=== block 1 ===
### Metal 3, block 1

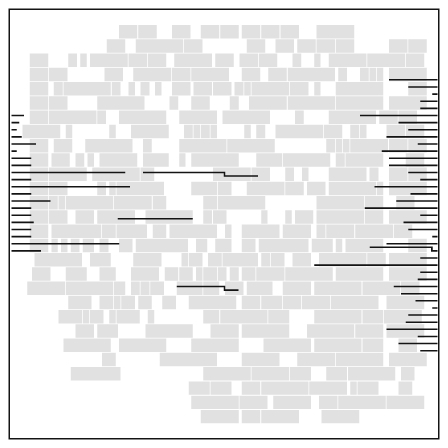
--- src/rtl/nes_flash_pkg.sv ---
// Shared types and constants for the NES flash read arbiter.
package nes_flash_pkg;

    localparam int FL_AW    = 23;
    localparam int FL_DW    = 8;
    localparam int PORT_CPU = 0;
    localparam int PORT_PPU = 1;

    typedef enum logic [1:0] {
        IDLE   = 2'd0,
        ACCESS = 2'd1,
        DONE   = 2'd2,
        RECOV  = 2'd3
    } fl_state_e;

endpackage

--- src/rtl/nes_rr_arb2.sv ---
// Two-input round-robin arbiter; bit index of req/grant is the port index.
module nes_rr_arb2
    import nes_flash_pkg::*;
(
    input  logic       i_clk,
    input  logic       i_rst,
    input  logic [1:0] i_req,
    input  logic       i_adv,
    output logic [1:0] o_gnt
);

    logic       prio_q;   // 1: PPU wins a tie, 0: CPU wins a tie
    logic [1:0] gnt;

    always_comb begin
        gnt = i_req;
        if (i_req == 2'b11) begin
            gnt = prio_q ? 2'b10 : 2'b01;
        end
    end

    always_ff @(posedge i_clk or posedge i_rst) begin
        if (i_rst) begin
            prio_q <= 1'b1;
        end else if (i_adv) begin
            prio_q <= gnt[PORT_CPU];
        end
    end

    assign o_gnt = gnt;

endmodule

--- src/rtl/nes_flash_arb.sv ---
// Sequences single-byte flash reads for the CPU PRG and PPU CHR paths.
//   state  | meaning
//   IDLE   | no access; grant the next requester
//   ACCESS | CE_n/OE_n low, counting wait states
//   DONE   | data captured, ack pulsing, CE_n/OE_n high
//   RECOV  | recovery gap before the next access
module nes_flash_arb
    import nes_flash_pkg::*;
#(
    parameter int FL_WAIT  = 4,
    parameter int FL_RECOV = 1
) (
    input  logic             i_clk,
    input  logic             i_rst,
    input  logic             i_cpu_req,
    input  logic [FL_AW-1:0] i_cpu_addr,
    output logic             o_cpu_ack,
    output logic [FL_DW-1:0] o_cpu_rdata,
    input  logic             i_ppu_req,
    input  logic [FL_AW-1:0] i_ppu_addr,
    output logic             o_ppu_ack,
    output logic [FL_DW-1:0] o_ppu_rdata,
    output logic [FL_AW-1:0] o_fl_addr,
    output logic             o_fl_ce_n,
    output logic             o_fl_oe_n,
    input  logic [FL_DW-1:0] i_fl_rdata,
    output logic             o_busy
);

    localparam logic [3:0] WAIT_LD  = 4'(FL_WAIT - 1);
    localparam logic [3:0] RECOV_LD = (FL_RECOV > 0) ? 4'(FL_RECOV - 1) : 4'd0;

    fl_state_e        state_q, state_d;
    logic [3:0]       cnt_q, cnt_d;
    logic             port_q, port_d;
    logic [FL_AW-1:0] addr_q, addr_d;
    logic             en_n_q, en_n_d;
    logic             cpu_ack_q, cpu_ack_d;
    logic             ppu_ack_q, ppu_ack_d;
    logic [FL_DW-1:0] cpu_rdata_q, cpu_rdata_d;
    logic [FL_DW-1:0] ppu_rdata_q, ppu_rdata_d;

    logic [1:0] req;
    logic [1:0] gnt;
    logic       adv;

    assign req = {i_ppu_req, i_cpu_req};
    assign adv = (state_q == IDLE) && (|req);

    nes_rr_arb2 u_arb (
        .i_clk (i_clk),
        .i_rst (i_rst),
        .i_req (req),
        .i_adv (adv),
        .o_gnt (gnt)
    );

    always_comb begin
        state_d     = state_q;
        cnt_d       = cnt_q;
        port_d      = port_q;
        addr_d      = addr_q;
        en_n_d      = en_n_q;
        cpu_ack_d   = 1'b0;
        ppu_ack_d   = 1'b0;
        cpu_rdata_d = cpu_rdata_q;
        ppu_rdata_d = ppu_rdata_q;
        case (state_q)
            IDLE: begin
                if (|req) begin
                    port_d  = gnt[PORT_PPU];
                    addr_d  = gnt[PORT_CPU] ? i_cpu_addr : i_ppu_addr;
                    en_n_d  = 1'b0;
                    cnt_d   = WAIT_LD;
                    state_d = ACCESS;
                end
            end
            ACCESS: begin
                if (cnt_q == 4'd0) begin
                    en_n_d = 1'b1;
                    if (port_q) begin
                        ppu_ack_d   = 1'b1;
                        ppu_rdata_d = i_fl_rdata;
                    end else begin
                        cpu_ack_d   = 1'b1;
                        cpu_rdata_d = i_fl_rdata;
                    end
                    state_d = DONE;
                end else begin
                    cnt_d = cnt_q - 4'd1;
                end
            end
            DONE: begin
                if (FL_RECOV > 0) begin
                    cnt_d   = RECOV_LD;
                    state_d = RECOV;
                end else begin
                    state_d = IDLE;
                end
            end
            RECOV: begin
                if (cnt_q == 4'd0) begin
                    state_d = IDLE;
                end else begin
                    cnt_d = cnt_q - 4'd1;
                end
            end
            default: state_d = IDLE;
        endcase
    end

    always_ff @(posedge i_clk or posedge i_rst) begin
        if (i_rst) begin
            state_q     <= IDLE;
            cnt_q       <= 4'd0;
            port_q      <= 1'b0;
            addr_q      <= '0;
            en_n_q      <= 1'b1;
            cpu_ack_q   <= 1'b0;
            ppu_ack_q   <= 1'b0;
            cpu_rdata_q <= '0;
            ppu_rdata_q <= '0;
        end else begin
            state_q     <= state_d;
            cnt_q       <= cnt_d;
            port_q      <= port_d;
            addr_q      <= addr_d;
            en_n_q      <= en_n_d;
            cpu_ack_q   <= cpu_ack_d;
            ppu_ack_q   <= ppu_ack_d;
            cpu_rdata_q <= cpu_rdata_d;
            ppu_rdata_q <= ppu_rdata_d;
        end
    end

    assign o_fl_addr   = addr_q;
    assign o_fl_ce_n   = en_n_q;
    assign o_fl_oe_n   = en_n_q;
    assign o_cpu_ack   = cpu_ack_q;
    assign o_ppu_ack   = ppu_ack_q;
    assign o_cpu_rdata = cpu_rdata_q;
    assign o_ppu_rdata = ppu_rdata_q;
    assign o_busy      = (state_q != IDLE);

endmodule

--- config.mk ---
export PLATFORM = sky130hd
export DESIGN_NAME = nes_flash_arb
export DESIGN_NICKNAME = d
export VERILOG_FILES = /design/src/rtl/nes_flash_pkg.sv /design/src/rtl/nes_rr_arb2.sv /design/src/rtl/nes_flash_arb.sv
export SDC_FILE = /design/constraint.sdc
export NUM_CORES = 1
export LEC_CHECK = 0
export ABC_CLOCK_PERIOD_IN_PS = 1700
export CORE_MARGIN = 2
export CORE_UTILIZATION = 38
export DETAILED_ROUTE_END_ITERATION = 8
export PLACE_DENSITY = 0.84
export SLEW_MARGIN = 10
export SYNTH_ARGS = -nofsm -noshare
export SYNTH_HDL_FRONTEND = slang
export SYNTH_SLANG_ARGS = --single-unit
--- constraint.sdc ---
create_clock -name i_clk -period 1.7 [get_ports i_clk]
set_clock_uncertainty 0.05 [all_clocks]
set_input_delay 0.17 -clock i_clk [delete_from_list [all_inputs] [get_ports i_clk]]
set_output_delay 0.17 -clock i_clk [all_outputs]
set_load 0.1 [all_outputs]
==> out/results.tsv <==
stage	metric	value	unit
place	io_buffers	101	
logic_synthesis	ys_cells	193	
setup_path	cp_cell_sequence	inv_2, ha_4, nor3b_4, and3b_2, buf_6, mux2_4	
final_layout	logic_area	1040	sq um
sta	drv_slew	0	
sta	tns	0	ns
die	die_x	81.7	microns
setup_path	critPathRequiredTime	1.84	ns
grt	first_global_vias	1819	
logic_synthesis	ys_types	31	
job	drv_cap	0	
setup_path	r2r-end	o_cpu_rdata[3]	
drt	drc	0	
clock_tree	cts_tree	done	
logic_synthesis	synth_flops	50	
status	outcome	finished, final reports clean	
final_layout	diodes	0	
grt	antenna_found_initial	0	
place	pre_cts_slack	-0.0194	ns
final_layout	seqCellArea	1250	sq um
setup_path	crit_end	o_cpu_rdata[3]	
clock_tree	clkSlewWorstSetupHoldPaths	0.09	ns
drt	vias_per_cell	4.84	
Notes on 'Metal 3' of block 1 above:
- share of all routed wire: 7.6%
- longest straight run: 23.2 microns
- nets with wire on the layer: 60
- wire length on this layer: 426 microns

state kept, by name (all words and copies together), names as in the netlist:
register      count
o_cpu_rdata       8
cnt_q             4
o_fl_ce_n         1
port_q            1
o_ppu_rdata       8
u_arb.prio_q      1
o_cpu_ack         1
o_fl_addr        23
state_q           2
o_ppu_ack         1
metal layers:
metal  global-route usage  vias to the layer above
met5                    0                        -
met4               0.0233                        0
met3               0.0451                        4
met2                0.287                       64
met1                0.205                      915
li1                     -                      916
layout make-up:
| type | count | area share |
|---|---|---|
| clock buffer | 5 | 0.0164 |
| tap | 75 | 0.0223 |
| clock inverter | 3 | 0.00954 |
| timing repair buffer | 127 | 0.398 |
| sequential | 50 | 0.299 |
| inverter | 8 | 0.00805 |
| multi-input combinational | 124 | 0.247 |
cells by family after synthesis:
family / count (synthesis) / synth area share
adders and majority gates: 6 / 0.0328
buffers and inverters: 19 / 0.0437
muxes: 43 / 0.198
and+or+nand+nor: 38 / 0.0830
DFF: 50 / 0.547
AOI/OAI and AO/OA: 37 / 0.0955

=== block 2 ===
`src/rtl/mem_port_arbiter.sv`:
```
// -----------------------------------------------------------------------------
// mem_port_arbiter
//
// Two-requester arbiter and sequencer for the single synchronous memory port.
// Port 0 is the control state machine's MAR/MDR path, port 1 is the DMA /
// program loader. A winning request is latched in IDLE, then driven to memory
// for MEM_LAT cycles (ACCESS), read data is captured on the final ACCESS edge
// and a one-cycle acknowledge is returned to the owner (DONE).
//
// Parameters
//   ADDR_W   address width
//   DATA_W   data width
//   MEM_LAT  memory access cycles with mem_en held high (1..15)
//
// Ports
//   clk, reset         rising-edge clock, synchronous active-high reset
//   req0/req1          access request, port 0 (CPU) / port 1 (DMA)
//   we0/we1            1 = write, 0 = read
//   addr0/addr1        access address
//   wdata0/wdata1      write data
//   ack0/ack1          one-cycle completion pulse (registered)
//   rdata              registered read data, valid with the matching ack
//   busy               high while in ACCESS or DONE (registered)
//   mem_en, mem_we     memory strobe / write enable (registered)
//   mem_addr           memory address (registered)
//   mem_wdata          memory write data (registered)
//   mem_rdata          memory read data, valid in the last ACCESS cycle
// -----------------------------------------------------------------------------
module mem_port_arbiter #(
  parameter int ADDR_W  = 16,
  parameter int DATA_W  = 16,
  parameter int MEM_LAT = 2
) (
  input  logic              clk,
  input  logic              reset,
  input  logic              req0,
  input  logic              req1,
  input  logic              we0,
  input  logic              we1,
  input  logic [ADDR_W-1:0] addr0,
  input  logic [ADDR_W-1:0] addr1,
  input  logic [DATA_W-1:0] wdata0,
  input  logic [DATA_W-1:0] wdata1,
  output logic              ack0,
  output logic              ack1,
  output logic [DATA_W-1:0] rdata,
  output logic              busy,
  output logic              mem_en,
  output logic              mem_we,
  output logic [ADDR_W-1:0] mem_addr,
  output logic [DATA_W-1:0] mem_wdata,
  input  logic [DATA_W-1:0] mem_rdata
);

  typedef enum logic [1:0] {
    ST_IDLE   = 2'd0,
    ST_ACCESS = 2'd1,
    ST_DONE   = 2'd2
  } state_t;

  // Wait counter is preloaded with MEM_LAT-1 so that ACCESS lasts MEM_LAT
  // cycles; MEM_LAT=1 loads zero and ACCESS lasts a single cycle.
  localparam logic [3:0] CNT_LOAD = 4'(MEM_LAT - 1);

  // Registered state
  state_t            state_r;
  logic [3:0]        cnt_r;
  logic              owner_r;
  logic              last_gnt_r;
  logic              ack0_r;
  logic              ack1_r;
  logic [DATA_W-1:0] rdata_r;
  logic              busy_r;
  logic              mem_en_r;
  logic              mem_we_r;
  logic [ADDR_W-1:0] mem_addr_r;
  logic [DATA_W-1:0] mem_wdata_r;

  // Next-state values
  state_t            state_s;
  logic [3:0]        cnt_s;
  logic              owner_s;
  logic              last_gnt_s;
  logic              ack0_s;
  logic              ack1_s;
  logic [DATA_W-1:0] rdata_s;
  logic              busy_s;
  logic              mem_en_s;
  logic              mem_we_s;
  logic [ADDR_W-1:0] mem_addr_s;
  logic [DATA_W-1:0] mem_wdata_s;

  // Arbitration result
  logic              gnt_valid_s;
  logic              gnt_port_s;
  logic              gnt_we_s;
  logic [ADDR_W-1:0] gnt_addr_s;
  logic [DATA_W-1:0] gnt_wdata_s;

  // Round-robin arbitration: on a tie the port that did not win last time
  // wins now, so a pending port 1 always follows a port-0 grant.
  always_comb begin
    gnt_valid_s = 1'b0;
    gnt_port_s  = 1'b0;
    if (req0 && req1) begin
      gnt_valid_s = 1'b1;
      gnt_port_s  = ~last_gnt_r;
    end else if (req0) begin
      gnt_valid_s = 1'b1;
      gnt_port_s  = 1'b0;
    end else if (req1) begin
      gnt_valid_s = 1'b1;
      gnt_port_s  = 1'b1;
    end else begin
      gnt_valid_s = 1'b0;
      gnt_port_s  = 1'b0;
    end
  end

  // Winner's access attributes, muxed by the grant decision.
  always_comb begin
    if (gnt_port_s) begin
      gnt_we_s    = we1;
      gnt_addr_s  = addr1;
      gnt_wdata_s = wdata1;
    end else begin
      gnt_we_s    = we0;
      gnt_addr_s  = addr0;
      gnt_wdata_s = wdata0;
    end
  end

  // Next-state and next-output logic; every output is computed here one
  // cycle ahead and registered below.
  always_comb begin
    state_s     = state_r;
    cnt_s       = cnt_r;
    owner_s     = owner_r;
    last_gnt_s  = last_gnt_r;
    ack0_s      = 1'b0;
    ack1_s      = 1'b0;
    rdata_s     = rdata_r;
    mem_en_s    = 1'b0;
    mem_we_s    = 1'b0;
    mem_addr_s  = mem_addr_r;
    mem_wdata_s = mem_wdata_r;

    case (state_r)
      ST_IDLE: begin
        if (gnt_valid_s) begin
          state_s     = ST_ACCESS;
          cnt_s       = CNT_LOAD;
          owner_s     = gnt_port_s;
          last_gnt_s  = gnt_port_s;
          mem_en_s    = 1'b1;
          mem_we_s    = gnt_we_s;
          mem_addr_s  = gnt_addr_s;
          mem_wdata_s = gnt_wdata_s;
        end else begin
          state_s  = ST_IDLE;
          mem_en_s = 1'b0;
          mem_we_s = 1'b0;
        end
      end

      ST_ACCESS: begin
        if (cnt_r == 4'd0) begin
          // Final access cycle: mem_rdata is valid now. Writes leave rdata
          // untouched so the requester never sees stale write-cycle data.
          state_s  = ST_DONE;
          mem_en_s = 1'b0;
          mem_we_s = 1'b0;
          if (!mem_we_r) begin
            rdata_s = mem_rdata;
          end else begin
            rdata_s = rdata_r;
          end
          if (owner_r) begin
            ack1_s = 1'b1;
          end else begin
            ack0_s = 1'b1;
          end
        end else begin
          state_s  = ST_ACCESS;
          cnt_s    = cnt_r - 4'd1;
          mem_en_s = 1'b1;
          mem_we_s = mem_we_r;
        end
      end

      ST_DONE: begin
        state_s = ST_IDLE;
      end

      default: begin
        state_s = ST_IDLE;
        cnt_s   = 4'd0;
      end
    endcase

    busy_s = (state_s != ST_IDLE);
  end

  // State and output registers with synchronous reset.
  always_ff @(posedge clk) begin
    if (reset) begin
      state_r     <= ST_IDLE;
      cnt_r       <= 4'd0;
      owner_r     <= 1'b0;
      last_gnt_r  <= 1'b1;
      ack0_r      <= 1'b0;
      ack1_r      <= 1'b0;
      rdata_r     <= {DATA_W{1'b0}};
      busy_r      <= 1'b0;
      mem_en_r    <= 1'b0;
      mem_we_r    <= 1'b0;
      mem_addr_r  <= {ADDR_W{1'b0}};
      mem_wdata_r <= {DATA_W{1'b0}};
    end else begin
      state_r     <= state_s;
      cnt_r       <= cnt_s;
      owner_r     <= owner_s;
      last_gnt_r  <= last_gnt_s;
      ack0_r      <= ack0_s;
      ack1_r      <= ack1_s;
      rdata_r     <= rdata_s;
      busy_r      <= busy_s;
      mem_en_r    <= mem_en_s;
      mem_we_r    <= mem_we_s;
      mem_addr_r  <= mem_addr_s;
      mem_wdata_r <= mem_wdata_s;
    end
  end

  assign ack0      = ack0_r;
  assign ack1      = ack1_r;
  assign rdata     = rdata_r;
  assign busy      = busy_r;
  assign mem_en    = mem_en_r;
  assign mem_we    = mem_we_r;
  assign mem_addr  = mem_addr_r;
  assign mem_wdata = mem_wdata_r;

endmodule

```
`config.mk`:
```
export PLATFORM = sky130hd
export DESIGN_NAME = mem_port_arbiter
export DESIGN_NICKNAME = d
export VERILOG_FILES = /design/src/rtl/mem_port_arbiter.sv
export SDC_FILE = /design/constraint.sdc
export NUM_CORES = 1
export LEC_CHECK = 0
export ABC_CLOCK_PERIOD_IN_PS = 2900
export CAP_MARGIN = 20
export CELL_PAD_IN_SITES_DETAIL_PLACEMENT = 0
export CELL_PAD_IN_SITES_GLOBAL_PLACEMENT = 1
export CORE_MARGIN = 2
export CORE_UTILIZATION = 29
export DETAILED_ROUTE_END_ITERATION = 10
export GPL_TIMING_DRIVEN = 0
export PLACE_DENSITY = 0.84
export SYNTH_ARGS = -nofsm -noshare
export SYNTH_HDL_FRONTEND = slang
export SYNTH_SLANG_ARGS = --single-unit
```
`constraint.sdc`:
```
create_clock -name clk -period 2.9 [get_ports clk]
set_clock_uncertainty 0.05 [all_clocks]
set_input_delay 0.58 -clock clk [delete_from_list [all_inputs] [get_ports clk]]
set_output_delay 0.58 -clock clk [all_outputs]
set_load 0.005 [all_outputs]
```
==> out/results.tsv <==
stage	metric	value	unit
status	outcome	finished, final reports clean	
final_layout	seqCellArea	1200	sq um
logic_synthesis	postSynthCellCount	313	
final_layout	diodes	0	
final_layout	comb_share	0.288	
final_layout	clock_buffers	11	
setup_path	crit_path_start_kind	input port	
final_layout	area_growth	65.2	%
grt	overflow	0	
sta	setup_ws	0.865	ns
final_layout	drive_gt1_frac	0.0923	
final_layout	area_dominant_class	buffers	
setup_path	cp_cell_sequence	clkdlybuf4s50_1, o21bai_1, nor2_1, buf_2, a311oi_1	
power_and_ir_drop	pwr-share-seq	0.409	
sta	fmax	0.492	GHz
setup_path	critical_path.startpoint	req0	
logic_synthesis	yosysMostFrequentCell	nand2_1	
final_layout	nNonClkBuffers	168	
sta	period_used_share	0.702	
sta	relSlewSlack	0.567	
## metal layers
metal / wire (microns) / vias to the layer above
met4: 94 / 0
met2: 4030 / 93
li1: - / 1431
met5: 0 / -
met1: 3480 / 1288
met3: 792 / 8
## how the worst max path moves through the flow
stage	to	slack, ns	cells after the start
4_1_cts	mem_wdata[4]	0.87	5
5_1_grt	mem_addr[7]	0.68	5
2_1_floorplan	cnt_r[3]	1.36	5
3_3_place_gp	mem_wdata[4]	0.58	5
6_report	mem_wdata[4]	0.87	5
3_5_place_dp	mem_wdata[4]	0.53	5
## power by group through the flow
stage	registers [mW]	clock network [mW]	logic, mW
2_1_floorplan	1.01	0	0.347
3_3_place_gp	1.01	0	0.758
3_5_place_dp	1.01	0	0.764
4_1_cts	0.991	0.696	0.768
5_1_grt	1.00	0.722	0.833
6_report	0.991	0.672	0.757
## logic make-up after synthesis
logic type,after synthesis,share of synthesized area
AND-OR/OR-AND,112,0.277
flip-flops,60,0.463
buffers and inverters,34,0.0612
multiplexers,2,0.00771
AND/OR/NAND/NOR,103,0.182
adder cells (fa/ha/maj),2,0.00964
### Zoomed window, block 2

Region (29, 29) to (69, 69) microns. Cells in gray, sequential cells in the stronger gray; small squares are vias.
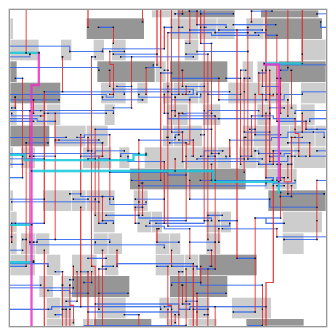
- met3: cyan
- met4: magenta
- met2: red
- met1: blue
- most frequent: dfxtp_1 (13), buf_2 (10), a21oi_1 (9)
- netlist names of flops here include: cnt_r (4), mem_wdata (4)
- cells with their middle in the window: 96
- sequential cells in the window: 13

### Signal metal coverage by tile, block 2

The bar under the picture is 20 microns long. 20 x 20 tiles, from white (low) to dark blue (high), scaled to the fullest tile. Values are wire area over tile area, all layers added.
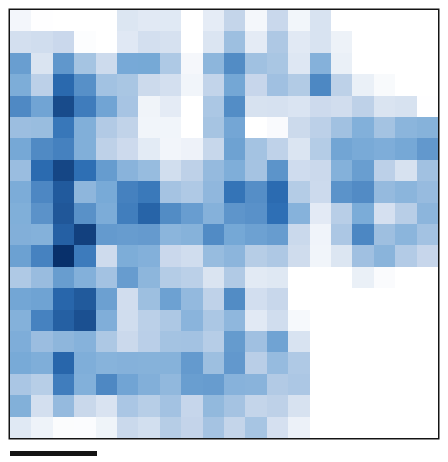
- mean over tiles: 0.14
- emptiest ninth of the die: bottom right
- tiles over half the peak: 22%
- nearly empty tiles: 19%


=== block 3 ===
--- src/rtl/axi_stream_ring_writer.sv ---
// -----------------------------------------------------------------------------
// axi_stream_ring_writer
//
// AXI4 write master that moves an AXI-Stream into a DDR ring buffer. Data is
// written as fixed-length INCR bursts. The burst address wraps back to BASE_ADDR
// at the end of the ring. A burst cut short by tlast is filled out with
// zero-strobe beats. Bursts that have no B response yet are counted and capped
// at MAX_OUTSTANDING.
//
// Optional feature macro: AXI_WR_BRESP_CHECK_EN
//   defined   : a non-OKAY bresp sets sticky err. The current burst finishes,
//               then the FSM parks in HALT until reset.
//   undefined : bresp is ignored, err is tied low, and HALT is never entered.
//
// Ports
//   aclk, areset      clock, asynchronous active-high reset
//   enable            level; new bursts start only while high
//   s_axis_*          stream input (tdata/tvalid/tready/tlast)
//   m_axi_aw*         write address channel (constant fields tied off)
//   m_axi_w*          write data channel
//   m_axi_b*          write response channel (bid ignored)
//   next_addr         address the next burst will use
//   bursts_done       count of B responses received (wraps)
//   frame_done        pulse on the final beat of a burst that held tlast
//   busy              FSM not idle, or bursts still awaiting B
//   err               sticky bresp error (only with the macro)
// -----------------------------------------------------------------------------
module axi_stream_ring_writer #(
  parameter int unsigned            ADDR_WIDTH      = 32,
  parameter int unsigned            DATA_WIDTH      = 64,
  parameter int unsigned            BURST_LEN       = 16,
  parameter logic [ADDR_WIDTH-1:0]  BASE_ADDR       = 32'h2000_0000,
  parameter logic [ADDR_WIDTH-1:0]  RING_BYTES      = 32'h0010_0000,
  parameter int unsigned            MAX_OUTSTANDING = 4
) (
  input  logic                    aclk,
  input  logic                    areset,
  input  logic                    enable,
  input  logic [DATA_WIDTH-1:0]   s_axis_tdata,
  input  logic                    s_axis_tvalid,
  output logic                    s_axis_tready,
  input  logic                    s_axis_tlast,
  output logic                    m_axi_awid,
  output logic [ADDR_WIDTH-1:0]   m_axi_awaddr,
  output logic [7:0]              m_axi_awlen,
  output logic [2:0]              m_axi_awsize,
  output logic [1:0]              m_axi_awburst,
  output logic                    m_axi_awlock,
  output logic [3:0]              m_axi_awcache,
  output logic [2:0]              m_axi_awprot,
  output logic [3:0]              m_axi_awqos,
  output logic                    m_axi_awvalid,
  input  logic                    m_axi_awready,
  output logic [DATA_WIDTH-1:0]   m_axi_wdata,
  output logic [DATA_WIDTH/8-1:0] m_axi_wstrb,
  output logic                    m_axi_wlast,
  output logic                    m_axi_wvalid,
  input  logic                    m_axi_wready,
  input  logic                    m_axi_bid,
  input  logic [1:0]              m_axi_bresp,
  input  logic                    m_axi_bvalid,
  output logic                    m_axi_bready,
  output logic [ADDR_WIDTH-1:0]   next_addr,
  output logic [31:0]             bursts_done,
  output logic                    frame_done,
  output logic                    busy,
  output logic                    err
);

  localparam int unsigned           STRB_WIDTH  = DATA_WIDTH / 8;
  localparam logic [ADDR_WIDTH-1:0] BURST_BYTES = ADDR_WIDTH'(BURST_LEN * STRB_WIDTH);
  localparam logic [ADDR_WIDTH-1:0] RING_END    = BASE_ADDR + RING_BYTES;
  localparam logic [8:0]            LAST_BEAT   = 9'(BURST_LEN - 1);
  localparam logic [3:0]            MAX_OUT     = 4'(MAX_OUTSTANDING);

  typedef enum logic [2:0] {IDLE, ADDR, DATA, PAD, HALT} state_t;

  state_t                r_state;
  state_t                w_nextState;
  logic [ADDR_WIDTH-1:0] r_nextAddr;
  logic [ADDR_WIDTH-1:0] r_awaddr;
  logic                  r_awvalid;
  logic [8:0]            r_beatCnt;
  logic [3:0]            r_outstanding;
  logic [31:0]           r_burstsDone;
  logic                  r_bready;
  logic                  w_err;
  logic                  w_awHs;
  logic                  w_wHs;
  logic                  w_bHs;
  logic                  w_wlast;
  logic                  w_canStart;
  logic [ADDR_WIDTH-1:0] w_addrInc;
  logic                  w_unused;

  // Handshake strobes and burst-position helpers shared by every process below
  assign w_awHs     = r_awvalid & m_axi_awready;
  assign w_wHs      = m_axi_wvalid & m_axi_wready;
  assign w_bHs      = m_axi_bvalid & r_bready;
  assign w_wlast    = (r_beatCnt == LAST_BEAT);
  assign w_canStart = enable & s_axis_tvalid & (r_outstanding < MAX_OUT) & ~w_err;
  assign w_addrInc  = r_nextAddr + BURST_BYTES;

`ifdef AXI_WR_BRESP_CHECK_EN
  logic r_err;

  // Any non-OKAY response latches the error until reset. The FSM reads it only
  // in IDLE, so a burst already in flight always runs to completion.
  always_ff @(posedge aclk or posedge areset) begin
    if (areset) begin
      r_err <= 1'b0;
    end else if (w_bHs && (m_axi_bresp != 2'b00)) begin
      r_err <= 1'b1;
    end
  end

  assign w_err    = r_err;
  assign w_unused = m_axi_bid;
`else
  assign w_err    = 1'b0;
  assign w_unused = ^{m_axi_bid, m_axi_bresp};
`endif

  // State register
  always_ff @(posedge aclk or posedge areset) begin
    if (areset) begin
      r_state <= IDLE;
    end else begin
      r_state <= w_nextState;
    end
  end

  // Next-state logic. A burst only ever ends back in IDLE, which is where
  // enable, the outstanding limit and the error flag are looked at again.
  always_comb begin
    w_nextState = r_state;
    case (r_state)
      IDLE: begin
        if (w_err) begin
          w_nextState = HALT;
        end else if (w_canStart) begin
          w_nextState = ADDR;
        end
      end
      ADDR: begin
        if (w_awHs) begin
          w_nextState = DATA;
        end
      end
      DATA: begin
        if (w_wHs) begin
          if (w_wlast) begin
            w_nextState = IDLE;
          end else if (s_axis_tlast) begin
            w_nextState = PAD;
          end
        end
      end
      PAD: begin
        if (w_wHs && w_wlast) begin
          w_nextState = IDLE;
        end
      end
      HALT:    w_nextState = HALT;
      default: w_nextState = IDLE;
    endcase
  end

  // W-channel outputs. DATA is a pure pass-through from the stream. PAD drives
  // zero-strobe filler beats while holding the stream off.
  always_comb begin
    s_axis_tready = 1'b0;
    m_axi_wvalid  = 1'b0;
    m_axi_wdata   = '0;
    m_axi_wstrb   = '0;
    m_axi_wlast   = 1'b0;
    frame_done    = 1'b0;
    case (r_state)
      DATA: begin
        s_axis_tready = m_axi_wready;
        m_axi_wvalid  = s_axis_tvalid;
        m_axi_wdata   = s_axis_tdata;
        m_axi_wstrb   = '1;
        m_axi_wlast   = w_wlast;
        frame_done    = s_axis_tvalid & m_axi_wready & s_axis_tlast & w_wlast;
      end
      PAD: begin
        m_axi_wvalid  = 1'b1;
        m_axi_wlast   = w_wlast;
        frame_done    = m_axi_wready & w_wlast;
      end
      default: ;
    endcase
  end

  // AW request. The address is captured on entry to ADDR and then held steady
  // until the slave accepts it.
  always_ff @(posedge aclk or posedge areset) begin
    if (areset) begin
      r_awvalid <= 1'b0;
      r_awaddr  <= '0;
    end else if ((r_state == IDLE) && (w_nextState == ADDR)) begin
      r_awvalid <= 1'b1;
      r_awaddr  <= r_nextAddr;
    end else if (w_awHs) begin
      r_awvalid <= 1'b0;
    end
  end

  // Ring pointer. It advances only once a burst is committed on AW, and folds
  // back to the base when it reaches the end of the ring.
  always_ff @(posedge aclk or posedge areset) begin
    if (areset) begin
      r_nextAddr <= BASE_ADDR;
    end else if (w_awHs) begin
      r_nextAddr <= (w_addrInc == RING_END) ? BASE_ADDR : w_addrInc;
    end
  end

  // Beat position within the current burst. Filler beats count the same as
  // real ones.
  always_ff @(posedge aclk or posedge areset) begin
    if (areset) begin
      r_beatCnt <= '0;
    end else if (w_wHs) begin
      r_beatCnt <= w_wlast ? 9'd0 : r_beatCnt + 9'd1;
    end
  end

  // B-channel bookkeeping. If an AW accept and a B response land in the same
  // cycle, they cancel and the outstanding count is unchanged.
  always_ff @(posedge aclk or posedge areset) begin
    if (areset) begin
      r_bready      <= 1'b0;
      r_outstanding <= '0;
      r_burstsDone  <= '0;
    end else begin
      r_bready <= 1'b1;
      case ({w_awHs, w_bHs})
        2'b10:   r_outstanding <= r_outstanding + 4'd1;
        2'b01:   r_outstanding <= (r_outstanding != 4'd0) ? r_outstanding - 4'd1 : 4'd0;
        default: ;
      endcase
      if (w_bHs) begin
        r_burstsDone <= r_burstsDone + 32'd1;
      end
    end
  end

  assign m_axi_awid    = 1'b0;
  assign m_axi_awaddr  = r_awaddr;
  assign m_axi_awlen   = 8'(BURST_LEN - 1);
  assign m_axi_awsize  = 3'($clog2(STRB_WIDTH));
  assign m_axi_awburst = 2'b01;
  assign m_axi_awlock  = 1'b0;
  assign m_axi_awcache = 4'b0011;
  assign m_axi_awprot  = 3'b000;
  assign m_axi_awqos   = 4'b0000;
  assign m_axi_awvalid = r_awvalid;
  assign m_axi_bready  = r_bready;
  assign next_addr     = r_nextAddr;
  assign bursts_done   = r_burstsDone;
  assign busy          = (r_state != IDLE) | (r_outstanding != 4'd0);
  assign err           = w_err;

endmodule

--- config.mk ---
export PLATFORM = sky130hd
export DESIGN_NAME = axi_stream_ring_writer
export DESIGN_NICKNAME = d
export VERILOG_FILES = /design/src/rtl/axi_stream_ring_writer.sv
export SDC_FILE = /design/constraint.sdc
export NUM_CORES = 1
export LEC_CHECK = 0
export ABC_CLOCK_PERIOD_IN_PS = 7400
export CAP_MARGIN = 20
export CORE_UTILIZATION = 44
export CTS_BUF_LIST = sky130_fd_sc_hd__clkbuf_8 sky130_fd_sc_hd__clkbuf_16
export DETAILED_ROUTE_END_ITERATION = 16
export GPL_ROUTABILITY_DRIVEN = 0
export HOLD_SLACK_MARGIN = 0.05
export PLACE_DENSITY = 0.86
export SLEW_MARGIN = 20
export SYNTH_ARGS = -nofsm -noshare
export SYNTH_HDL_FRONTEND = slang
export SYNTH_SLANG_ARGS = --single-unit
--- constraint.sdc ---
create_clock -name aclk -period 7.4 [get_ports aclk]
set_input_delay 1.85 -clock aclk [delete_from_list [all_inputs] [get_ports aclk]]
set_output_delay 1.85 -clock aclk [all_outputs]
set_load 0.02 [all_outputs]
### Zoomed window, block 3

Region (38, 38) to (78, 78) microns. Cells in gray, sequential cells in the stronger gray; small squares are vias.
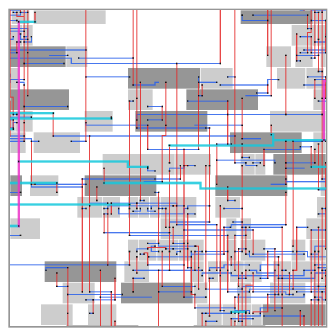
- met3: cyan
- met4: magenta
- met1: blue
- met2: red
- netlist names of flops here include: next_addr (8), m_axi_awaddr (3), r_beatCnt (2)
- most frequent: dfrtp_1 (13), nand2_1 (10), xnor2_1 (7)
- sequential cells in the window: 13
- cells with their middle in the window: 78

==> out/results.tsv <==
stage	metric	value	unit
power_and_ir_drop	finalPower	2.06	mW
power_and_ir_drop	peakVddDrop	0.168	mV
final_layout	area_growth	44.9	%
die	io_pins	277	
sta	relSlewSlack	0.358	
drt	antenna_left	0	
place	io_buffers	232	
job	warnings	30	
final_layout	design_area	8160	sq um
logic_synthesis	synth_flops	100	
hold_path	min_path_type	flop to flop	
final_layout	fin_cells	939	
final_layout	finalNetCount	847	
status	outcome	finished, final reports clean	
drt	wl_met3	998	microns
logic_synthesis	yosysMostFrequentCell	dfrtp_1	
power_and_ir_drop	power_density	252	nW/um^2
drt	firstDrtPassIters	4	
setup_path	crit_end	frame_done	
sta	finalSetupViolCount	0	
final_layout	largest_reg_flops	32	
### Clock nets, block 3

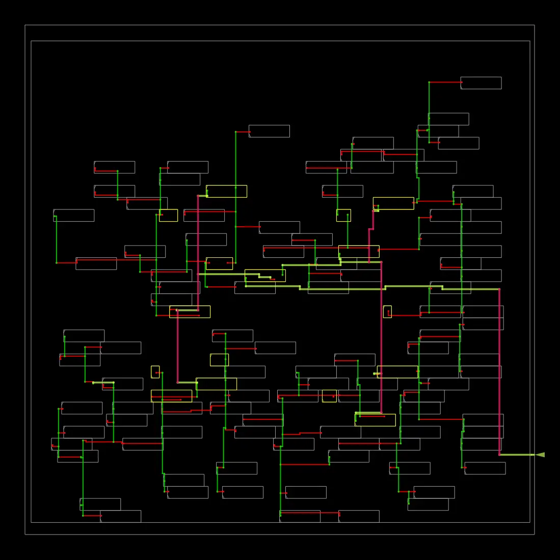
clk_buf instances: 9
sequential cells: 100
total CTS buffers: 9
CTS sink cnt: 100
clock skew: 0.00922 ns

==> cell type report <==
| cell class | count | area, sq um | area share |
|---|---|---|---|
| Multi-Input combinational cell | 412 | 2770 | 0.339 |
| Sequential cell | 100 | 2500 | 0.307 |
| Timing Repair Buffer | 234 | 2350 | 0.288 |
| Clock buffer | 9 | 225 | 0.0276 |
| Tap cell | 168 | 210 | 0.0258 |
| Clock inverter | 7 | 66.3 | 0.00813 |
| Inverter | 9 | 36.3 | 0.00445 |
==> where the power goes <==
| group | internal, mW | switching [mW] |
|---|---|---|
| Combinational | 0.425 | 0.475 |
| Clock | 0.236 | 0.219 |
| Sequential | 0.610 | 0.0885 |
==> cells by family (layout without fill, tap and decap cells) <==
kind of cell | Yosys count | count (layout) | synth area share
simple gates | 228 | 228 | 0.247
flops | 100 | 100 | 0.445
buf+inv | 83 | 259 | 0.0918
xor+xnor | 68 | 68 | 0.106
compound gates | 43 | 43 | 0.0462
mux | 25 | 25 | 0.0498
fa+ha+maj | 6 | 6 | 0.0133
other cells | 2 | 42 | 0.00133
==> critical path, stage by stage <==
cell,delay (ns)
clkdlybuf4s50_1,0.54
a21oi_1,0.13
nor4b_4,0.25
clkdlybuf4s50_1,0.65

=== block 4 ===
### Metal 3, block 4

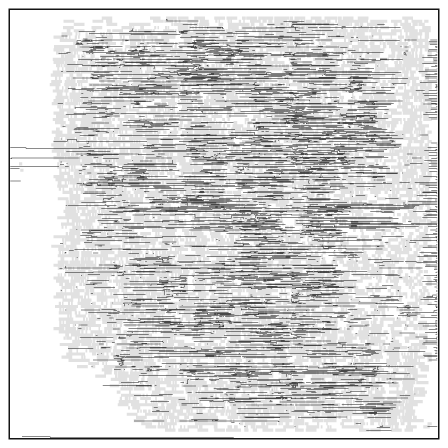
### Zoomed window, block 4

Region (164, 164) to (204, 204) microns. Cells in gray, sequential cells in the stronger gray; small squares are vias.
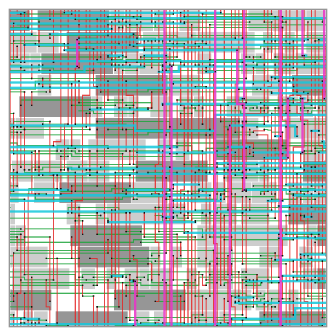
--- config.mk ---
export PLATFORM = sky130hd
export DESIGN_NAME = decstage_pipe_flat
export DESIGN_NICKNAME = d
export VERILOG_FILES = /design/src/rtl/decstage_pkg.sv /design/src/rtl/decstage_pipe_if.sv /design/src/rtl/reg_file_bp.sv /design/src/rtl/decstage_pipe.sv /design/src/flat_wrapper.sv
export SDC_FILE = /design/constraint.sdc
export NUM_CORES = 2
export LEC_CHECK = 0
export CAP_MARGIN = 30
export CORE_MARGIN = 5
export CORE_UTILIZATION = 48
export DETAILED_ROUTE_END_ITERATION = 7
export PLACE_DENSITY = 0.65
export SETUP_SLACK_MARGIN = 0.3
export SLEW_MARGIN = 20
export SYNTH_ARGS = -nofsm -noshare
export SYNTH_HDL_FRONTEND = slang
export SYNTH_SLANG_ARGS = --single-unit
export TNS_END_PERCENT = 20
--- constraint.sdc ---
create_clock -name clk -period 2.5 [get_ports clk]
set_input_delay 0.375 -clock clk [delete_from_list [all_inputs] [get_ports clk]]
set_output_delay 0.375 -clock clk [all_outputs]
set_load 0.005 [all_outputs]
--- src/rtl/decstage_pkg.sv ---
// Shared types and formatting helpers for the MIPS decode stage.
// Helpers work at MAX_W bits; callers size-cast the result to their datapath width.
package decstage_pkg;

  localparam int MAX_W = 128;

  typedef enum logic [1:0] {IMM_SEXT, IMM_ZEXT, IMM_LUI, IMM_BR} imm_mode_t;
  typedef enum logic [1:0] {SZ_WORD, SZ_BYTE, SZ_HALF} size_t;

  // Size encoding 2'b11 falls into the default branches and behaves as a word.
  function automatic logic [MAX_W-1:0] load_format(input logic [MAX_W-1:0] mem,
                                                   input size_t size,
                                                   input logic zext,
                                                   input logic [7:0] off);
    logic [7:0]  b;
    logic [15:0] h;
    b = mem[8*off +: 8];
    h = mem[16*(off >> 1) +: 16];
    case (size)
      SZ_BYTE: return {{(MAX_W-8){~zext & b[7]}}, b};
      SZ_HALF: return {{(MAX_W-16){~zext & h[15]}}, h};
      default: return mem;
    endcase
  endfunction

  function automatic logic [MAX_W-1:0] store_format(input logic [MAX_W-1:0] d,
                                                    input size_t size);
    case (size)
      SZ_BYTE: return {(MAX_W/8){d[7:0]}};
      SZ_HALF: return {(MAX_W/16){d[15:0]}};
      default: return d;
    endcase
  endfunction

  function automatic logic [MAX_W-1:0] imm_format(input logic [15:0] imm,
                                                  input imm_mode_t mode);
    logic [MAX_W-1:0] sext;
    sext = {{(MAX_W-16){imm[15]}}, imm};
    case (mode)
      IMM_ZEXT: return {{(MAX_W-16){1'b0}}, imm};
      IMM_LUI:  return sext << 16;
      IMM_BR:   return sext << 2;
      default:  return sext;
    endcase
  endfunction

endpackage

--- src/rtl/decstage_pipe_if.sv ---
// Decode-stage bus: IF/ID inputs, MEM/WB write-back return and ID/EX outputs.
interface decstage_pipe_if #(
  parameter int DATA_W  = 32,
  parameter int REG_CNT = 32
);
  localparam int ADDR_W = $clog2(REG_CNT);
  localparam int OFF_W  = $clog2(DATA_W / 8);

  logic [31:0]       instr;
  logic              in_valid;
  logic              stall;
  logic              flush;
  logic [1:0]        imm_mode;
  logic              rf_b_sel;
  logic [1:0]        st_size;
  logic              wb_en;
  logic [ADDR_W-1:0] wb_addr;
  logic              wb_sel;
  logic [DATA_W-1:0] wb_alu;
  logic [DATA_W-1:0] wb_mem;
  logic [1:0]        wb_size;
  logic              wb_unsigned;
  logic [OFF_W-1:0]  wb_off;

  logic              ex_valid;
  logic [DATA_W-1:0] ex_rs_data;
  logic [DATA_W-1:0] ex_rt_data;
  logic [DATA_W-1:0] ex_imm;
  logic [ADDR_W-1:0] ex_rs_addr;
  logic [ADDR_W-1:0] ex_rt_addr;
  logic              err_misalign;

  modport master (
    output instr, in_valid, stall, flush, imm_mode, rf_b_sel, st_size,
           wb_en, wb_addr, wb_sel, wb_alu, wb_mem, wb_size, wb_unsigned, wb_off,
    input  ex_valid, ex_rs_data, ex_rt_data, ex_imm, ex_rs_addr, ex_rt_addr, err_misalign
  );

  modport slave (
    input  instr, in_valid, stall, flush, imm_mode, rf_b_sel, st_size,
           wb_en, wb_addr, wb_sel, wb_alu, wb_mem, wb_size, wb_unsigned, wb_off,
    output ex_valid, ex_rs_data, ex_rt_data, ex_imm, ex_rs_addr, ex_rt_addr, err_misalign
  );
endinterface

--- src/rtl/reg_file_bp.sv ---
// Two-read, one-write register file with r0 hard-wired to zero and
// same-cycle write-to-read bypass.
module reg_file_bp #(
  parameter int DATA_W  = 32,
  parameter int REG_CNT = 32,
  parameter int ADDR_W  = $clog2(REG_CNT)
) (
  input  logic              clk,
  input  logic              rst_n,
  input  logic [ADDR_W-1:0] ra_addr,
  input  logic [ADDR_W-1:0] rb_addr,
  input  logic              we,
  input  logic [ADDR_W-1:0] wa,
  input  logic [DATA_W-1:0] wd,
  output logic [DATA_W-1:0] ra_data,
  output logic [DATA_W-1:0] rb_data
);

  logic [DATA_W-1:0] regs [REG_CNT];

  always_ff @(posedge clk or negedge rst_n) begin
    if (!rst_n) begin
      for (int i = 0; i < REG_CNT; i++) regs[i] <= '0;
    end else if (we && wa != '0) begin
      regs[wa] <= wd;
    end
  end

  // Bypass lets a reader in the write cycle see the value being committed.
  always_comb begin
    ra_data = regs[ra_addr];
    if (ra_addr == '0)                ra_data = '0;
    else if (we && wa == ra_addr)     ra_data = wd;
  end

  always_comb begin
    rb_data = regs[rb_addr];
    if (rb_addr == '0)                rb_data = '0;
    else if (we && wa == rb_addr)     rb_data = wd;
  end

endmodule

--- src/rtl/decstage_pipe.sv ---
// MIPS instruction-decode stage: register file, immediate/store formatting
// and the ID/EX pipeline register with stall refresh.
module decstage_pipe #(
  parameter int DATA_W  = 32,
  parameter int REG_CNT = 32
) (
  input  logic           clk,
  input  logic           rst_n,
  decstage_pipe_if.slave bus
);
  import decstage_pkg::*;

  localparam int ADDR_W = $clog2(REG_CNT);

  logic [ADDR_W-1:0] rs_addr, rt_addr;
  logic [DATA_W-1:0] rs_data, rb_data, wb_data, st_data, imm_data;
  logic              rs_hit, rt_hit;
  logic              unused_instr;

  logic              ex_valid;
  logic [DATA_W-1:0] ex_rs_data, ex_rt_data, ex_imm;
  logic [ADDR_W-1:0] ex_rs_addr, ex_rt_addr;
  size_t             ex_st_size;
  logic              err_misalign;

  assign rs_addr      = bus.instr[21 +: ADDR_W];
  assign rt_addr      = bus.rf_b_sel ? bus.instr[16 +: ADDR_W] : bus.instr[11 +: ADDR_W];
  assign unused_instr = ^bus.instr[31:26];

  assign wb_data = bus.wb_sel
                   ? DATA_W'(load_format(MAX_W'(bus.wb_mem), size_t'(bus.wb_size),
                                         bus.wb_unsigned, 8'(bus.wb_off)))
                   : bus.wb_alu;

  reg_file_bp #(.DATA_W(DATA_W), .REG_CNT(REG_CNT)) u_rf (
    .clk     (clk),
    .rst_n   (rst_n),
    .ra_addr (rs_addr),
    .rb_addr (rt_addr),
    .we      (bus.wb_en),
    .wa      (bus.wb_addr),
    .wd      (wb_data),
    .ra_data (rs_data),
    .rb_data (rb_data)
  );

  assign st_data  = DATA_W'(store_format(MAX_W'(rb_data), size_t'(bus.st_size)));
  assign imm_data = DATA_W'(imm_format(bus.instr[15:0], imm_mode_t'(bus.imm_mode)));

  // A stalled instruction must not miss a write-back to a register it already read.
  assign rs_hit = ex_valid && bus.wb_en && bus.wb_addr == ex_rs_addr && ex_rs_addr != '0;
  assign rt_hit = ex_valid && bus.wb_en && bus.wb_addr == ex_rt_addr && ex_rt_addr != '0;

  always_ff @(posedge clk or negedge rst_n) begin
    if (!rst_n) begin
      ex_valid   <= 1'b0;
      ex_rs_data <= '0;
      ex_rt_data <= '0;
      ex_imm     <= '0;
      ex_rs_addr <= '0;
      ex_rt_addr <= '0;
      ex_st_size <= SZ_WORD;
    end else if (bus.flush) begin
      ex_valid   <= 1'b0;
      ex_rs_data <= '0;
      ex_rt_data <= '0;
      ex_imm     <= '0;
      ex_rs_addr <= '0;
      ex_rt_addr <= '0;
      ex_st_size <= SZ_WORD;
    end else if (bus.stall) begin
      if (rs_hit) ex_rs_data <= wb_data;
      if (rt_hit) ex_rt_data <= DATA_W'(store_format(MAX_W'(wb_data), ex_st_size));
    end else begin
      ex_valid   <= bus.in_valid;
      ex_rs_data <= rs_data;
      ex_rt_data <= st_data;
      ex_imm     <= imm_data;
      ex_rs_addr <= rs_addr;
      ex_rt_addr <= rt_addr;
      ex_st_size <= size_t'(bus.st_size);
    end
  end

  always_ff @(posedge clk or negedge rst_n) begin
    if (!rst_n) begin
      err_misalign <= 1'b0;
    end else if (bus.wb_en && bus.wb_sel && bus.wb_size == 2'b10 && bus.wb_off[0]) begin
      err_misalign <= 1'b1;
    end
  end

  assign bus.ex_valid     = ex_valid;
  assign bus.ex_rs_data   = ex_rs_data;
  assign bus.ex_rt_data   = ex_rt_data;
  assign bus.ex_imm       = ex_imm;
  assign bus.ex_rs_addr   = ex_rs_addr;
  assign bus.ex_rt_addr   = ex_rt_addr;
  assign bus.err_misalign = err_misalign;

endmodule

--- src/flat_wrapper.sv ---
// flat-port wrapper written by rule: the top's interface ports become plain ports
module decstage_pipe_flat import decstage_pkg::*;
#(
  parameter int DATA_W  = 32,
  parameter int REG_CNT = 32
)
  (clk, rst_n, bus_instr, bus_in_valid, bus_stall, bus_flush, bus_imm_mode, bus_rf_b_sel, bus_st_size, bus_wb_en, bus_wb_addr, bus_wb_sel, bus_wb_alu, bus_wb_mem, bus_wb_size, bus_wb_unsigned, bus_wb_off, bus_ex_valid, bus_ex_rs_data, bus_ex_rt_data, bus_ex_imm, bus_ex_rs_addr, bus_ex_rt_addr, bus_err_misalign);
  decstage_pipe_if #(.DATA_W(DATA_W), .REG_CNT(REG_CNT)) bus_i ();
  input  logic clk;
  input  logic rst_n;
  input wire logic [$bits(bus_i.instr)-1:0] bus_instr;
  input wire logic [$bits(bus_i.in_valid)-1:0] bus_in_valid;
  input wire logic [$bits(bus_i.stall)-1:0] bus_stall;
  input wire logic [$bits(bus_i.flush)-1:0] bus_flush;
  input wire logic [$bits(bus_i.imm_mode)-1:0] bus_imm_mode;
  input wire logic [$bits(bus_i.rf_b_sel)-1:0] bus_rf_b_sel;
  input wire logic [$bits(bus_i.st_size)-1:0] bus_st_size;
  input wire logic [$bits(bus_i.wb_en)-1:0] bus_wb_en;
  input wire logic [$bits(bus_i.wb_addr)-1:0] bus_wb_addr;
  input wire logic [$bits(bus_i.wb_sel)-1:0] bus_wb_sel;
  input wire logic [$bits(bus_i.wb_alu)-1:0] bus_wb_alu;
  input wire logic [$bits(bus_i.wb_mem)-1:0] bus_wb_mem;
  input wire logic [$bits(bus_i.wb_size)-1:0] bus_wb_size;
  input wire logic [$bits(bus_i.wb_unsigned)-1:0] bus_wb_unsigned;
  input wire logic [$bits(bus_i.wb_off)-1:0] bus_wb_off;
  output wire logic [$bits(bus_i.ex_valid)-1:0] bus_ex_valid;
  output wire logic [$bits(bus_i.ex_rs_data)-1:0] bus_ex_rs_data;
  output wire logic [$bits(bus_i.ex_rt_data)-1:0] bus_ex_rt_data;
  output wire logic [$bits(bus_i.ex_imm)-1:0] bus_ex_imm;
  output wire logic [$bits(bus_i.ex_rs_addr)-1:0] bus_ex_rs_addr;
  output wire logic [$bits(bus_i.ex_rt_addr)-1:0] bus_ex_rt_addr;
  output wire logic [$bits(bus_i.err_misalign)-1:0] bus_err_misalign;
  assign bus_i.instr = bus_instr;
  assign bus_i.in_valid = bus_in_valid;
  assign bus_i.stall = bus_stall;
  assign bus_i.flush = bus_flush;
  assign bus_i.imm_mode = bus_imm_mode;
  assign bus_i.rf_b_sel = bus_rf_b_sel;
  assign bus_i.st_size = bus_st_size;
  assign bus_i.wb_en = bus_wb_en;
  assign bus_i.wb_addr = bus_wb_addr;
  assign bus_i.wb_sel = bus_wb_sel;
  assign bus_i.wb_alu = bus_wb_alu;
  assign bus_i.wb_mem = bus_wb_mem;
  assign bus_i.wb_size = bus_wb_size;
  assign bus_i.wb_unsigned = bus_wb_unsigned;
  assign bus_i.wb_off = bus_wb_off;
  assign bus_ex_valid = bus_i.ex_valid;
  assign bus_ex_rs_data = bus_i.ex_rs_data;
  assign bus_ex_rt_data = bus_i.ex_rt_data;
  assign bus_ex_imm = bus_i.ex_imm;
  assign bus_ex_rs_addr = bus_i.ex_rs_addr;
  assign bus_ex_rt_addr = bus_i.ex_rt_addr;
  assign bus_err_misalign = bus_i.err_misalign;
  decstage_pipe #(.DATA_W(DATA_W), .REG_CNT(REG_CNT)) u_core (.clk(clk), .rst_n(rst_n), .bus(bus_i));
endmodule
==> out/results.tsv <==
stage	metric	value	unit
status	outcome	finished, final reports clean	
final_layout	area_dominant_class	logic gates	
hold_path	min_path_type	input port to flop	
place	dpl_cell_area	73400	sq um
setup_path	cp-end-kind	flop	
die	die_area	135000	sq um
setup_path	r2r_slack	0.04	ns
grt	top_usage_layer	met2	
grt	use_met2	0.561	
clock_tree	numClockSinks	1134	
logic_synthesis	ys.flop_type	dfrtp_1	
drt	highest_layer	met5	
final_layout	clock_buffers	172	
logic_synthesis	yosysMostFrequentCell	nand2_1	
drt	wl_met2	112000	microns
final_layout	diodes	3	
sta	finalSetupViolCount	0	
die	tap_cells	1662	
sta	fmax	0.407	GHz
sta	tns	0	ns
place	dp.cells	8735	
final_layout	fin_util	0.628	
logic_synthesis	yosysWarnings	0	
power_and_ir_drop	p_int	39.4	mW
Notes on 'Metal 3' of block 4 above:
- share of all routed wire: 14%
- nets with wire on the layer: 1320
- main direction: horizontal
- wire length on this layer: 37.9 mm
- longest straight run: 169 microns

Notes on 'Zoomed window' of block 4 above:
- met4: magenta
- met1: green
- met3: cyan
- met2: red
- most frequent: nand2_1 (24), o21ai_0 (21), dfrtp_1 (17)
- sequential cells in the window: 17
- netlist names of flops here include: u_core.u_rf.regs (17)
- cells with their middle in the window: 115

## stage by stage
| step | total power, mW | setup WS [ns] | hold WS [ns] |
|---|---|---|---|
| 2_1_floorplan | 31.0 | -0.0309 | 0.0794 |
| 3_3_place_gp | 36.8 | -1.55 | 0.341 |
| 3_5_place_dp | 37.3 | -1.62 | 0.337 |
| 4_1_cts | 57.2 | 0.0799 | 0.0258 |
| 5_1_grt | 60.1 | 0.0272 | 0.0789 |
| 6_report | 58.0 | 0.0417 | 0.0677 |
## power groups by stage
| stage | logic (mW) | registers, mW | clock network (mW) |
|---|---|---|---|
| global placement | 12.7 | 24.1 | 0 |
| CTS | 13.5 | 24.0 | 19.7 |
| global route | 15.1 | 24.5 | 20.5 |
| floorplan | 7.50 | 23.5 | 0 |
| finish | 14.1 | 24.2 | 19.7 |
| detailed placement | 13.0 | 24.3 | 0 |
## worst max-delay path, cell delays in order, from the launching register on
cell	delay (ns)
dfrtp_1	0.43
mux4_2	0.50
o22ai_4	0.20
nor2_2	0.07
a21oi_2	0.14
o41ai_2	0.10
o21ai_1	0.24
buf_4	0.19
o221ai_4	0.12
a221o_1	0.30

=== block 5 ===
### Metal 3, block 5

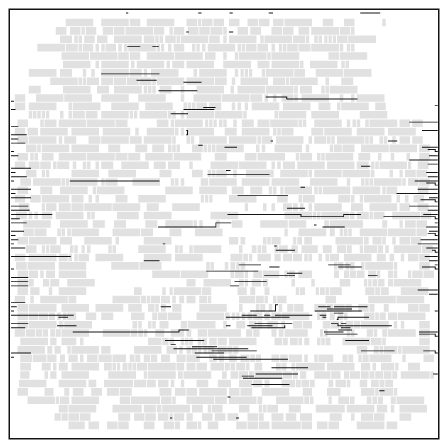
===== config.mk =====
export PLATFORM = sky130hd
export DESIGN_NAME = intp_mu_sequencer
export DESIGN_NICKNAME = d
export VERILOG_FILES = /design/src/rtl/intp_pkg.sv /design/src/rtl/intp_mu_fix2flt.sv /design/src/rtl/intp_mu_sequencer.sv
export SDC_FILE = /design/constraint.sdc
export NUM_CORES = 1
export LEC_CHECK = 0
export CORE_UTILIZATION = 55
export CTS_CLUSTER_DIAMETER = 80
export CTS_CLUSTER_SIZE = 24
export DETAILED_ROUTE_END_ITERATION = 10
export PLACE_DENSITY = 0.82
export SLEW_MARGIN = 20
export SYNTH_ARGS = -nofsm -noshare
export SYNTH_HDL_FRONTEND = slang
export SYNTH_SLANG_ARGS = --single-unit

===== constraint.sdc =====
create_clock -name clk -period 4.26 [get_ports clk]
set_input_delay 0.639 -clock clk [delete_from_list [all_inputs] [get_ports clk]]
set_output_delay 0.639 -clock clk [all_outputs]
set_load 0.02 [all_outputs]

===== src/rtl/intp_pkg.sv =====
// Shared definitions for the Farrow interpolator sequencer: float19 field layout,
// sequencer states and the default NCO step.
package intp_pkg;

    localparam int SIGN_BIT = 18;
    localparam int EXP_MSB  = 17;
    localparam int EXP_LSB  = 10;
    localparam int MAN_W    = 10;
    localparam int EXP_BIAS = 127;
    localparam int EXP_W    = EXP_MSB - EXP_LSB + 1;

    // About 1/9 in 0.16 fixed point: nine outputs per input sample.
    localparam int unsigned STEP_INIT_DEF = 7282;

    typedef enum logic [1:0] {
        FILL    = 2'd0,
        RUN     = 2'd1,
        ADVANCE = 2'd2
    } seq_state_t;

endpackage


===== src/rtl/intp_mu_fix2flt.sv =====
// Converts an unsigned 0.FRAC_W fixed-point fraction to float19 by locating the
// leading one and normalising; the mantissa is truncated, never rounded.
module intp_mu_fix2flt
    import intp_pkg::*;
#(
    parameter int FRAC_W     = 16,
    parameter int DATA_WIDTH = 19
) (
    input  logic [FRAC_W-1:0]     fix,
    output logic [DATA_WIDTH-1:0] flt
);

    localparam int LEAD_W = $clog2(FRAC_W);

    logic [LEAD_W-1:0]         lead;
    logic [FRAC_W+MAN_W-2:0]   norm;

    always_comb begin
        lead = '0;
        for (int unsigned i = 0; i < FRAC_W; i++) begin
            if (fix[i]) begin
                lead = LEAD_W'(i);
            end
        end
    end

    // The leading one is shifted out of the top, leaving the fraction bits MSB-aligned.
    always_comb begin
        norm = {fix[FRAC_W-2:0], {MAN_W{1'b0}}} << (LEAD_W'(FRAC_W - 1) - lead);
        flt  = '0;
        if (fix != '0) begin
            flt[SIGN_BIT]        = 1'b0;
            flt[EXP_MSB:EXP_LSB] = EXP_W'(EXP_BIAS - FRAC_W) + EXP_W'(lead);
            flt[MAN_W-1:0]       = MAN_W'(norm >> (FRAC_W - 1));
        end
    end

endmodule


===== src/rtl/intp_mu_sequencer.sv =====
// Sample-window sequencer and mu NCO for the cubic Farrow interpolator; issues
// {window, mu} tuples through a registered valid/ready output stage.
module intp_mu_sequencer
    import intp_pkg::*;
#(
    parameter int          DATA_WIDTH = 19,
    parameter int          FRAC_W     = 16,
    parameter int unsigned STEP_INIT  = STEP_INIT_DEF
) (
    input  logic                  clk,
    input  logic                  rst_n,
    input  logic                  cfg_load,
    input  logic [FRAC_W-1:0]     cfg_step,
    input  logic [FRAC_W-1:0]     cfg_mu0,
    input  logic                  in_valid,
    output logic                  in_ready,
    input  logic [DATA_WIDTH-1:0] in_data,
    output logic                  out_valid,
    input  logic                  out_ready,
    output logic [DATA_WIDTH-1:0] out_x0,
    output logic [DATA_WIDTH-1:0] out_x1,
    output logic [DATA_WIDTH-1:0] out_x2,
    output logic [DATA_WIDTH-1:0] out_x3,
    output logic [DATA_WIDTH-1:0] out_mu,
    output logic [15:0]           underrun_cnt
);

    seq_state_t            state;
    logic [2:0]            fill_cnt;
    logic [FRAC_W-1:0]     phase;
    logic [FRAC_W-1:0]     step;
    logic [DATA_WIDTH-1:0] win0, win1, win2, win3;
    logic [FRAC_W:0]       phase_sum;
    logic [DATA_WIDTH-1:0] mu_flt;
    logic                  accept;
    logic                  slot_free;

    intp_mu_fix2flt #(
        .FRAC_W     (FRAC_W),
        .DATA_WIDTH (DATA_WIDTH)
    ) u_fix2flt (
        .fix (phase),
        .flt (mu_flt)
    );

    // in_ready is combinational so a cfg_load cycle can refuse the sample it collides with.
    always_comb begin
        in_ready  = rst_n && !cfg_load && (state != RUN);
        accept    = in_valid && in_ready;
        slot_free = !out_valid || out_ready;
        phase_sum = {1'b0, phase} + {1'b0, step};
    end

    always_ff @(posedge clk or negedge rst_n) begin
        if (!rst_n) begin
            state        <= FILL;
            fill_cnt     <= '0;
            phase        <= '0;
            step         <= FRAC_W'(STEP_INIT);
            win0         <= '0;
            win1         <= '0;
            win2         <= '0;
            win3         <= '0;
            out_valid    <= 1'b0;
            out_x0       <= '0;
            out_x1       <= '0;
            out_x2       <= '0;
            out_x3       <= '0;
            out_mu       <= '0;
            underrun_cnt <= '0;
        end else if (cfg_load) begin
            step      <= cfg_step;
            phase     <= cfg_mu0;
            fill_cnt  <= '0;
            state     <= FILL;
            out_valid <= 1'b0;
        end else begin
            if (out_valid && out_ready) begin
                out_valid <= 1'b0;
            end

            if (accept) begin
                win3 <= win2;
                win2 <= win1;
                win1 <= win0;
                win0 <= in_data;
            end

            case (state)
                FILL: begin
                    if (accept) begin
                        fill_cnt <= fill_cnt + 3'd1;
                        if (fill_cnt == 3'd3) begin
                            state <= RUN;
                        end
                    end
                end
                RUN: begin
                    if (slot_free) begin
                        out_x0    <= win0;
                        out_x1    <= win1;
                        out_x2    <= win2;
                        out_x3    <= win3;
                        out_mu    <= mu_flt;
                        out_valid <= 1'b1;
                        phase     <= phase_sum[FRAC_W-1:0];
                        state     <= phase_sum[FRAC_W] ? ADVANCE : RUN;
                    end
                end
                ADVANCE: begin
                    if (accept) begin
                        state <= RUN;
                    end else if (underrun_cnt != '1) begin
                        underrun_cnt <= underrun_cnt + 16'd1;
                    end
                end
                default: begin
                    state <= FILL;
                end
            endcase
        end
    end

endmodule


==> out/results.tsv <==
stage	metric	value	unit
status	outcome	complete, but fails checks	
status	violations	DRC	
setup_path	critical_path_class	flop to flop	
clock_tree	cts_hold_buffers	0	
grt	grt_pass1_wl	39500	microns
drt	drt_iter0_markers	654	
sta	setup_ws	1.20	ns
setup_path	critPathRequiredTime	4.68	ns
setup_path	worstReg2RegStart	phase[0]	
drt	postRouteWirelength	23400	microns
drt	firstDrtPassIters	8	
drt	vias_per_cell	5.67	
logic_synthesis	yosysWarnings	0	
drt	highest_layer	met4	
drt	drc	9	
logic_synthesis	yosys-stat-area	10300	sq um
final_layout	logic_area	4380	sq um
sta	holdWs	0.0885	ns
hold_path	min_path_type	input port to async pin	
die	fp_util	0.566	
drt	wl_per_cell	17.2	microns
final_layout	seqCellArea	5560	sq um
power_and_ir_drop	leakage	5.79	nW
drt	wl_met1	11200	microns
clock_tree	numClockSinks	222	
place	io_buffers	166	
clock_tree	htreeDepth	1	
clock_tree	cts_resized	0	
grt	use_met3	0.0294	
final_layout	area_growth	21.3	%
Notes on 'Metal 3' of block 5 above:
- nets with wire on the layer: 140
- main direction: horizontal
- wire length on this layer: 1110 microns
- share of all routed wire: 4.8%

layout make-up:
type                    instances  share of cell area
flip-flops and latches        222               0.447
inverters                      17             0.00532
clock inverters                 4             0.00623
clock buffers                  14              0.0272
well taps                     229              0.0230
multi-input cells             705               0.351
repair buffers                174               0.140
critical path, stage by stage (launching register included):
cell       delay (ns)
dfrtp_1          0.51
ha_1             0.25
inv_1            0.06
fa_1             0.37
and2b_1          0.22
o21a_1           0.13
o21ai_1          0.11
a211o_1          0.33
a311oi_1         0.37
a2111oi_0        0.20
or3_1            0.37
nand3_1          0.09
report_power, final:
group / leakage (nW) / switching, mW / internal [mW]
combinational: 2.72 / 0.422 / 0.472
clock: 0.205 / 0.687 / 0.704
sequential: 2.87 / 0.287 / 2.43
total: 5.79 / 1.40 / 3.60
kinds of logic after synthesis:
family,Yosys count,share of synthesized area
mux,104,0.113
xor+xnor,28,0.0239
flops,222,0.542
compound gates,143,0.0950
other cells,1,0.000365
fa+ha+maj,21,0.0263
buf+inv,76,0.0346
simple gates,407,0.166

=== block 6 ===
### Signal metal coverage by tile, block 6

The bar under the picture is 20 microns long. 13 x 13 tiles, from white (low) to dark blue (high), scaled to the fullest tile. Values are wire area over tile area, all layers added.
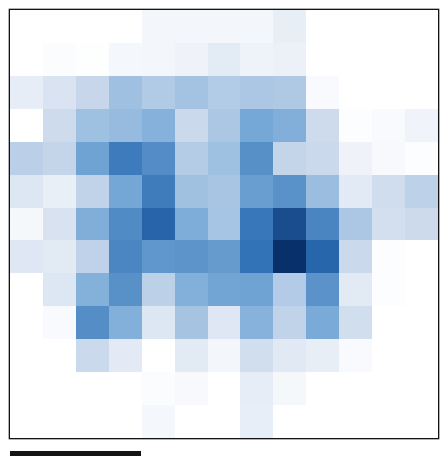
### Metal 3, block 6

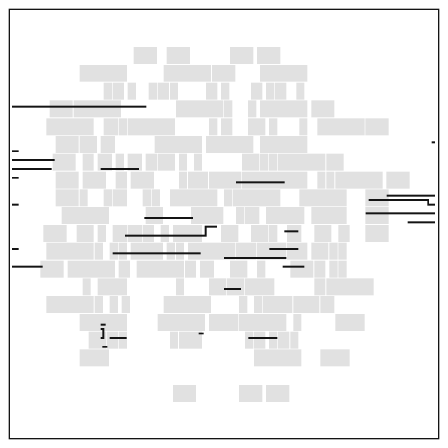
## src/rtl/seq_div_pkg.sv

```systemverilog
`timescale 100ps/1ps
// seq_div_pkg: shared state encoding and default operand width for the sequential divider
package seq_div_pkg;
   typedef enum logic [1:0] {IDLE, CALC, DONE} state_t;
   localparam int DEF_WIDTH = 4;
endpackage

```

## src/rtl/seq_divider_div_step.sv

```systemverilog
`timescale 100ps/1ps
// div_step: one combinational restoring-division step on the {acc,q} pair
module div_step
   import seq_div_pkg::*;
#(
   parameter int WIDTH = DEF_WIDTH
) (
   input  logic [WIDTH-1:0] acc,
   input  logic [WIDTH-1:0] q,
   input  logic [WIDTH-1:0] d,
   output logic [WIDTH-1:0] acc_next,
   output logic [WIDTH-1:0] q_next
);
   logic [WIDTH:0] shifted;
   logic           ge;
   // acc < d always holds, so the subtracted value fits back into WIDTH bits
   always_comb begin
      shifted  = {acc, q[WIDTH-1]};
      ge       = shifted >= {1'b0, d};
      acc_next = shifted[WIDTH-1:0] - (ge ? d : '0);
      q_next   = {q[WIDTH-2:0], ge};
   end
endmodule

```

## src/rtl/seq_divider.sv

```systemverilog
`timescale 100ps/1ps
// seq_divider: iterative unsigned restoring divider, one quotient bit per clock.
// Optional SEQ_DIV_ZERO_SHORTCUT_EN: a zero divisor jumps straight from IDLE to DONE.
module seq_divider
   import seq_div_pkg::*;
#(
   parameter int WIDTH = DEF_WIDTH
) (
   input  logic             clk,
   input  logic             rst,
   input  logic             start,
   input  logic [WIDTH-1:0] dividend,
   input  logic [WIDTH-1:0] divisor,
   output logic             busy,
   output logic             done,
   output logic [WIDTH-1:0] quotient,
   output logic [WIDTH-1:0] remainder,
   output logic             div_by_zero
);
   localparam int CW = $clog2(WIDTH + 1);
   localparam logic [CW-1:0] LAST = CW'(WIDTH - 1);

   state_t           state;
   logic [WIDTH-1:0] acc, q, d, acc_next, q_next;
   logic [CW-1:0]    cnt;

   div_step #(.WIDTH(WIDTH)) step (
      .acc(acc),
      .q(q),
      .d(d),
      .acc_next(acc_next),
      .q_next(q_next)
   );

   always_ff @(posedge clk) begin
      if (rst) begin
         state       <= IDLE;
         busy        <= 1'b0;
         done        <= 1'b0;
         quotient    <= '0;
         remainder   <= '0;
         div_by_zero <= 1'b0;
         acc         <= '0;
         q           <= '0;
         d           <= '0;
         cnt         <= '0;
      end else begin
         done <= 1'b0;
         case (state)
            IDLE: if (start) begin
               acc         <= '0;
               q           <= dividend;
               d           <= divisor;
               cnt         <= '0;
               busy        <= 1'b1;
               div_by_zero <= 1'b0;
`ifdef SEQ_DIV_ZERO_SHORTCUT_EN
               if (divisor == '0) begin
                  state       <= DONE;
                  done        <= 1'b1;
                  quotient    <= '1;
                  remainder   <= dividend;
                  div_by_zero <= 1'b1;
               end else begin
                  state <= CALC;
               end
`else
               state <= CALC;
`endif
            end
            CALC: begin
               acc <= acc_next;
               q   <= q_next;
               cnt <= cnt + 1'b1;
               if (cnt == LAST) begin
                  state       <= DONE;
                  done        <= 1'b1;
                  quotient    <= q_next;
                  remainder   <= acc_next;
                  div_by_zero <= d == '0;
               end
            end
            DONE: begin
               state <= IDLE;
               busy  <= 1'b0;
            end
            default: state <= IDLE;
         endcase
      end
   end
endmodule

```

## config.mk

```make
export PLATFORM = sky130hd
export DESIGN_NAME = seq_divider
export DESIGN_NICKNAME = d
export VERILOG_FILES = /design/src/rtl/seq_div_pkg.sv /design/src/rtl/seq_divider_div_step.sv /design/src/rtl/seq_divider.sv
export SDC_FILE = /design/constraint.sdc
export NUM_CORES = 1
export LEC_CHECK = 0
export CORE_MARGIN = 4
export CORE_UTILIZATION = 40
export CTS_BUF_LIST = sky130_fd_sc_hd__clkbuf_8 sky130_fd_sc_hd__clkbuf_16
export DETAILED_ROUTE_END_ITERATION = 8
export PLACE_DENSITY = 0.74
export RECOVER_POWER = 25
export SLEW_MARGIN = 20
export SYNTH_ARGS = -nofsm -noshare
export SYNTH_HDL_FRONTEND = slang
export SYNTH_SLANG_ARGS = --single-unit
```

## constraint.sdc

```tcl
create_clock -name clk -period 3.1 [get_ports clk]
set_input_delay 0.31 -clock clk [delete_from_list [all_inputs] [get_ports clk]]
set_output_delay 0.31 -clock clk [all_outputs]
set_load 0.02 [all_outputs]
```

==> out/results.tsv <==
stage	metric	value	unit
sta	rsz0062_at_grt	false	
power_and_ir_drop	p_clk_frac	0.262	
setup_path	crit_end	remainder[3]	
sta	period_used_share	0.940	
sta	finClkSkew	0.00619	ns
hold_path	whs_path_depth	2	
place	dp.cells	211	
job	warnings	26	
power_and_ir_drop	leakage	0.611	nW
sta	relSlewSlack	0.528	
die	fp_util	0.425	
power_and_ir_drop	seq-power	0.389	mW
sta	tns	0	ns
final_layout	lay_top_cells	33 x nor2_1, 28 x dfxtp_1, 14 x clkdlybuf4s50_1	
status	outcome	finished, final reports clean	
grt	first_global_vias	1129	
setup_path	cp_max_fo	7	
logic_synthesis	yosys-stat-area	1320	sq um
setup_path	cp-end-kind	flop	
sta	period_minus_slack	2.91	ns
final_layout	fill_cells	327	
logic_synthesis	postSynthCellCount	153	
setup_path	r2r_slack	0.19	ns
sta	holdWs	0.454	ns
power_and_ir_drop	swShare	0.276	
die	rows	20	
logic_synthesis	top_area_frac	0.425	
clock_tree	htreeDepth	1	
setup_path	critical_path_class	flop to flop	
place	gp_congestion	0.896	
About 'Signal metal coverage by tile' of block 6:
- tiles over half the peak: 15%
- emptiest ninth of the die: top right
- mean over tiles: 0.11
- fullest tile: 0.51
- densest ninth of the die: middle
- nearly empty tiles: 32%

About 'Metal 3' of block 6:
- longest straight run: 20.2 microns
- share of all routed wire: 5.1%
met3 Use GR: 0.0462
final WL: 2910 microns
Vias: 1110

==> critical path: cells and delay by family, from the launching register on <==
family                   cells  cell delay (ns)
AND-OR/OR-AND                5             1.02
AND/OR/NAND/NOR              2             0.57
adder cells (fa/ha/maj)      2             0.47
flip-flops                   1             0.43
XOR/XNOR                     1             0.20
buffers and inverters        1             0.11
==> logic make-up after synthesis <==
family,synth area share
fa+ha+maj,0.100
simple gates,0.233
buf+inv,0.0436
compound gates,0.163
mux,0.0152
flops,0.425
xor+xnor,0.0199
==> layer usage <==
| metal | routed length [microns] | share of wire | up-vias |
|---|---|---|---|
| met2 | 1390 | 0.48 | 38 |
| met1 | 1320 | 0.45 | 509 |
| met4 | 45 | 0.015 | 0 |
| met3 | 148 | 0.051 | 8 |
| li1 | - | - | 555 |
| met5 | 0 | 0 | - |
==> cell type report <==
cell class                      instances  area (sq um)  area share
Sequential cell                        28           561       0.349
Timing Repair Buffer                   22           214       0.133
Inverter                                7          26.3      0.0164
Multi-Input combinational cell        110           709       0.442
Clock buffer                            3          41.3      0.0257
Tap cell                               44          55.1      0.0343

=== block 7 ===
--- src/rtl/pio_tx_arbiter_pkg.sv ---
// Shared TLP type codes, arbiter state encoding and type-decode helpers
// used by the PIO TX arbiter, its round-robin sub-block and the testbench.
package pio_tx_arbiter_pkg;

  // TX type codes understood by the TLP generator. Codes 3'b110 and 3'b111
  // are undefined and never forwarded to the generator.
  localparam logic [2:0] TX_TYPE_MEMRD32 = 3'b000;
  localparam logic [2:0] TX_TYPE_MEMRD64 = 3'b001;
  localparam logic [2:0] TX_TYPE_MEMWR32 = 3'b010;
  localparam logic [2:0] TX_TYPE_MEMWR64 = 3'b011;
  localparam logic [2:0] TX_TYPE_IORD    = 3'b100;
  localparam logic [2:0] TX_TYPE_IOWR    = 3'b101;

  // Completion kinds expected by the checker.
  localparam logic RX_TYPE_CPL  = 1'b0;
  localparam logic RX_TYPE_CPLD = 1'b1;

  typedef enum logic [2:0] {
    ST_IDLE,
    ST_GRANT,
    ST_TX_WAIT,
    ST_CPL_WAIT,
    ST_RESP
  } arb_state_t;

  function automatic logic tx_type_defined(input logic [2:0] t);
    return (t <= TX_TYPE_IOWR);
  endfunction

  // Posted writes complete as soon as the generator has sent them.
  function automatic logic tx_type_posted(input logic [2:0] t);
    return (t == TX_TYPE_MEMWR32) || (t == TX_TYPE_MEMWR64);
  endfunction

  // Reads come back with data (CplD); IO writes get a data-less Cpl.
  function automatic logic rx_type_for(input logic [2:0] t);
    if ((t == TX_TYPE_MEMRD32) || (t == TX_TYPE_MEMRD64) || (t == TX_TYPE_IORD))
      return RX_TYPE_CPLD;
    return RX_TYPE_CPL;
  endfunction

endpackage

--- src/rtl/pio_tx_arbiter_if.sv ---
// Requester and generator/checker signal bundle of the PIO TX arbiter.
// The slave modport is the arbiter's view; master is the surrounding logic.
interface pio_tx_arbiter_if #(
  parameter int NUM_REQ = 2
);

  // Requester side
  logic [NUM_REQ-1:0]    req_valid;
  logic [NUM_REQ-1:0]    req_ready;
  logic [3*NUM_REQ-1:0]  req_type;
  logic [64*NUM_REQ-1:0] req_addr;
  logic [32*NUM_REQ-1:0] req_data;
  logic [NUM_REQ-1:0]    rsp_valid;
  logic                  rsp_err;

  // TLP generator side
  logic [2:0]            tx_type;
  logic [7:0]            tx_tag;
  logic [63:0]           tx_addr;
  logic [31:0]           tx_data;
  logic                  tx_start;
  logic                  tx_done;

  // Completion checker side
  logic                  rx_type;
  logic [7:0]            rx_tag;
  logic [31:0]           rx_data;
  logic                  rx_good;
  logic                  rx_bad;

  modport slave (
    input  req_valid, req_type, req_addr, req_data,
    input  tx_done, rx_good, rx_bad,
    output req_ready, rsp_valid, rsp_err,
    output tx_type, tx_tag, tx_addr, tx_data, tx_start,
    output rx_type, rx_tag, rx_data
  );

  modport master (
    output req_valid, req_type, req_addr, req_data,
    output tx_done, rx_good, rx_bad,
    input  req_ready, rsp_valid, rsp_err,
    input  tx_type, tx_tag, tx_addr, tx_data, tx_start,
    input  rx_type, rx_tag, rx_data
  );

endinterface

--- src/rtl/pio_tx_arbiter_rr_arbiter.sv ---
// Round-robin requester selection: combinational first-set search starting
// at rr_ptr (wrapping), plus the pointer register that moves past the
// granted index whenever a grant is taken.
module pio_tx_arbiter_rr_arbiter #(
  parameter int NUM_REQ = 2,
  parameter int REQ_W   = (NUM_REQ > 1) ? $clog2(NUM_REQ) : 1
) (
  input  logic               user_clk,
  input  logic               reset,
  input  logic [NUM_REQ-1:0] req,
  input  logic               advance,
  output logic               grant_any,
  output logic [REQ_W-1:0]   grant_idx
);

  logic [REQ_W-1:0] rr_ptr;

  function automatic logic [REQ_W-1:0] wrap_idx(input int base, input int off);
    int s;
    s = base + off;
    if (s >= NUM_REQ) s = s - NUM_REQ;
    return REQ_W'(s);
  endfunction

  // Scan offsets from farthest to nearest so the requester closest to rr_ptr wins.
  always_comb begin
    // NOTE: every output gets a default before the loop so no path leaves it unassigned (no latch).
    grant_any = 1'b0;
    grant_idx = '0;
    for (int i = NUM_REQ - 1; i >= 0; i--) begin
      if (req[wrap_idx(int'(rr_ptr), i)]) begin
        grant_any = 1'b1;
        grant_idx = wrap_idx(int'(rr_ptr), i);
      end
    end
  end

  // Move the pointer one past the index that was just granted.
  always_ff @(posedge user_clk or posedge reset) begin
    // NOTE: state is updated with non-blocking assignments so every register samples pre-edge values.
    if (reset) rr_ptr <= '0;
    else if (advance) rr_ptr <= wrap_idx(int'(grant_idx), 1);
  end

endmodule

--- src/rtl/pio_tx_arbiter.sv ---
// PIO TX arbiter: shares one TLP generator / completion checker pair among
// NUM_REQ requesters. One TLP in flight, round-robin grant, 8-bit tag per
// issued TLP, completion timeout, one-hot done/error status per requester.
module pio_tx_arbiter
  import pio_tx_arbiter_pkg::*;
#(
  parameter int NUM_REQ     = 2,
  parameter int REQ_W       = (NUM_REQ > 1) ? $clog2(NUM_REQ) : 1,
  parameter int CPL_TIMEOUT = 1024
) (
  input  logic               user_clk,
  input  logic               reset,
  input  logic               user_lnk_up,
  pio_tx_arbiter_if.slave    bus
);

  localparam int              CNT_W    = $clog2(CPL_TIMEOUT);
  localparam logic [CNT_W-1:0] CNT_LAST = CNT_W'(CPL_TIMEOUT - 1);

  arb_state_t       state, state_nxt;
  logic             err_q, err_nxt;
  logic             advance, issue, cpl_enter;
  logic             grant_any;
  logic [REQ_W-1:0] grant_idx;
  logic [REQ_W-1:0] idx_q;
  logic [2:0]       type_q;
  logic [63:0]      addr_q;
  logic [31:0]      data_q;
  logic [CNT_W-1:0] cnt_q;

  pio_tx_arbiter_rr_arbiter #(
    .NUM_REQ (NUM_REQ),
    .REQ_W   (REQ_W)
  ) u_rr (
    .user_clk  (user_clk),
    .reset     (reset),
    .req       (bus.req_valid),
    .advance   (advance),
    .grant_any (grant_any),
    .grant_idx (grant_idx)
  );

  // Next-state decode; err_nxt is set on every transition into ST_RESP.
  always_comb begin
    state_nxt = state;
    err_nxt   = err_q;
    advance   = 1'b0;
    issue     = 1'b0;
    cpl_enter = 1'b0;
    case (state)
      ST_IDLE: begin
        if (user_lnk_up && grant_any) begin
          advance   = 1'b1;
          state_nxt = ST_GRANT;
        end
      end
      ST_GRANT: begin
        // Undefined codes and a dead link skip the generator entirely.
        if (!user_lnk_up || !tx_type_defined(type_q)) begin
          state_nxt = ST_RESP;
          err_nxt   = 1'b1;
        end else begin
          issue     = 1'b1;
          state_nxt = ST_TX_WAIT;
        end
      end
      ST_TX_WAIT: begin
        if (!user_lnk_up) begin
          state_nxt = ST_RESP;
          err_nxt   = 1'b1;
        end else if (bus.tx_done) begin
          if (tx_type_posted(type_q)) begin
            state_nxt = ST_RESP;
            err_nxt   = 1'b0;
          end else begin
            cpl_enter = 1'b1;
            state_nxt = ST_CPL_WAIT;
          end
        end
      end
      ST_CPL_WAIT: begin
        // rx_bad outranks rx_good when both arrive together.
        if (!user_lnk_up || bus.rx_bad) begin
          state_nxt = ST_RESP;
          err_nxt   = 1'b1;
        end else if (bus.rx_good) begin
          state_nxt = ST_RESP;
          err_nxt   = 1'b0;
        end else if (cnt_q == CNT_LAST) begin
          state_nxt = ST_RESP;
          err_nxt   = 1'b1;
        end
      end
      ST_RESP: state_nxt = ST_IDLE;
      default: state_nxt = ST_IDLE;
    endcase
  end

  // State and pending-error registers.
  always_ff @(posedge user_clk or posedge reset) begin
    if (reset) begin
      state <= ST_IDLE;
      err_q <= 1'b0;
    end else begin
      state <= state_nxt;
      err_q <= err_nxt;
    end
  end

  // Capture the granted requester's command when the grant is taken.
  always_ff @(posedge user_clk or posedge reset) begin
    if (reset) begin
      idx_q  <= '0;
      type_q <= '0;
      addr_q <= '0;
      data_q <= '0;
    end else if (advance) begin
      idx_q  <= grant_idx;
      type_q <= bus.req_type[3*grant_idx +: 3];
      addr_q <= bus.req_addr[64*grant_idx +: 64];
      data_q <= bus.req_data[32*grant_idx +: 32];
    end
  end

  // Completion timeout counter, restarted as the TLP enters ST_CPL_WAIT.
  always_ff @(posedge user_clk or posedge reset) begin
    if (reset) cnt_q <= '0;
    else if (cpl_enter) cnt_q <= '0;
    else if (state == ST_CPL_WAIT) cnt_q <= cnt_q + 1'b1;
  end

  // Registered outputs: pulses clear every cycle, tx_*/rx_* hold until the next issue.
  always_ff @(posedge user_clk or posedge reset) begin
    if (reset) begin
      bus.req_ready <= '0;
      bus.rsp_valid <= '0;
      bus.rsp_err   <= 1'b0;
      bus.tx_type   <= '0;
      bus.tx_tag    <= '0;
      bus.tx_addr   <= '0;
      bus.tx_data   <= '0;
      bus.tx_start  <= 1'b0;
      bus.rx_type   <= 1'b0;
      bus.rx_tag    <= '0;
      bus.rx_data   <= '0;
    end else begin
      bus.req_ready <= '0;
      bus.rsp_valid <= '0;
      bus.rsp_err   <= 1'b0;
      bus.tx_start  <= 1'b0;
      if (advance) bus.req_ready <= NUM_REQ'(1) << grant_idx;
      if (issue) begin
        bus.tx_type  <= type_q;
        bus.tx_addr  <= addr_q;
        bus.tx_data  <= data_q;
        bus.tx_tag   <= bus.tx_tag + 8'd1;
        bus.rx_tag   <= bus.tx_tag + 8'd1;
        bus.rx_type  <= rx_type_for(type_q);
        bus.rx_data  <= data_q;
        bus.tx_start <= 1'b1;
      end
      if (state == ST_RESP) begin
        bus.rsp_valid <= NUM_REQ'(1) << idx_q;
        bus.rsp_err   <= err_q;
      end
    end
  end

endmodule

--- src/flat_wrapper.sv ---
// flat-port wrapper written by rule: the top's interface ports become plain ports
module pio_tx_arbiter_flat import pio_tx_arbiter_pkg::*;
#(
  parameter int NUM_REQ     = 2,
  parameter int REQ_W       = (NUM_REQ > 1) ? $clog2(NUM_REQ) : 1,
  parameter int CPL_TIMEOUT = 1024
)
  (user_clk, reset, user_lnk_up, bus_req_valid, bus_req_type, bus_req_addr, bus_req_data, bus_tx_done, bus_rx_good, bus_rx_bad, bus_req_ready, bus_rsp_valid, bus_rsp_err, bus_tx_type, bus_tx_tag, bus_tx_addr, bus_tx_data, bus_tx_start, bus_rx_type, bus_rx_tag, bus_rx_data);
  pio_tx_arbiter_if #(.NUM_REQ(NUM_REQ)) bus_i ();
  input  logic user_clk;
  input  logic reset;
  input  logic user_lnk_up;
  input wire logic [$bits(bus_i.req_valid)-1:0] bus_req_valid;
  input wire logic [$bits(bus_i.req_type)-1:0] bus_req_type;
  input wire logic [$bits(bus_i.req_addr)-1:0] bus_req_addr;
  input wire logic [$bits(bus_i.req_data)-1:0] bus_req_data;
  input wire logic [$bits(bus_i.tx_done)-1:0] bus_tx_done;
  input wire logic [$bits(bus_i.rx_good)-1:0] bus_rx_good;
  input wire logic [$bits(bus_i.rx_bad)-1:0] bus_rx_bad;
  output wire logic [$bits(bus_i.req_ready)-1:0] bus_req_ready;
  output wire logic [$bits(bus_i.rsp_valid)-1:0] bus_rsp_valid;
  output wire logic [$bits(bus_i.rsp_err)-1:0] bus_rsp_err;
  output wire logic [$bits(bus_i.tx_type)-1:0] bus_tx_type;
  output wire logic [$bits(bus_i.tx_tag)-1:0] bus_tx_tag;
  output wire logic [$bits(bus_i.tx_addr)-1:0] bus_tx_addr;
  output wire logic [$bits(bus_i.tx_data)-1:0] bus_tx_data;
  output wire logic [$bits(bus_i.tx_start)-1:0] bus_tx_start;
  output wire logic [$bits(bus_i.rx_type)-1:0] bus_rx_type;
  output wire logic [$bits(bus_i.rx_tag)-1:0] bus_rx_tag;
  output wire logic [$bits(bus_i.rx_data)-1:0] bus_rx_data;
  assign bus_i.req_valid = bus_req_valid;
  assign bus_i.req_type = bus_req_type;
  assign bus_i.req_addr = bus_req_addr;
  assign bus_i.req_data = bus_req_data;
  assign bus_i.tx_done = bus_tx_done;
  assign bus_i.rx_good = bus_rx_good;
  assign bus_i.rx_bad = bus_rx_bad;
  assign bus_req_ready = bus_i.req_ready;
  assign bus_rsp_valid = bus_i.rsp_valid;
  assign bus_rsp_err = bus_i.rsp_err;
  assign bus_tx_type = bus_i.tx_type;
  assign bus_tx_tag = bus_i.tx_tag;
  assign bus_tx_addr = bus_i.tx_addr;
  assign bus_tx_data = bus_i.tx_data;
  assign bus_tx_start = bus_i.tx_start;
  assign bus_rx_type = bus_i.rx_type;
  assign bus_rx_tag = bus_i.rx_tag;
  assign bus_rx_data = bus_i.rx_data;
  pio_tx_arbiter #(.NUM_REQ(NUM_REQ), .REQ_W(REQ_W), .CPL_TIMEOUT(CPL_TIMEOUT)) u_core (.user_clk(user_clk), .reset(reset), .user_lnk_up(user_lnk_up), .bus(bus_i));
endmodule
--- config.mk ---
export PLATFORM = sky130hd
export DESIGN_NAME = pio_tx_arbiter_flat
export DESIGN_NICKNAME = d
export VERILOG_FILES = /design/src/rtl/pio_tx_arbiter_pkg.sv /design/src/rtl/pio_tx_arbiter_if.sv /design/src/rtl/pio_tx_arbiter_rr_arbiter.sv /design/src/rtl/pio_tx_arbiter.sv /design/src/flat_wrapper.sv
export SDC_FILE = /design/constraint.sdc
export NUM_CORES = 1
export LEC_CHECK = 0
export CAP_MARGIN = 20
export CORE_UTILIZATION = 45
export CTS_CLUSTER_SIZE = 14
export DETAILED_ROUTE_END_ITERATION = 8
export HOLD_SLACK_MARGIN = 0.03
export PLACE_DENSITY = 0.81
export RECOVER_POWER = 50
export SYNTH_ARGS = -nofsm -noshare
export SYNTH_HDL_FRONTEND = slang
export SYNTH_HIERARCHICAL = 1
export SYNTH_SLANG_ARGS = --single-unit
export TNS_END_PERCENT = 5
--- constraint.sdc ---
create_clock -name user_clk -period 12.3 [get_ports user_clk]
set_input_delay 2.46 -clock user_clk [delete_from_list [all_inputs] [get_ports user_clk]]
set_output_delay 2.46 -clock user_clk [all_outputs]
set_load 0.05 [all_outputs]
### Metal 3, block 7

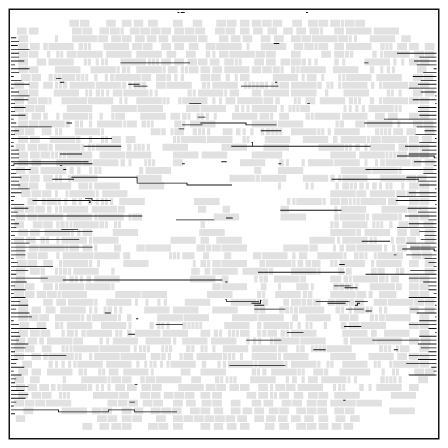
- main direction: horizontal
- longest straight run: 55.7 microns
- wire length on this layer: 1790 microns
- share of all routed wire: 7.0%
- nets with wire on the layer: 220

### Zoomed window, block 7

Region (55, 55) to (95, 95) microns. Cells in gray, sequential cells in the stronger gray; small squares are vias.
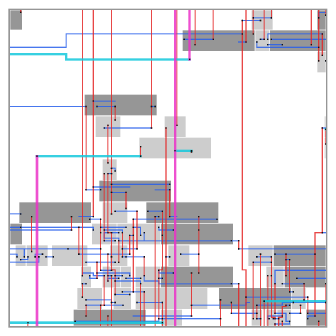
- met1: blue
- met3: cyan
- met4: magenta
- met2: red
- most frequent: dfrtp_1 (12), nand2_1 (6), xnor2_1 (6)
- netlist names of flops here include: u_core/bus.rx_tag (7), u_core/cnt_q (3)
- sequential cells in the window: 12
- cells with their middle in the window: 43

### Signal metal coverage by tile, block 7

The bar under the picture is 50 microns long. 30 x 30 tiles, from white (low) to dark blue (high), scaled to the fullest tile. Values are wire area over tile area, all layers added.
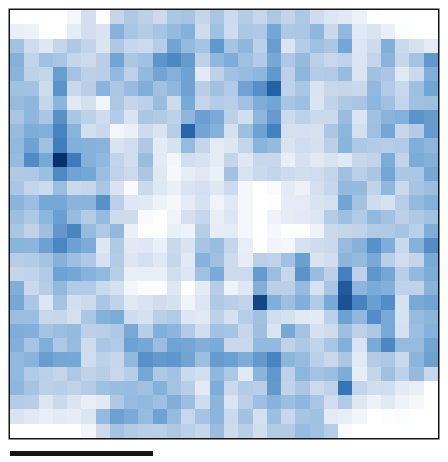
- tiles over half the peak: 12%
- nearly empty tiles: 5.1%
- fullest tile: 0.60
- emptiest ninth of the die: middle
mean routed wirelength per cell: 16.0 microns
final WL: 25800 microns
GRT Overall Usage: 0.230
Vias: 7956

cells by family after synthesis:
logic type,after synthesis,synth area share
buffers and inverters,104,0.0574
adders and majority gates,2,0.00253
DFF,229,0.580
xor gates and xnor gates,11,0.00976
muxes,102,0.104
and+or+nand+nor,455,0.185
AOI/OAI and AO/OA,117,0.0614
per-layer routing:
| metal | vias to the layer above | wire, microns | track usage |
|---|---|---|---|
| met3 | 37 | 1790 | 0.0436 |
| met1 | 3756 | 10100 | 0.294 |
| met4 | 0 | 557 | 0.0677 |
| met5 | - | 0 | 0 |
| met2 | 299 | 13300 | 0.396 |
| li1 | 3864 | - | - |
cell usage after synthesis, drive strengths merged (4+ instances only):
master / n / area (sq um)
xnor2: 9 / 78.8
or3: 5 / 31.3
a21oi: 5 / 25.0
nand2: 406 / 1520
o21ai: 105 / 526
dfrtp: 229 / 5730
buf: 61 / 405
nand3: 5 / 25.0
nor2: 12 / 52.6
nor3: 4 / 20.0
mux2i: 100 / 1000
and2: 4 / 26.3
clkbuf: 35 / 131
nand4: 6 / 37.5
inv: 8 / 30.0
==> out/results.tsv <==
stage	metric	value	unit
clock_tree	cts_root_buf	clkbuf_16	
status	violations	capacitance limit, slew limit	
place	dpl_cell_area	13400	sq um
die	die_x	150	microns
power_and_ir_drop	pwr-share-seq	0.338	
sta	setup_ws	6.50	ns
power_and_ir_drop	swShare	0.439	
power_and_ir_drop	p_clk_frac	0.203	
job	drv_cap	3	
final_layout	fill_cells	1674	
sta	period_minus_slack	5.80	ns
place	dp.cells	1565	
hold_path	min_to	u_core/bus.tx_addr[61]	
logic_synthesis	fp_nets	1228	
status	outcome	complete, but fails checks	
sta	drv_slew	201	

=== block 8 ===
### Metal 3, block 8

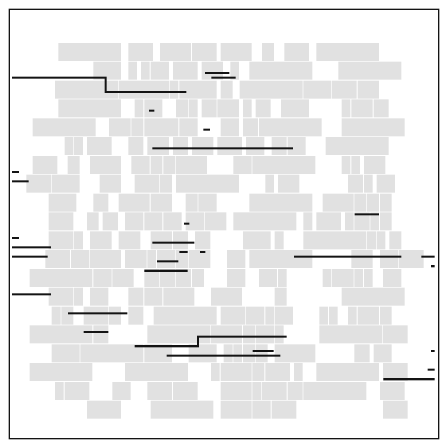
--- src/rtl/lexin_chk_pkg.sv ---
// Shared types and constants for the lexin_chk receive-side checksum verifier.
package lexin_chk_pkg;

  localparam int CHK_W = 8;

  typedef logic [CHK_W-1:0] byte_t;

  typedef enum logic [1:0] {
    IDLE  = 2'd0,
    DATA  = 2'd1,
    CHECK = 2'd2
  } state_t;

endpackage

--- src/rtl/lexin_chk_acc.sv ---
// Payload accumulator: 8-bit wrapping sum plus byte index.
// load starts a frame with its first byte, add folds in one more byte,
// clear returns to the idle values. last is high when the next add
// brings the index up to FRAME_LEN.
module lexin_chk_acc
  import lexin_chk_pkg::*;
#(
  parameter int FRAME_LEN = 16
) (
  input  logic  clk,
  input  logic  nrst,
  input  logic  load,
  input  logic  add,
  input  logic  clear,
  input  byte_t din,
  output byte_t acc,
  output logic  last
);

  localparam logic [7:0] FL = 8'(FRAME_LEN);

  logic [7:0] idx;

  // Accumulator and index; load wins over add so a restart never sums into the old frame.
  always_ff @(posedge clk or negedge nrst) begin
    if (!nrst) begin
      acc <= '0;
      idx <= '0;
    end else if (clear) begin
      acc <= '0;
      idx <= '0;
    end else if (load) begin
      acc <= din;
      idx <= 8'd1;
    end else if (add) begin
      acc <= acc + din;
      idx <= idx + 8'd1;
    end
  end

  assign last = ((idx + 8'd1) == FL);

endmodule

--- src/rtl/lexin_chk_verify.sv ---
// Receive-side checksum verifier: FRAME_LEN payload bytes then one checksum
// byte, 8-bit modular sum, one registered pass/fail/abort report per frame.
// Optional statistics counters are compiled in with LEXIN_CHK_STATS_EN.
module lexin_chk_verify
  import lexin_chk_pkg::*;
#(
  parameter int FRAME_LEN = 16,
  parameter int CNT_W     = 16
) (
  input  logic             clk,
  input  logic             nrst,
  input  logic             in_valid,
  input  logic             in_sof,
  input  logic [CHK_W-1:0] in_data,
  output logic             out_done,
  output logic             out_ok,
  output logic             out_abort,
  output logic [CHK_W-1:0] out_sum
`ifdef LEXIN_CHK_STATS_EN
  ,
  output logic [CNT_W-1:0] frm_cnt,
  output logic [CNT_W-1:0] err_cnt
`endif
);

  if (FRAME_LEN < 1 || FRAME_LEN > 255 || CNT_W < 1) begin : g_bad_param
    $error("lexin_chk_verify: FRAME_LEN must be 1..255 and CNT_W >= 1");
  end

  // A single-byte frame goes straight from its first byte to the checksum.
  localparam state_t FIRST_NEXT = (FRAME_LEN == 1) ? CHECK : DATA;

  state_t state, state_n;
  byte_t  acc;
  logic   last;
  logic   load, add, clear;
  logic   done_n, ok_n, abort_n;
  byte_t  sum_n;

  lexin_chk_acc #(.FRAME_LEN(FRAME_LEN)) u_acc (
    .clk  (clk),
    .nrst (nrst),
    .load (load),
    .add  (add),
    .clear(clear),
    .din  (in_data),
    .acc  (acc),
    .last (last)
  );

  // FSM state register.
  always_ff @(posedge clk or negedge nrst) begin
    if (!nrst) state <= IDLE;
    else       state <= state_n;
  end

  // Next state, accumulator controls and the result about to be registered.
  always_comb begin
    state_n = state;
    load    = 1'b0;
    add     = 1'b0;
    clear   = 1'b0;
    done_n  = 1'b0;
    ok_n    = 1'b0;
    abort_n = 1'b0;
    sum_n   = out_sum;
    if (in_valid) begin
      unique case (state)
        IDLE: begin
          // Bytes outside a frame are dropped unless they open one.
          if (in_sof) begin
            load    = 1'b1;
            state_n = FIRST_NEXT;
          end
        end
        DATA, CHECK: begin
          if (in_sof) begin
            // Report the cut-short frame and start the new one on the same byte.
            done_n  = 1'b1;
            abort_n = 1'b1;
            sum_n   = acc;
            load    = 1'b1;
            state_n = FIRST_NEXT;
          end else if (state == DATA) begin
            add = 1'b1;
            if (last) state_n = CHECK;
          end else begin
            done_n  = 1'b1;
            ok_n    = (in_data == acc);
            sum_n   = acc;
            clear   = 1'b1;
            state_n = IDLE;
          end
        end
        default: state_n = IDLE;
      endcase
    end
  end

  // Registered frame report; ok/abort are only ever high alongside done.
  always_ff @(posedge clk or negedge nrst) begin
    if (!nrst) begin
      out_done  <= 1'b0;
      out_ok    <= 1'b0;
      out_abort <= 1'b0;
      out_sum   <= '0;
    end else begin
      out_done  <= done_n;
      out_ok    <= ok_n;
      out_abort <= abort_n;
      out_sum   <= sum_n;
    end
  end

`ifdef LEXIN_CHK_STATS_EN
  // Saturating frame/error counters, updated with the same edge as out_done.
  always_ff @(posedge clk or negedge nrst) begin
    if (!nrst) begin
      frm_cnt <= '0;
      err_cnt <= '0;
    end else if (done_n) begin
      if (!abort_n && frm_cnt != '1)             frm_cnt <= frm_cnt + CNT_W'(1);
      if ((abort_n || !ok_n) && err_cnt != '1)   err_cnt <= err_cnt + CNT_W'(1);
    end
  end
`else
  // Statistics disabled: no counter state.
`endif

endmodule

--- config.mk ---
export PLATFORM = sky130hd
export DESIGN_NAME = lexin_chk_verify
export DESIGN_NICKNAME = d
export VERILOG_FILES = /design/src/rtl/lexin_chk_pkg.sv /design/src/rtl/lexin_chk_acc.sv /design/src/rtl/lexin_chk_verify.sv
export SDC_FILE = /design/constraint.sdc
export NUM_CORES = 1
export LEC_CHECK = 0
export CAP_MARGIN = 25
export CORE_MARGIN = 2
export CORE_UTILIZATION = 55
export CTS_CLUSTER_DIAMETER = 30
export DETAILED_ROUTE_END_ITERATION = 7
export GPL_ROUTABILITY_DRIVEN = 1
export HOLD_SLACK_MARGIN = 0.1
export PLACE_DENSITY = 0.79
export SETUP_SLACK_MARGIN = 0.2
export SLEW_MARGIN = 20
export SYNTH_ARGS = -nofsm -noshare
export SYNTH_HDL_FRONTEND = slang
export SYNTH_HIERARCHICAL = 1
export SYNTH_SLANG_ARGS = --single-unit
--- constraint.sdc ---
create_clock -name clk -period 2.59 [get_ports clk]
set_input_delay 0.518 -clock clk [delete_from_list [all_inputs] [get_ports clk]]
set_output_delay 0.518 -clock clk [all_outputs]
set_load 0.02 [all_outputs]
==> out/results.tsv <==
stage	metric	value	unit
status	outcome	finished, final reports clean	
drt	postRouteWirelength	3960	microns
setup_path	critical_path_class	flop to flop	
drt	firstDrtPassIters	4	
power_and_ir_drop	swShare	0.406	
clock_tree	cts_max_path_buffers	2	
logic_synthesis	top_cells_by_count	29 x dfrtp_1, 22 x nor2_1, 16 x xor2_1	
clock_tree	cts_tree	done	
power_and_ir_drop	leakage	1.00	nW
logic_synthesis	yosysMostFrequentCell	dfrtp_1	
drt	drt_iter0_markers	39	
logic_synthesis	ys.flop_type	dfrtp_1	
setup_path	cp-end-kind	flop	
sta	setup_ws	0.377	ns
drt	wl_per_cell	15.0	microns
clock_tree	numClockSinks	29	
die	die_x	61.8	microns
final_layout	mostFrequentLayoutCell	dfrtp_1	
About 'Metal 3' of block 8:
- share of all routed wire: 4.3%
- nets with wire on the layer: 24
- main direction: horizontal
- wire length on this layer: 171 microns
- longest straight run: 20.0 microns

-- layout make-up --
type,instances,area (sq um)
Multi-Input combinational cell,147,1060
Timing Repair Buffer,29,275
Clock buffer,7,65.1
Inverter,7,26.3
Tap cell,44,55.1
Clock inverter,1,5.00
Sequential cell,29,726
Fill cell,257,912
-- registers in the layout (all words and copies together), names as in the netlist --
register	cells
out_sum	8
out_done	1
out_abort	1
u_acc/acc	8
out_ok	1
u_acc/idx	8
state	2
-- path summary, 6_finish.rpt --
kind,startpoint,slack (ns),depth (start not counted),endpoint
worst min-delay path,out_sum[1],0.52,1,out_sum[1]
min in group asynchronous,nrst,0.56,2,u_acc/idx[6]
worst max register to register,u_acc/idx[0],0.38,10,state[0]
worst max-delay path,u_acc/idx[0],0.38,10,state[0]
worst min register to register,out_sum[1],0.52,1,out_sum[1]
max in group asynchronous,nrst,1.75,2,state[1]
-- power groups by stage --
| stage | registers, mW | clock network [mW] | logic, mW |
|---|---|---|---|
| CTS | 0.772 | 0.329 | 1.19 |
| floorplan | 0.833 | 0 | 0.752 |
| detailed placement | 0.780 | 0 | 1.18 |
| finish | 0.771 | 0.319 | 1.20 |
| global route | 0.796 | 0.348 | 1.31 |
| global placement | 0.765 | 0 | 1.13 |

=== block 9 ===
### Clock wires, drivers and flops, block 9

The bar under the picture is 100 microns long.
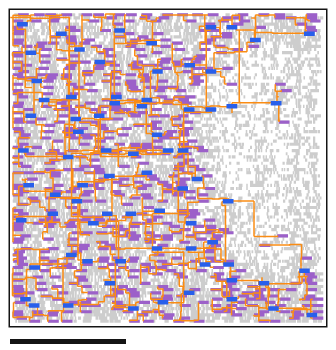
### Clock nets, block 9

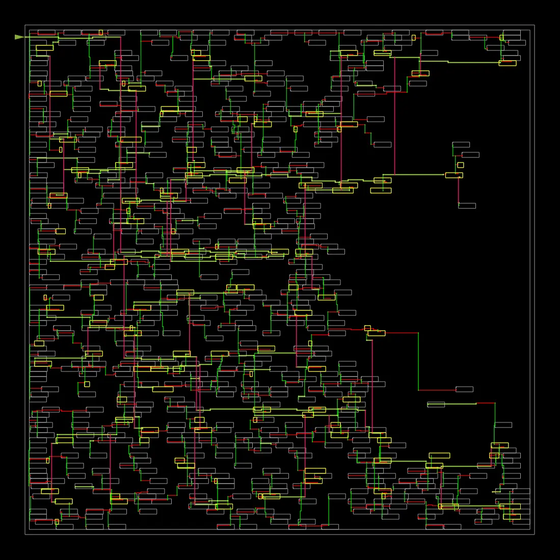
**src/rtl/sisc_mc_core.sv**
```systemverilog
// sisc_mc_core: multi-cycle SISC execution core (IDLE/DECODE/EXEC/WB/HALT).
// Register file NREGS x WIDTH, 4-bit status {C,N,V,Z}, 8-function ALU,
// combinational debug read port.
// Build option: define SISC_FAST_WB_EN to merge EXEC and WB into a single
// EXEC state (register write, status update and done all in EXEC).
module sisc_mc_core #(
  parameter int WIDTH = 32,
  parameter int NREGS = 16
) (
  input  logic             clk,
  input  logic             rst_f,
  input  logic [31:0]      ir,
  input  logic             ir_valid,
  output logic             ir_ready,
  output logic             done,
  output logic             halted,
  output logic             illegal,
  output logic [3:0]       stat,
  input  logic [3:0]       dbg_addr,
  output logic [WIDTH-1:0] dbg_data
);

  localparam int SHW = $clog2(WIDTH);
  localparam logic [WIDTH:0] ONE = {{WIDTH{1'b0}}, 1'b1};

  typedef enum logic [2:0] {
    S_IDLE,
    S_DECODE,
    S_EXEC,
    S_WB,
    S_HALT
  } state_t;

  state_t state, state_nx;

  logic [31:0]      ir_q;
  logic [WIDTH-1:0] a_q, b_q;
  logic             wr_q;
  logic             ill_q;
  logic [3:0]       stat_q;
  logic [WIDTH-1:0] regs [16];
`ifndef SISC_FAST_WB_EN
  logic [WIDTH-1:0] res_q;
`endif

  logic [3:0]       opc, fn, rd, rs, rt;
  logic [WIDTH-1:0] imm_ext, a_rd, b_rd, dbg_rd;
  logic             dec_alu, dec_halt, dec_illegal, rd_ok;

  logic [WIDTH-1:0] alu_res;
  logic             alu_c, alu_v;
  logic [WIDTH:0]   alu_wide;
  logic [SHW-1:0]   sh_amt;
  logic [3:0]       alu_flags;

  assign opc     = ir_q[31:28];
  assign fn      = ir_q[27:24];
  assign rd      = ir_q[23:20];
  assign rs      = ir_q[19:16];
  assign rt      = ir_q[15:12];
  assign imm_ext = WIDTH'(ir_q[15:0]);

  assign dec_alu     = ((opc == 4'h1) || (opc == 4'h2)) && !fn[3];
  assign dec_halt    = (opc == 4'hF);
  assign dec_illegal = !((opc == 4'h0) || dec_halt || dec_alu);

  // reg[0] and indices beyond NREGS read as zero and are never written
  assign rd_ok  = (rd != 4'd0) && (32'(rd) < NREGS);
  assign a_rd   = ((rs != 4'd0) && (32'(rs) < NREGS)) ? regs[rs] : '0;
  assign b_rd   = ((rt != 4'd0) && (32'(rt) < NREGS)) ? regs[rt] : '0;
  assign dbg_rd = ((dbg_addr != 4'd0) && (32'(dbg_addr) < NREGS)) ? regs[dbg_addr] : '0;

  assign dbg_data = dbg_rd;
  assign illegal  = ill_q;
  assign stat     = stat_q;
  assign sh_amt   = b_q[SHW-1:0];

  // ALU on the latched operands; shifts use a one-bit-wider datapath so the
  // last bit shifted out lands in the extra bit (zero when the amount is zero)
  always_comb begin
    alu_wide = '0;
    alu_res  = '0;
    alu_c    = 1'b0;
    alu_v    = 1'b0;
    case (fn[2:0])
      3'd0: begin
        alu_wide = {1'b0, a_q} + {1'b0, b_q};
        alu_res  = alu_wide[WIDTH-1:0];
        alu_c    = alu_wide[WIDTH];
        alu_v    = (a_q[WIDTH-1] == b_q[WIDTH-1]) && (alu_res[WIDTH-1] != a_q[WIDTH-1]);
      end
      3'd1: begin
        alu_wide = {1'b0, a_q} + {1'b0, ~b_q} + ONE;
        alu_res  = alu_wide[WIDTH-1:0];
        alu_c    = alu_wide[WIDTH];
        alu_v    = (a_q[WIDTH-1] != b_q[WIDTH-1]) && (alu_res[WIDTH-1] != a_q[WIDTH-1]);
      end
      3'd2: alu_res = a_q & b_q;
      3'd3: alu_res = a_q | b_q;
      3'd4: alu_res = a_q ^ b_q;
      3'd5: alu_res = ~a_q;
      3'd6: begin
        alu_wide = {1'b0, a_q} << sh_amt;
        alu_res  = alu_wide[WIDTH-1:0];
        alu_c    = alu_wide[WIDTH];
      end
      3'd7: begin
        alu_wide = {a_q, 1'b0} >> sh_amt;
        alu_res  = alu_wide[WIDTH:1];
        alu_c    = alu_wide[0];
      end
      default: ;
    endcase
  end

  assign alu_flags = {alu_c, alu_res[WIDTH-1], alu_v, (alu_res == '0)};

  // state register
  always_ff @(posedge clk or negedge rst_f) begin
    if (!rst_f) state <= S_IDLE;
    else        state <= state_nx;
  end

  // next state and handshake/status outputs
  always_comb begin
    state_nx = state;
    ir_ready = 1'b0;
    done     = 1'b0;
    halted   = 1'b0;
    case (state)
      S_IDLE: begin
        ir_ready = rst_f;
        if (ir_valid && rst_f) state_nx = S_DECODE;
      end
      S_DECODE: begin
        if (dec_halt) state_nx = S_HALT;
`ifdef SISC_FAST_WB_EN
        else          state_nx = S_EXEC;
`else
        else if (dec_illegal) state_nx = S_WB;
        else                  state_nx = S_EXEC;
`endif
      end
      S_EXEC: begin
`ifdef SISC_FAST_WB_EN
        done     = 1'b1;
        state_nx = S_IDLE;
`else
        state_nx = S_WB;
`endif
      end
      S_WB: begin
        done     = 1'b1;
        state_nx = S_IDLE;
      end
      S_HALT: halted = 1'b1;
      default: state_nx = S_IDLE;
    endcase
  end

  // instruction/operand latches, status, sticky illegal and register file
  always_ff @(posedge clk or negedge rst_f) begin
    if (!rst_f) begin
      ir_q   <= '0;
      a_q    <= '0;
      b_q    <= '0;
      wr_q   <= 1'b0;
      ill_q  <= 1'b0;
      stat_q <= '0;
`ifndef SISC_FAST_WB_EN
      res_q  <= '0;
`endif
      for (int unsigned i = 0; i < 16; i++) regs[i] <= '0;
    end else begin
      case (state)
        S_IDLE: begin
          if (ir_valid) ir_q <= ir;
        end
        S_DECODE: begin
          a_q  <= a_rd;
          b_q  <= (opc == 4'h1) ? b_rd : imm_ext;
          wr_q <= dec_alu;
          if (dec_illegal) ill_q <= 1'b1;
        end
        S_EXEC: begin
          if (wr_q) begin
            stat_q <= alu_flags;
`ifdef SISC_FAST_WB_EN
            if (rd_ok) regs[rd] <= alu_res;
`else
            res_q <= alu_res;
`endif
          end
        end
`ifndef SISC_FAST_WB_EN
        S_WB: begin
          if (wr_q && rd_ok) regs[rd] <= res_q;
        end
`endif
        default: ;
      endcase
    end
  end

endmodule

```
**config.mk**
```make
export PLATFORM = sky130hd
export DESIGN_NAME = sisc_mc_core
export DESIGN_NICKNAME = d
export VERILOG_FILES = /design/src/rtl/sisc_mc_core.sv
export SDC_FILE = /design/constraint.sdc
export NUM_CORES = 2
export LEC_CHECK = 0
export ABC_AREA = 1
export CORE_MARGIN = 2
export CORE_UTILIZATION = 64
export CTS_BUF_LIST = sky130_fd_sc_hd__clkbuf_8 sky130_fd_sc_hd__clkbuf_16
export DETAILED_ROUTE_END_ITERATION = 8
export PLACE_DENSITY = 0.81
export SLEW_MARGIN = 20
export SYNTH_ARGS = -nofsm -noshare
export SYNTH_HDL_FRONTEND = slang
export SYNTH_SLANG_ARGS = --single-unit
```
**constraint.sdc**
```tcl
create_clock -name clk -period 3.9 [get_ports clk]
set_input_delay 0.585 -clock clk [delete_from_list [all_inputs] [get_ports clk]]
set_output_delay 0.585 -clock clk [all_outputs]
set_load 0.05 [all_outputs]
```
==> out/results.tsv <==
stage	metric	value	unit
job	warnings	134	
logic_synthesis	synth.logic.top_family	AND-OR/OR-AND gates	
status	outcome	finished, final reports clean	
final_layout	fin_cells	7675	
setup_path	r2r-end	stat[0]	
setup_path	cp-end-kind	flop	
sta	period_minus_slack	3.86	ns
place	io_buffers	78	
sta	tightestPinTransition	1.23	ns
logic_synthesis	yosys-stat-area	46000	sq um
setup_path	critical_path_depth	18	
logic_synthesis	ys_types	51	
logic_synthesis	top_cells_by_count	1539 x o21ai_0, 1397 x nand2_1, 702 x nand3_1	
place	gp_congestion	1.10	
setup_path	critical_path.startpoint	b_q[0]	
setup_path	cp_slowest_stage_delay	0.60	ns
setup_path	r2r_cells	18	
clock_tree	cts_root_buf	clkbuf_16	
drt	wl_per_cell	25.4	microns
clock_tree	cts_hold_buffers	1	
clock_tree	postCtsSetupBuffers	0	
sta	period_used_share	0.989	
grt	overflow	0	
setup_path	cp_cell_sequence	ha_1, fa_1, nand2_1, nand3_1, and2_1, nand2_1, nand3_1, nand2_1, nand2_1, a21oi_1, nand2_1, nand2_1, nor2_1, nor2_1, nand3_1, nor2_1, nand2_1, nand2_1	
final_layout	area_growth	8.39	%
drt	firstDrtPassIters	8	
Notes on 'Clock wires, drivers and flops' of block 9 above:
- flip-flops: purple (count 648)
- cells driving clock nets: blue (count 74)
- clock wires: orange (length 8530 microns)
- routed clock nets: 75
- flops lie: widely spread
Clock power frac: 0.189
clock skew: 0.0501 ns
Late-Pin Clk Latency: 0.67 ns
P_clk: 7.27 mW

Notes on 'Clock nets' of block 9 above:
CTS sink cnt: 648
sequential cells: 648
clk_buf instances: 92
total CTS buffers: 74

[area by class of cell]
type,instances,area [sq um]
Inverter,498,1880
Fill cell,6052,21400
Antenna cell,8,20.0
Sequential cell,648,16200
Tap cell,950,1190
Clock inverter,41,414
Clock buffer,92,2110
Timing Repair Buffer,215,2310
Multi-Input combinational cell,5223,25700
[metal layers]
layer | global-route usage | wire length, microns | share of wire
met1 | 0.635 | 66800 | 0.34
met2 | 0.750 | 80800 | 0.41
met3 | 0.206 | 30900 | 0.16
met4 | 0.353 | 16300 | 0.084
met5 | 0 | 129 | 0.00066
[state kept, by name (all words and copies together) (netlist names)]
signal,cells
a_q,32
b_q,32
illegal,1
ir_q,32
regs,512
res_q,31
stat,4
state,3
wr_q,1
[stage by stage]
stage,area (sq um),worst slack [ns]
4_1_cts,49800,0.262
2_1_floorplan,46000,0.736
3_5_place_dp,47300,0.307
3_3_place_gp,47300,0.293
5_1_grt,49800,0.0500
6_report,49800,0.0410
[power by group through the flow]
stage	logic [mW]	clock network [mW]	registers, mW
global route	24.0	7.50	8.39
CTS	21.3	7.22	8.28
finish	22.8	7.27	8.35
detailed placement	21.2	0	8.39
floorplan	14.0	0	7.81
global placement	21.0	0	8.35

=== block 10 ===
## config.mk

```make
export PLATFORM = sky130hd
export DESIGN_NAME = hit_judge_flat
export DESIGN_NICKNAME = d
export VERILOG_FILES = /design/src/rtl/hit_judge_pkg.sv /design/src/rtl/hit_judge_if.sv /design/src/rtl/hit_judge_box_overlap.sv /design/src/rtl/hit_judge.sv /design/src/flat_wrapper.sv
export SDC_FILE = /design/constraint.sdc
export NUM_CORES = 1
export LEC_CHECK = 0
export CORE_ASPECT_RATIO = 1.4
export CORE_MARGIN = 10
export CORE_UTILIZATION = 45
export DETAILED_ROUTE_END_ITERATION = 8
export HOLD_SLACK_MARGIN = 0.1
export PLACE_DENSITY = 0.73
export SYNTH_ARGS = -nofsm -noshare
export SYNTH_HDL_FRONTEND = slang
export SYNTH_SLANG_ARGS = --single-unit
```

## constraint.sdc

```tcl
create_clock -name clk -period 6.4 [get_ports clk]
set_input_delay 0.64 -clock clk [delete_from_list [all_inputs] [get_ports clk]]
set_output_delay 0.64 -clock clk [all_outputs]
set_load 0.005 [all_outputs]
```

## src/rtl/hit_judge_pkg.sv

```systemverilog
// Shared game definitions: sprite geometry, game and judge state encodings,
// the 12-bit signed coordinate/box types and coordinate widening helpers.
package hit_judge_pkg;

  // Sprite geometry, shared by every module that reasons about boxes
  localparam int MARIO_W_DEF   = 34;
  localparam int MARIO_H_DEF   = 36;
  localparam int BARREL_HW_DEF = 20;
  localparam int BARREL_HH_DEF = 30;
  localparam int QUEUE_HW_DEF  = 22;
  localparam int QUEUE_HH_DEF  = 25;

  // Box arithmetic width: wide enough that centre - half-size never wraps
  localparam int COORD_W = 12;

  typedef logic signed [COORD_W-1:0] coord_t;

  // Top-level game FSM encodings
  typedef enum logic [1:0] {
    GAME_IDLE    = 2'd0,
    GAME_RUNNING = 2'd1,
    GAME_OVER    = 2'd2,
    GAME_SUCCESS = 2'd3
  } game_state_e;

  // Hit-judge FSM encodings (also shown on the seg7 debug display)
  typedef enum logic [2:0] {
    JUDGE_IDLE  = 3'd0,
    JUDGE_GRACE = 3'd1,
    JUDGE_ARMED = 3'd2,
    JUDGE_LOST  = 3'd3,
    JUDGE_WON   = 3'd4
  } judge_state_e;

  // Half-open box [x_lo, x_hi) by [y_lo, y_hi)
  typedef struct packed {
    coord_t x_lo;
    coord_t x_hi;
    coord_t y_lo;
    coord_t y_hi;
  } box_t;

  // Zero-extend a 10-bit screen x into the signed box domain
  function automatic coord_t widen_x(input logic [9:0] v);
    return coord_t'({2'b00, v});
  endfunction

  // Zero-extend a 9-bit screen y into the signed box domain
  function automatic coord_t widen_y(input logic [8:0] v);
    return coord_t'({3'b000, v});
  endfunction

endpackage

```

## src/rtl/hit_judge_if.sv

```systemverilog
// Bus between the game core and the hit judge: tick/control strobes,
// sprite positions in, judged result and debug levels out.
interface hit_judge_if;
  logic       tick;
  logic       enable;
  logic       clear;
  logic [9:0] mario_x;
  logic [8:0] mario_y;
  logic [9:0] barrel_x;
  logic [8:0] barrel_y;
  logic       barrel_valid;
  logic [9:0] queue_x;
  logic [8:0] queue_y;
  logic       over;
  logic       success;
  logic [2:0] judge_state;
  logic       barrel_ovl;
  logic       queue_ovl;

  modport master (
    output tick, enable, clear,
    output mario_x, mario_y, barrel_x, barrel_y, barrel_valid, queue_x, queue_y,
    input  over, success, judge_state, barrel_ovl, queue_ovl
  );

  modport slave (
    input  tick, enable, clear,
    input  mario_x, mario_y, barrel_x, barrel_y, barrel_valid, queue_x, queue_y,
    output over, success, judge_state, barrel_ovl, queue_ovl
  );
endinterface

```

## src/rtl/hit_judge_box_overlap.sv

```systemverilog
// Combinational strict overlap test of two half-open boxes; touching edges
// do not count as overlap.
module box_overlap
  import hit_judge_pkg::*;
(
  input  box_t a_i,
  input  box_t b_i,
  output logic ovl_o
);

  coord_t a_xl, a_xh, a_yl, a_yh;
  coord_t b_xl, b_xh, b_yl, b_yh;

  assign a_xl = a_i.x_lo;
  assign a_xh = a_i.x_hi;
  assign a_yl = a_i.y_lo;
  assign a_yh = a_i.y_hi;
  assign b_xl = b_i.x_lo;
  assign b_xh = b_i.x_hi;
  assign b_yl = b_i.y_lo;
  assign b_yh = b_i.y_hi;

  // Both axes must overlap strictly, compared as signed values
  always_comb begin
    ovl_o = (a_xl < b_xh) && (b_xl < a_xh) && (a_yl < b_yh) && (b_yl < a_yh);
  end

endmodule

```

## src/rtl/hit_judge.sv

```systemverilog
// Game-rule judge: on each game tick tests Mario against the barrel and the
// queue, confirms a hit or a win after enough consecutive overlapping ticks
// and latches the result until clear or reset.
module hit_judge
  import hit_judge_pkg::*;
#(
  parameter int MARIO_W     = MARIO_W_DEF,
  parameter int MARIO_H     = MARIO_H_DEF,
  parameter int BARREL_HW   = BARREL_HW_DEF,
  parameter int BARREL_HH   = BARREL_HH_DEF,
  parameter int QUEUE_HW    = QUEUE_HW_DEF,
  parameter int QUEUE_HH    = QUEUE_HH_DEF,
  parameter int SHRINK      = 4,
  parameter int HIT_TICKS   = 2,
  parameter int WIN_TICKS   = 3,
  parameter int GRACE_TICKS = 16
) (
  input  logic         clk,
  input  logic         rst,
  hit_judge_if.slave   bus
);

  localparam int HIT_W   = $clog2(HIT_TICKS + 1);
  localparam int WIN_W   = $clog2(WIN_TICKS + 1);
  localparam int GRACE_W = $clog2(GRACE_TICKS + 1);

  localparam logic [HIT_W-1:0]   HIT_MAX   = HIT_W'(HIT_TICKS);
  localparam logic [WIN_W-1:0]   WIN_MAX   = WIN_W'(WIN_TICKS);
  localparam logic [GRACE_W-1:0] GRACE_MAX = GRACE_W'(GRACE_TICKS);

  localparam coord_t C_MARIO_W   = coord_t'(MARIO_W);
  localparam coord_t C_MARIO_H   = coord_t'(MARIO_H);
  localparam coord_t C_BARREL_HW = coord_t'(BARREL_HW);
  localparam coord_t C_BARREL_HH = coord_t'(BARREL_HH);
  localparam coord_t C_QUEUE_HW  = coord_t'(QUEUE_HW);
  localparam coord_t C_QUEUE_HH  = coord_t'(QUEUE_HH);
  localparam coord_t C_SHRINK    = coord_t'(SHRINK);

  coord_t mx, my, bx, by, qx, qy;
  box_t   mario_shrunk, mario_full, barrel_box, queue_box;
  logic   barrel_geom, queue_geom;
  logic   barrel_hit, queue_hit;
  logic   flush;

  judge_state_e        state_q, state_d;
  logic [HIT_W-1:0]    hit_cnt_q, hit_cnt_d, hit_inc;
  logic [WIN_W-1:0]    win_cnt_q, win_cnt_d, win_inc;
  logic [GRACE_W-1:0]  grace_cnt_q, grace_cnt_d;
  logic                barrel_ovl_q, barrel_ovl_d;
  logic                queue_ovl_q, queue_ovl_d;

  assign mx = widen_x(bus.mario_x);
  assign my = widen_y(bus.mario_y);
  assign bx = widen_x(bus.barrel_x);
  assign by = widen_y(bus.barrel_y);
  assign qx = widen_x(bus.queue_x);
  assign qy = widen_y(bus.queue_y);

  // Build the four boxes; the barrel test uses a trimmed Mario to be forgiving
  always_comb begin
    mario_shrunk.x_lo = mx + C_SHRINK;
    mario_shrunk.x_hi = mx + C_MARIO_W - C_SHRINK;
    mario_shrunk.y_lo = my + C_SHRINK;
    mario_shrunk.y_hi = my + C_MARIO_H - C_SHRINK;
    mario_full.x_lo   = mx;
    mario_full.x_hi   = mx + C_MARIO_W;
    mario_full.y_lo   = my;
    mario_full.y_hi   = my + C_MARIO_H;
    barrel_box.x_lo   = bx - C_BARREL_HW;
    barrel_box.x_hi   = bx + C_BARREL_HW;
    barrel_box.y_lo   = by - C_BARREL_HH;
    barrel_box.y_hi   = by + C_BARREL_HH;
    queue_box.x_lo    = qx - C_QUEUE_HW;
    queue_box.x_hi    = qx + C_QUEUE_HW;
    queue_box.y_lo    = qy - C_QUEUE_HH;
    queue_box.y_hi    = qy + C_QUEUE_HH;
  end

  box_overlap u_barrel_ovl (
    .a_i   (mario_shrunk),
    .b_i   (barrel_box),
    .ovl_o (barrel_geom)
  );

  box_overlap u_queue_ovl (
    .a_i   (mario_full),
    .b_i   (queue_box),
    .ovl_o (queue_geom)
  );

  assign barrel_hit = barrel_geom & bus.barrel_valid;
  assign queue_hit  = queue_geom;

  // Saturating increments so a held overlap can never wrap the counters
  assign hit_inc = (hit_cnt_q == HIT_MAX) ? hit_cnt_q : hit_cnt_q + 1'b1;
  assign win_inc = (win_cnt_q == WIN_MAX) ? win_cnt_q : win_cnt_q + 1'b1;

  // Leaving an active round (clear anywhere, or disable before a result) resets everything
  assign flush = bus.clear |
                 (~bus.enable & ((state_q == JUDGE_GRACE) | (state_q == JUDGE_ARMED)));

  // State, counters and sampled overlaps
  always_ff @(posedge clk) begin
    if (rst) begin
      state_q      <= JUDGE_IDLE;
      hit_cnt_q    <= '0;
      win_cnt_q    <= '0;
      grace_cnt_q  <= '0;
      barrel_ovl_q <= 1'b0;
      queue_ovl_q  <= 1'b0;
    end else begin
      state_q      <= state_d;
      hit_cnt_q    <= hit_cnt_d;
      win_cnt_q    <= win_cnt_d;
      grace_cnt_q  <= grace_cnt_d;
      barrel_ovl_q <= barrel_ovl_d;
      queue_ovl_q  <= queue_ovl_d;
    end
  end

  // Next-state logic: clear beats tick, LOST beats WON on a simultaneous confirm
  always_comb begin
    state_d      = state_q;
    hit_cnt_d    = hit_cnt_q;
    win_cnt_d    = win_cnt_q;
    grace_cnt_d  = grace_cnt_q;
    barrel_ovl_d = barrel_ovl_q;
    queue_ovl_d  = queue_ovl_q;

    if (flush) begin
      state_d      = JUDGE_IDLE;
      hit_cnt_d    = '0;
      win_cnt_d    = '0;
      grace_cnt_d  = '0;
      barrel_ovl_d = 1'b0;
      queue_ovl_d  = 1'b0;
    end else begin
      if (bus.tick) begin
        barrel_ovl_d = barrel_hit;
        queue_ovl_d  = queue_hit;
      end
      unique case (state_q)
        JUDGE_IDLE: begin
          hit_cnt_d = '0;
          win_cnt_d = '0;
          if (bus.enable) begin
            state_d     = JUDGE_GRACE;
            grace_cnt_d = GRACE_MAX;
          end
        end
        JUDGE_GRACE: begin
          if (bus.tick) begin
            if (grace_cnt_q <= GRACE_W'(1)) begin
              grace_cnt_d = '0;
              state_d     = JUDGE_ARMED;
            end else begin
              grace_cnt_d = grace_cnt_q - 1'b1;
            end
          end
        end
        JUDGE_ARMED: begin
          if (bus.tick) begin
            hit_cnt_d = barrel_hit ? hit_inc : '0;
            win_cnt_d = queue_hit  ? win_inc : '0;
            if (hit_cnt_d == HIT_MAX) begin
              state_d = JUDGE_LOST;
            end else if (win_cnt_d == WIN_MAX) begin
              state_d = JUDGE_WON;
            end
          end
        end
        JUDGE_LOST, JUDGE_WON: begin
          state_d = state_q;
        end
        default: begin
          state_d = JUDGE_IDLE;
        end
      endcase
    end
  end

  assign bus.over        = (state_q == JUDGE_LOST);
  assign bus.success     = (state_q == JUDGE_WON);
  assign bus.judge_state = state_q;
  assign bus.barrel_ovl  = barrel_ovl_q;
  assign bus.queue_ovl   = queue_ovl_q;

endmodule

```

## src/flat_wrapper.sv

```systemverilog
// flat-port wrapper written by rule: the top's interface ports become plain ports
module hit_judge_flat import hit_judge_pkg::*;
#(
  parameter int MARIO_W     = MARIO_W_DEF,
  parameter int MARIO_H     = MARIO_H_DEF,
  parameter int BARREL_HW   = BARREL_HW_DEF,
  parameter int BARREL_HH   = BARREL_HH_DEF,
  parameter int QUEUE_HW    = QUEUE_HW_DEF,
  parameter int QUEUE_HH    = QUEUE_HH_DEF,
  parameter int SHRINK      = 4,
  parameter int HIT_TICKS   = 2,
  parameter int WIN_TICKS   = 3,
  parameter int GRACE_TICKS = 16
)
  (clk, rst, bus_tick, bus_enable, bus_clear, bus_mario_x, bus_mario_y, bus_barrel_x, bus_barrel_y, bus_barrel_valid, bus_queue_x, bus_queue_y, bus_over, bus_success, bus_judge_state, bus_barrel_ovl, bus_queue_ovl);
  hit_judge_if bus_i ();
  input  logic clk;
  input  logic rst;
  input wire logic [$bits(bus_i.tick)-1:0] bus_tick;
  input wire logic [$bits(bus_i.enable)-1:0] bus_enable;
  input wire logic [$bits(bus_i.clear)-1:0] bus_clear;
  input wire logic [$bits(bus_i.mario_x)-1:0] bus_mario_x;
  input wire logic [$bits(bus_i.mario_y)-1:0] bus_mario_y;
  input wire logic [$bits(bus_i.barrel_x)-1:0] bus_barrel_x;
  input wire logic [$bits(bus_i.barrel_y)-1:0] bus_barrel_y;
  input wire logic [$bits(bus_i.barrel_valid)-1:0] bus_barrel_valid;
  input wire logic [$bits(bus_i.queue_x)-1:0] bus_queue_x;
  input wire logic [$bits(bus_i.queue_y)-1:0] bus_queue_y;
  output wire logic [$bits(bus_i.over)-1:0] bus_over;
  output wire logic [$bits(bus_i.success)-1:0] bus_success;
  output wire logic [$bits(bus_i.judge_state)-1:0] bus_judge_state;
  output wire logic [$bits(bus_i.barrel_ovl)-1:0] bus_barrel_ovl;
  output wire logic [$bits(bus_i.queue_ovl)-1:0] bus_queue_ovl;
  assign bus_i.tick = bus_tick;
  assign bus_i.enable = bus_enable;
  assign bus_i.clear = bus_clear;
  assign bus_i.mario_x = bus_mario_x;
  assign bus_i.mario_y = bus_mario_y;
  assign bus_i.barrel_x = bus_barrel_x;
  assign bus_i.barrel_y = bus_barrel_y;
  assign bus_i.barrel_valid = bus_barrel_valid;
  assign bus_i.queue_x = bus_queue_x;
  assign bus_i.queue_y = bus_queue_y;
  assign bus_over = bus_i.over;
  assign bus_success = bus_i.success;
  assign bus_judge_state = bus_i.judge_state;
  assign bus_barrel_ovl = bus_i.barrel_ovl;
  assign bus_queue_ovl = bus_i.queue_ovl;
  hit_judge #(.MARIO_W(MARIO_W), .MARIO_H(MARIO_H), .BARREL_HW(BARREL_HW), .BARREL_HH(BARREL_HH), .QUEUE_HW(QUEUE_HW), .QUEUE_HH(QUEUE_HH), .SHRINK(SHRINK), .HIT_TICKS(HIT_TICKS), .WIN_TICKS(WIN_TICKS), .GRACE_TICKS(GRACE_TICKS)) u_core (.clk(clk), .rst(rst), .bus(bus_i));
endmodule
```

### Zoomed window, block 10

Region (30, 46) to (70, 86) microns. Cells in gray, sequential cells in the stronger gray; small squares are vias.
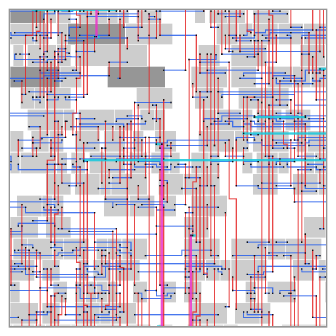
- met4: magenta
- met1: blue
- met2: red
- met3: cyan
- most frequent: ha_1 (21), nor2_1 (17), xor2_1 (16)
- sequential cells in the window: 4
- netlist names of flops here include: u_core.hit_cnt_q (2), u_core.win_cnt_q (2)
- cells with their middle in the window: 143

### Metal 3, block 10

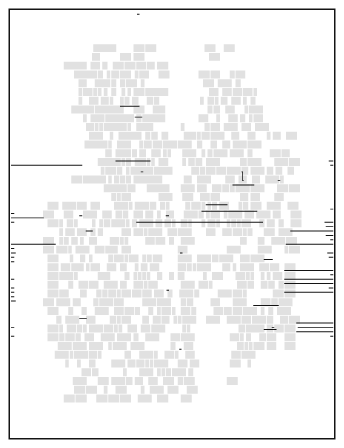
- nets with wire on the layer: 52
- wire length on this layer: 301 microns
- share of all routed wire: 2.9%
Vias: 3890
final WL: 10500 microns

==> out/results.tsv <==
stage	metric	value	unit
sta	period_minus_slack	4.18	ns
setup_path	r2r_slack	4.06	ns
setup_path	cp_slowest_stage_delay	0.52	ns
clock_tree	htreeDepth	1	
final_layout	fill_cells	848	
logic_synthesis	edf_count	0	
logic_synthesis	postSynthCellCount	538	
sta	holdWs	0.478	ns
setup_path	crit_path_start_kind	input port	
setup_path	arrival	4.32	ns
final_layout	seq_area_frac	0.0571	
grt	first_global_vias	4032	
logic_synthesis	synth.avg_cell_area	7.61	sq um
job	warnings	34	
status	outcome	finished, final reports clean	
final_layout	buffer_area_frac	0.141	
sta	period_used_share	0.653	
logic_synthesis	yosys-stat-area	4100	sq um
logic_synthesis	syn-cell-area	4100	sq um
hold_path	min_path_type	flop to flop	
final_layout	largest_reg_flops	5	
final_layout	logic_area	3590	sq um
final_layout	inverters_excl_clock	33	
grt	grt_max_degree	15	
final_layout	seq_cells	14	
die	die_x	101	microns
die	io_pins	70	
setup_path	r2r-end	u_core.bus.judge_state[2]	
setup_path	slowest_stage	clkdlybuf4s50_1	
die	core_area	8980	sq um
### Clock nets, block 10

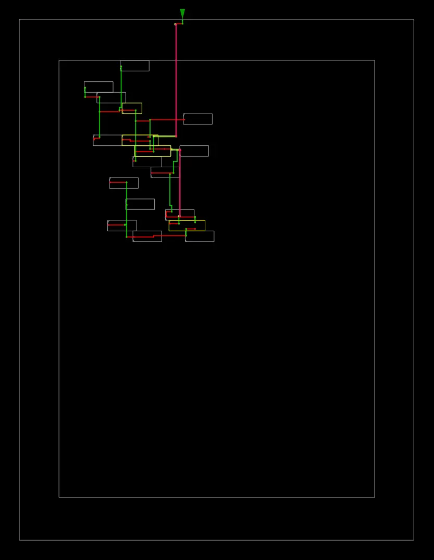
clk_buf instances: 4
clock skew: 0.000575 ns
CTS sink cnt: 14

==> where the power goes <==
group | internal (mW) | switching (mW) | leakage (nW) | total [mW]
sequential | 0.0898 | 0.00327 | 0.113 | 0.0930
clock | 0.0948 | 0.0376 | 0.0442 | 0.132
combinational | 0.165 | 0.181 | 2.02 | 0.346
==> cells in the mapped netlist, drive strengths merged (3+ instances only) <==
library cell,n
o211ai,3
o21bai,3
nor2,46
a21oi,24
nand2b,10
a211o,4
nor2b,6
dfxtp,14
nand2,39
and3,10
a31oi,7
inv,33
nand3,17
o2111ai,5
ha,89
or2,4
a21o,18
o21ai,20
xnor2,39
nor3,13
nand4,13
buf,6
xor2,49
mux2i,3
clkbuf,21
a211oi,8
o31a,3
==> placed cells by master (no fill, tap or decap), types with 13 or more instances in the layout <==
| cell type | n |
|---|---|
| inv_1 | 32 |
| nor2_1 | 46 |
| dfxtp_1 | 14 |
| o21ai_0 | 19 |
| a21o_1 | 18 |
| xor2_1 | 49 |
| ha_1 | 89 |
| nand2_1 | 39 |
| nand4_1 | 13 |
| clkdlybuf4s50_1 | 69 |
| a21oi_1 | 24 |
| nand3_1 | 17 |
| xnor2_1 | 39 |


## Gallery

Metal 3.
(a)
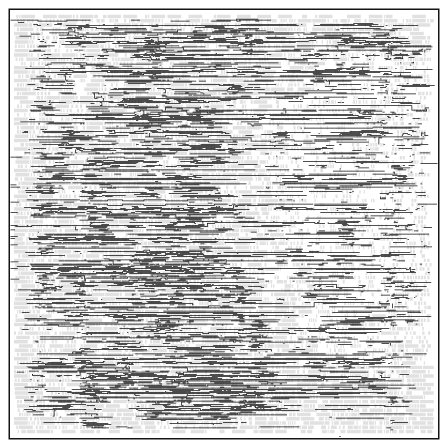
(b)
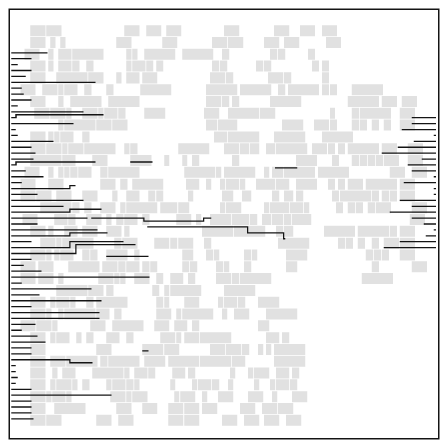
(c)
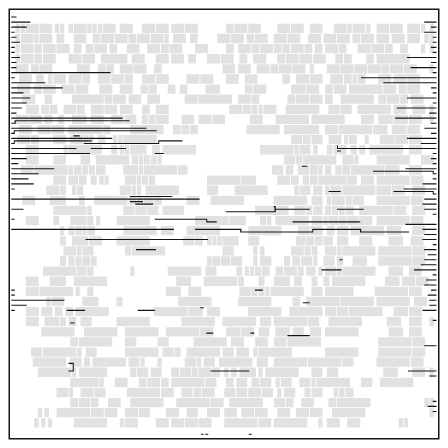
| picture | from |
|---|---|
| (c) | block 3 |
| (b) | block 2 |
| (a) | block 9 |


==> screenshots <==
Clock wires, drivers and flops.
image #1
The bar under the picture is 20 microns long.
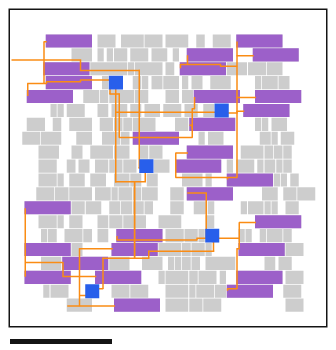
image #2
The bar under the picture is 20 microns long.
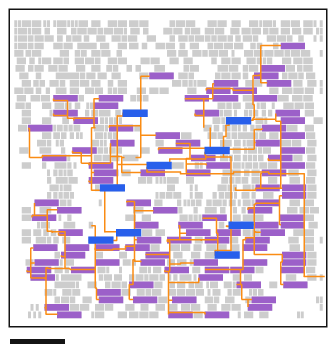
image #3
The bar under the picture is 20 microns long.
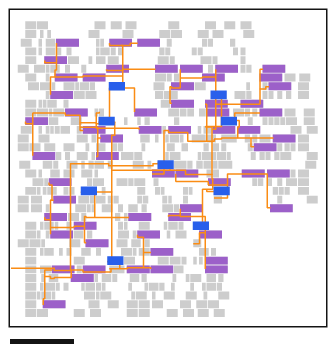
image #4
The bar under the picture is 20 microns long.
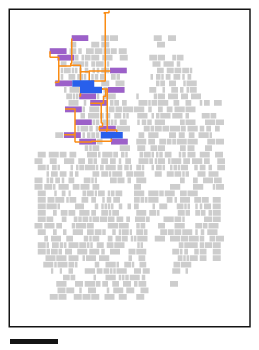
image #5
The bar under the picture is 100 microns long.
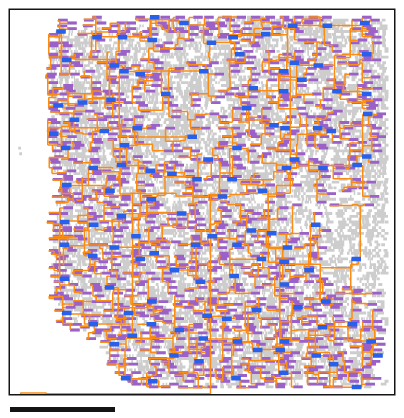
image #6
The bar under the picture is 20 microns long.
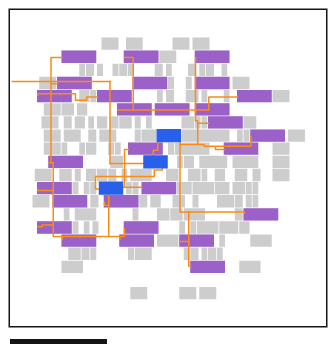
Image #1 comes from block 8.
Image #3 comes from block 2.
Image #6 comes from block 6.
Image #2 comes from block 3.
Image #4 comes from block 10.
Image #5 comes from block 4.
- largest die: image #5

Key to image #5:
- flip-flops: purple (count 1134)
- cells driving clock nets: blue (count 120)
- clock wires: orange (length 15100 microns)
- routed clock nets: 121

Power figures rest on the tool's default switching activity, not on a simulated workload.
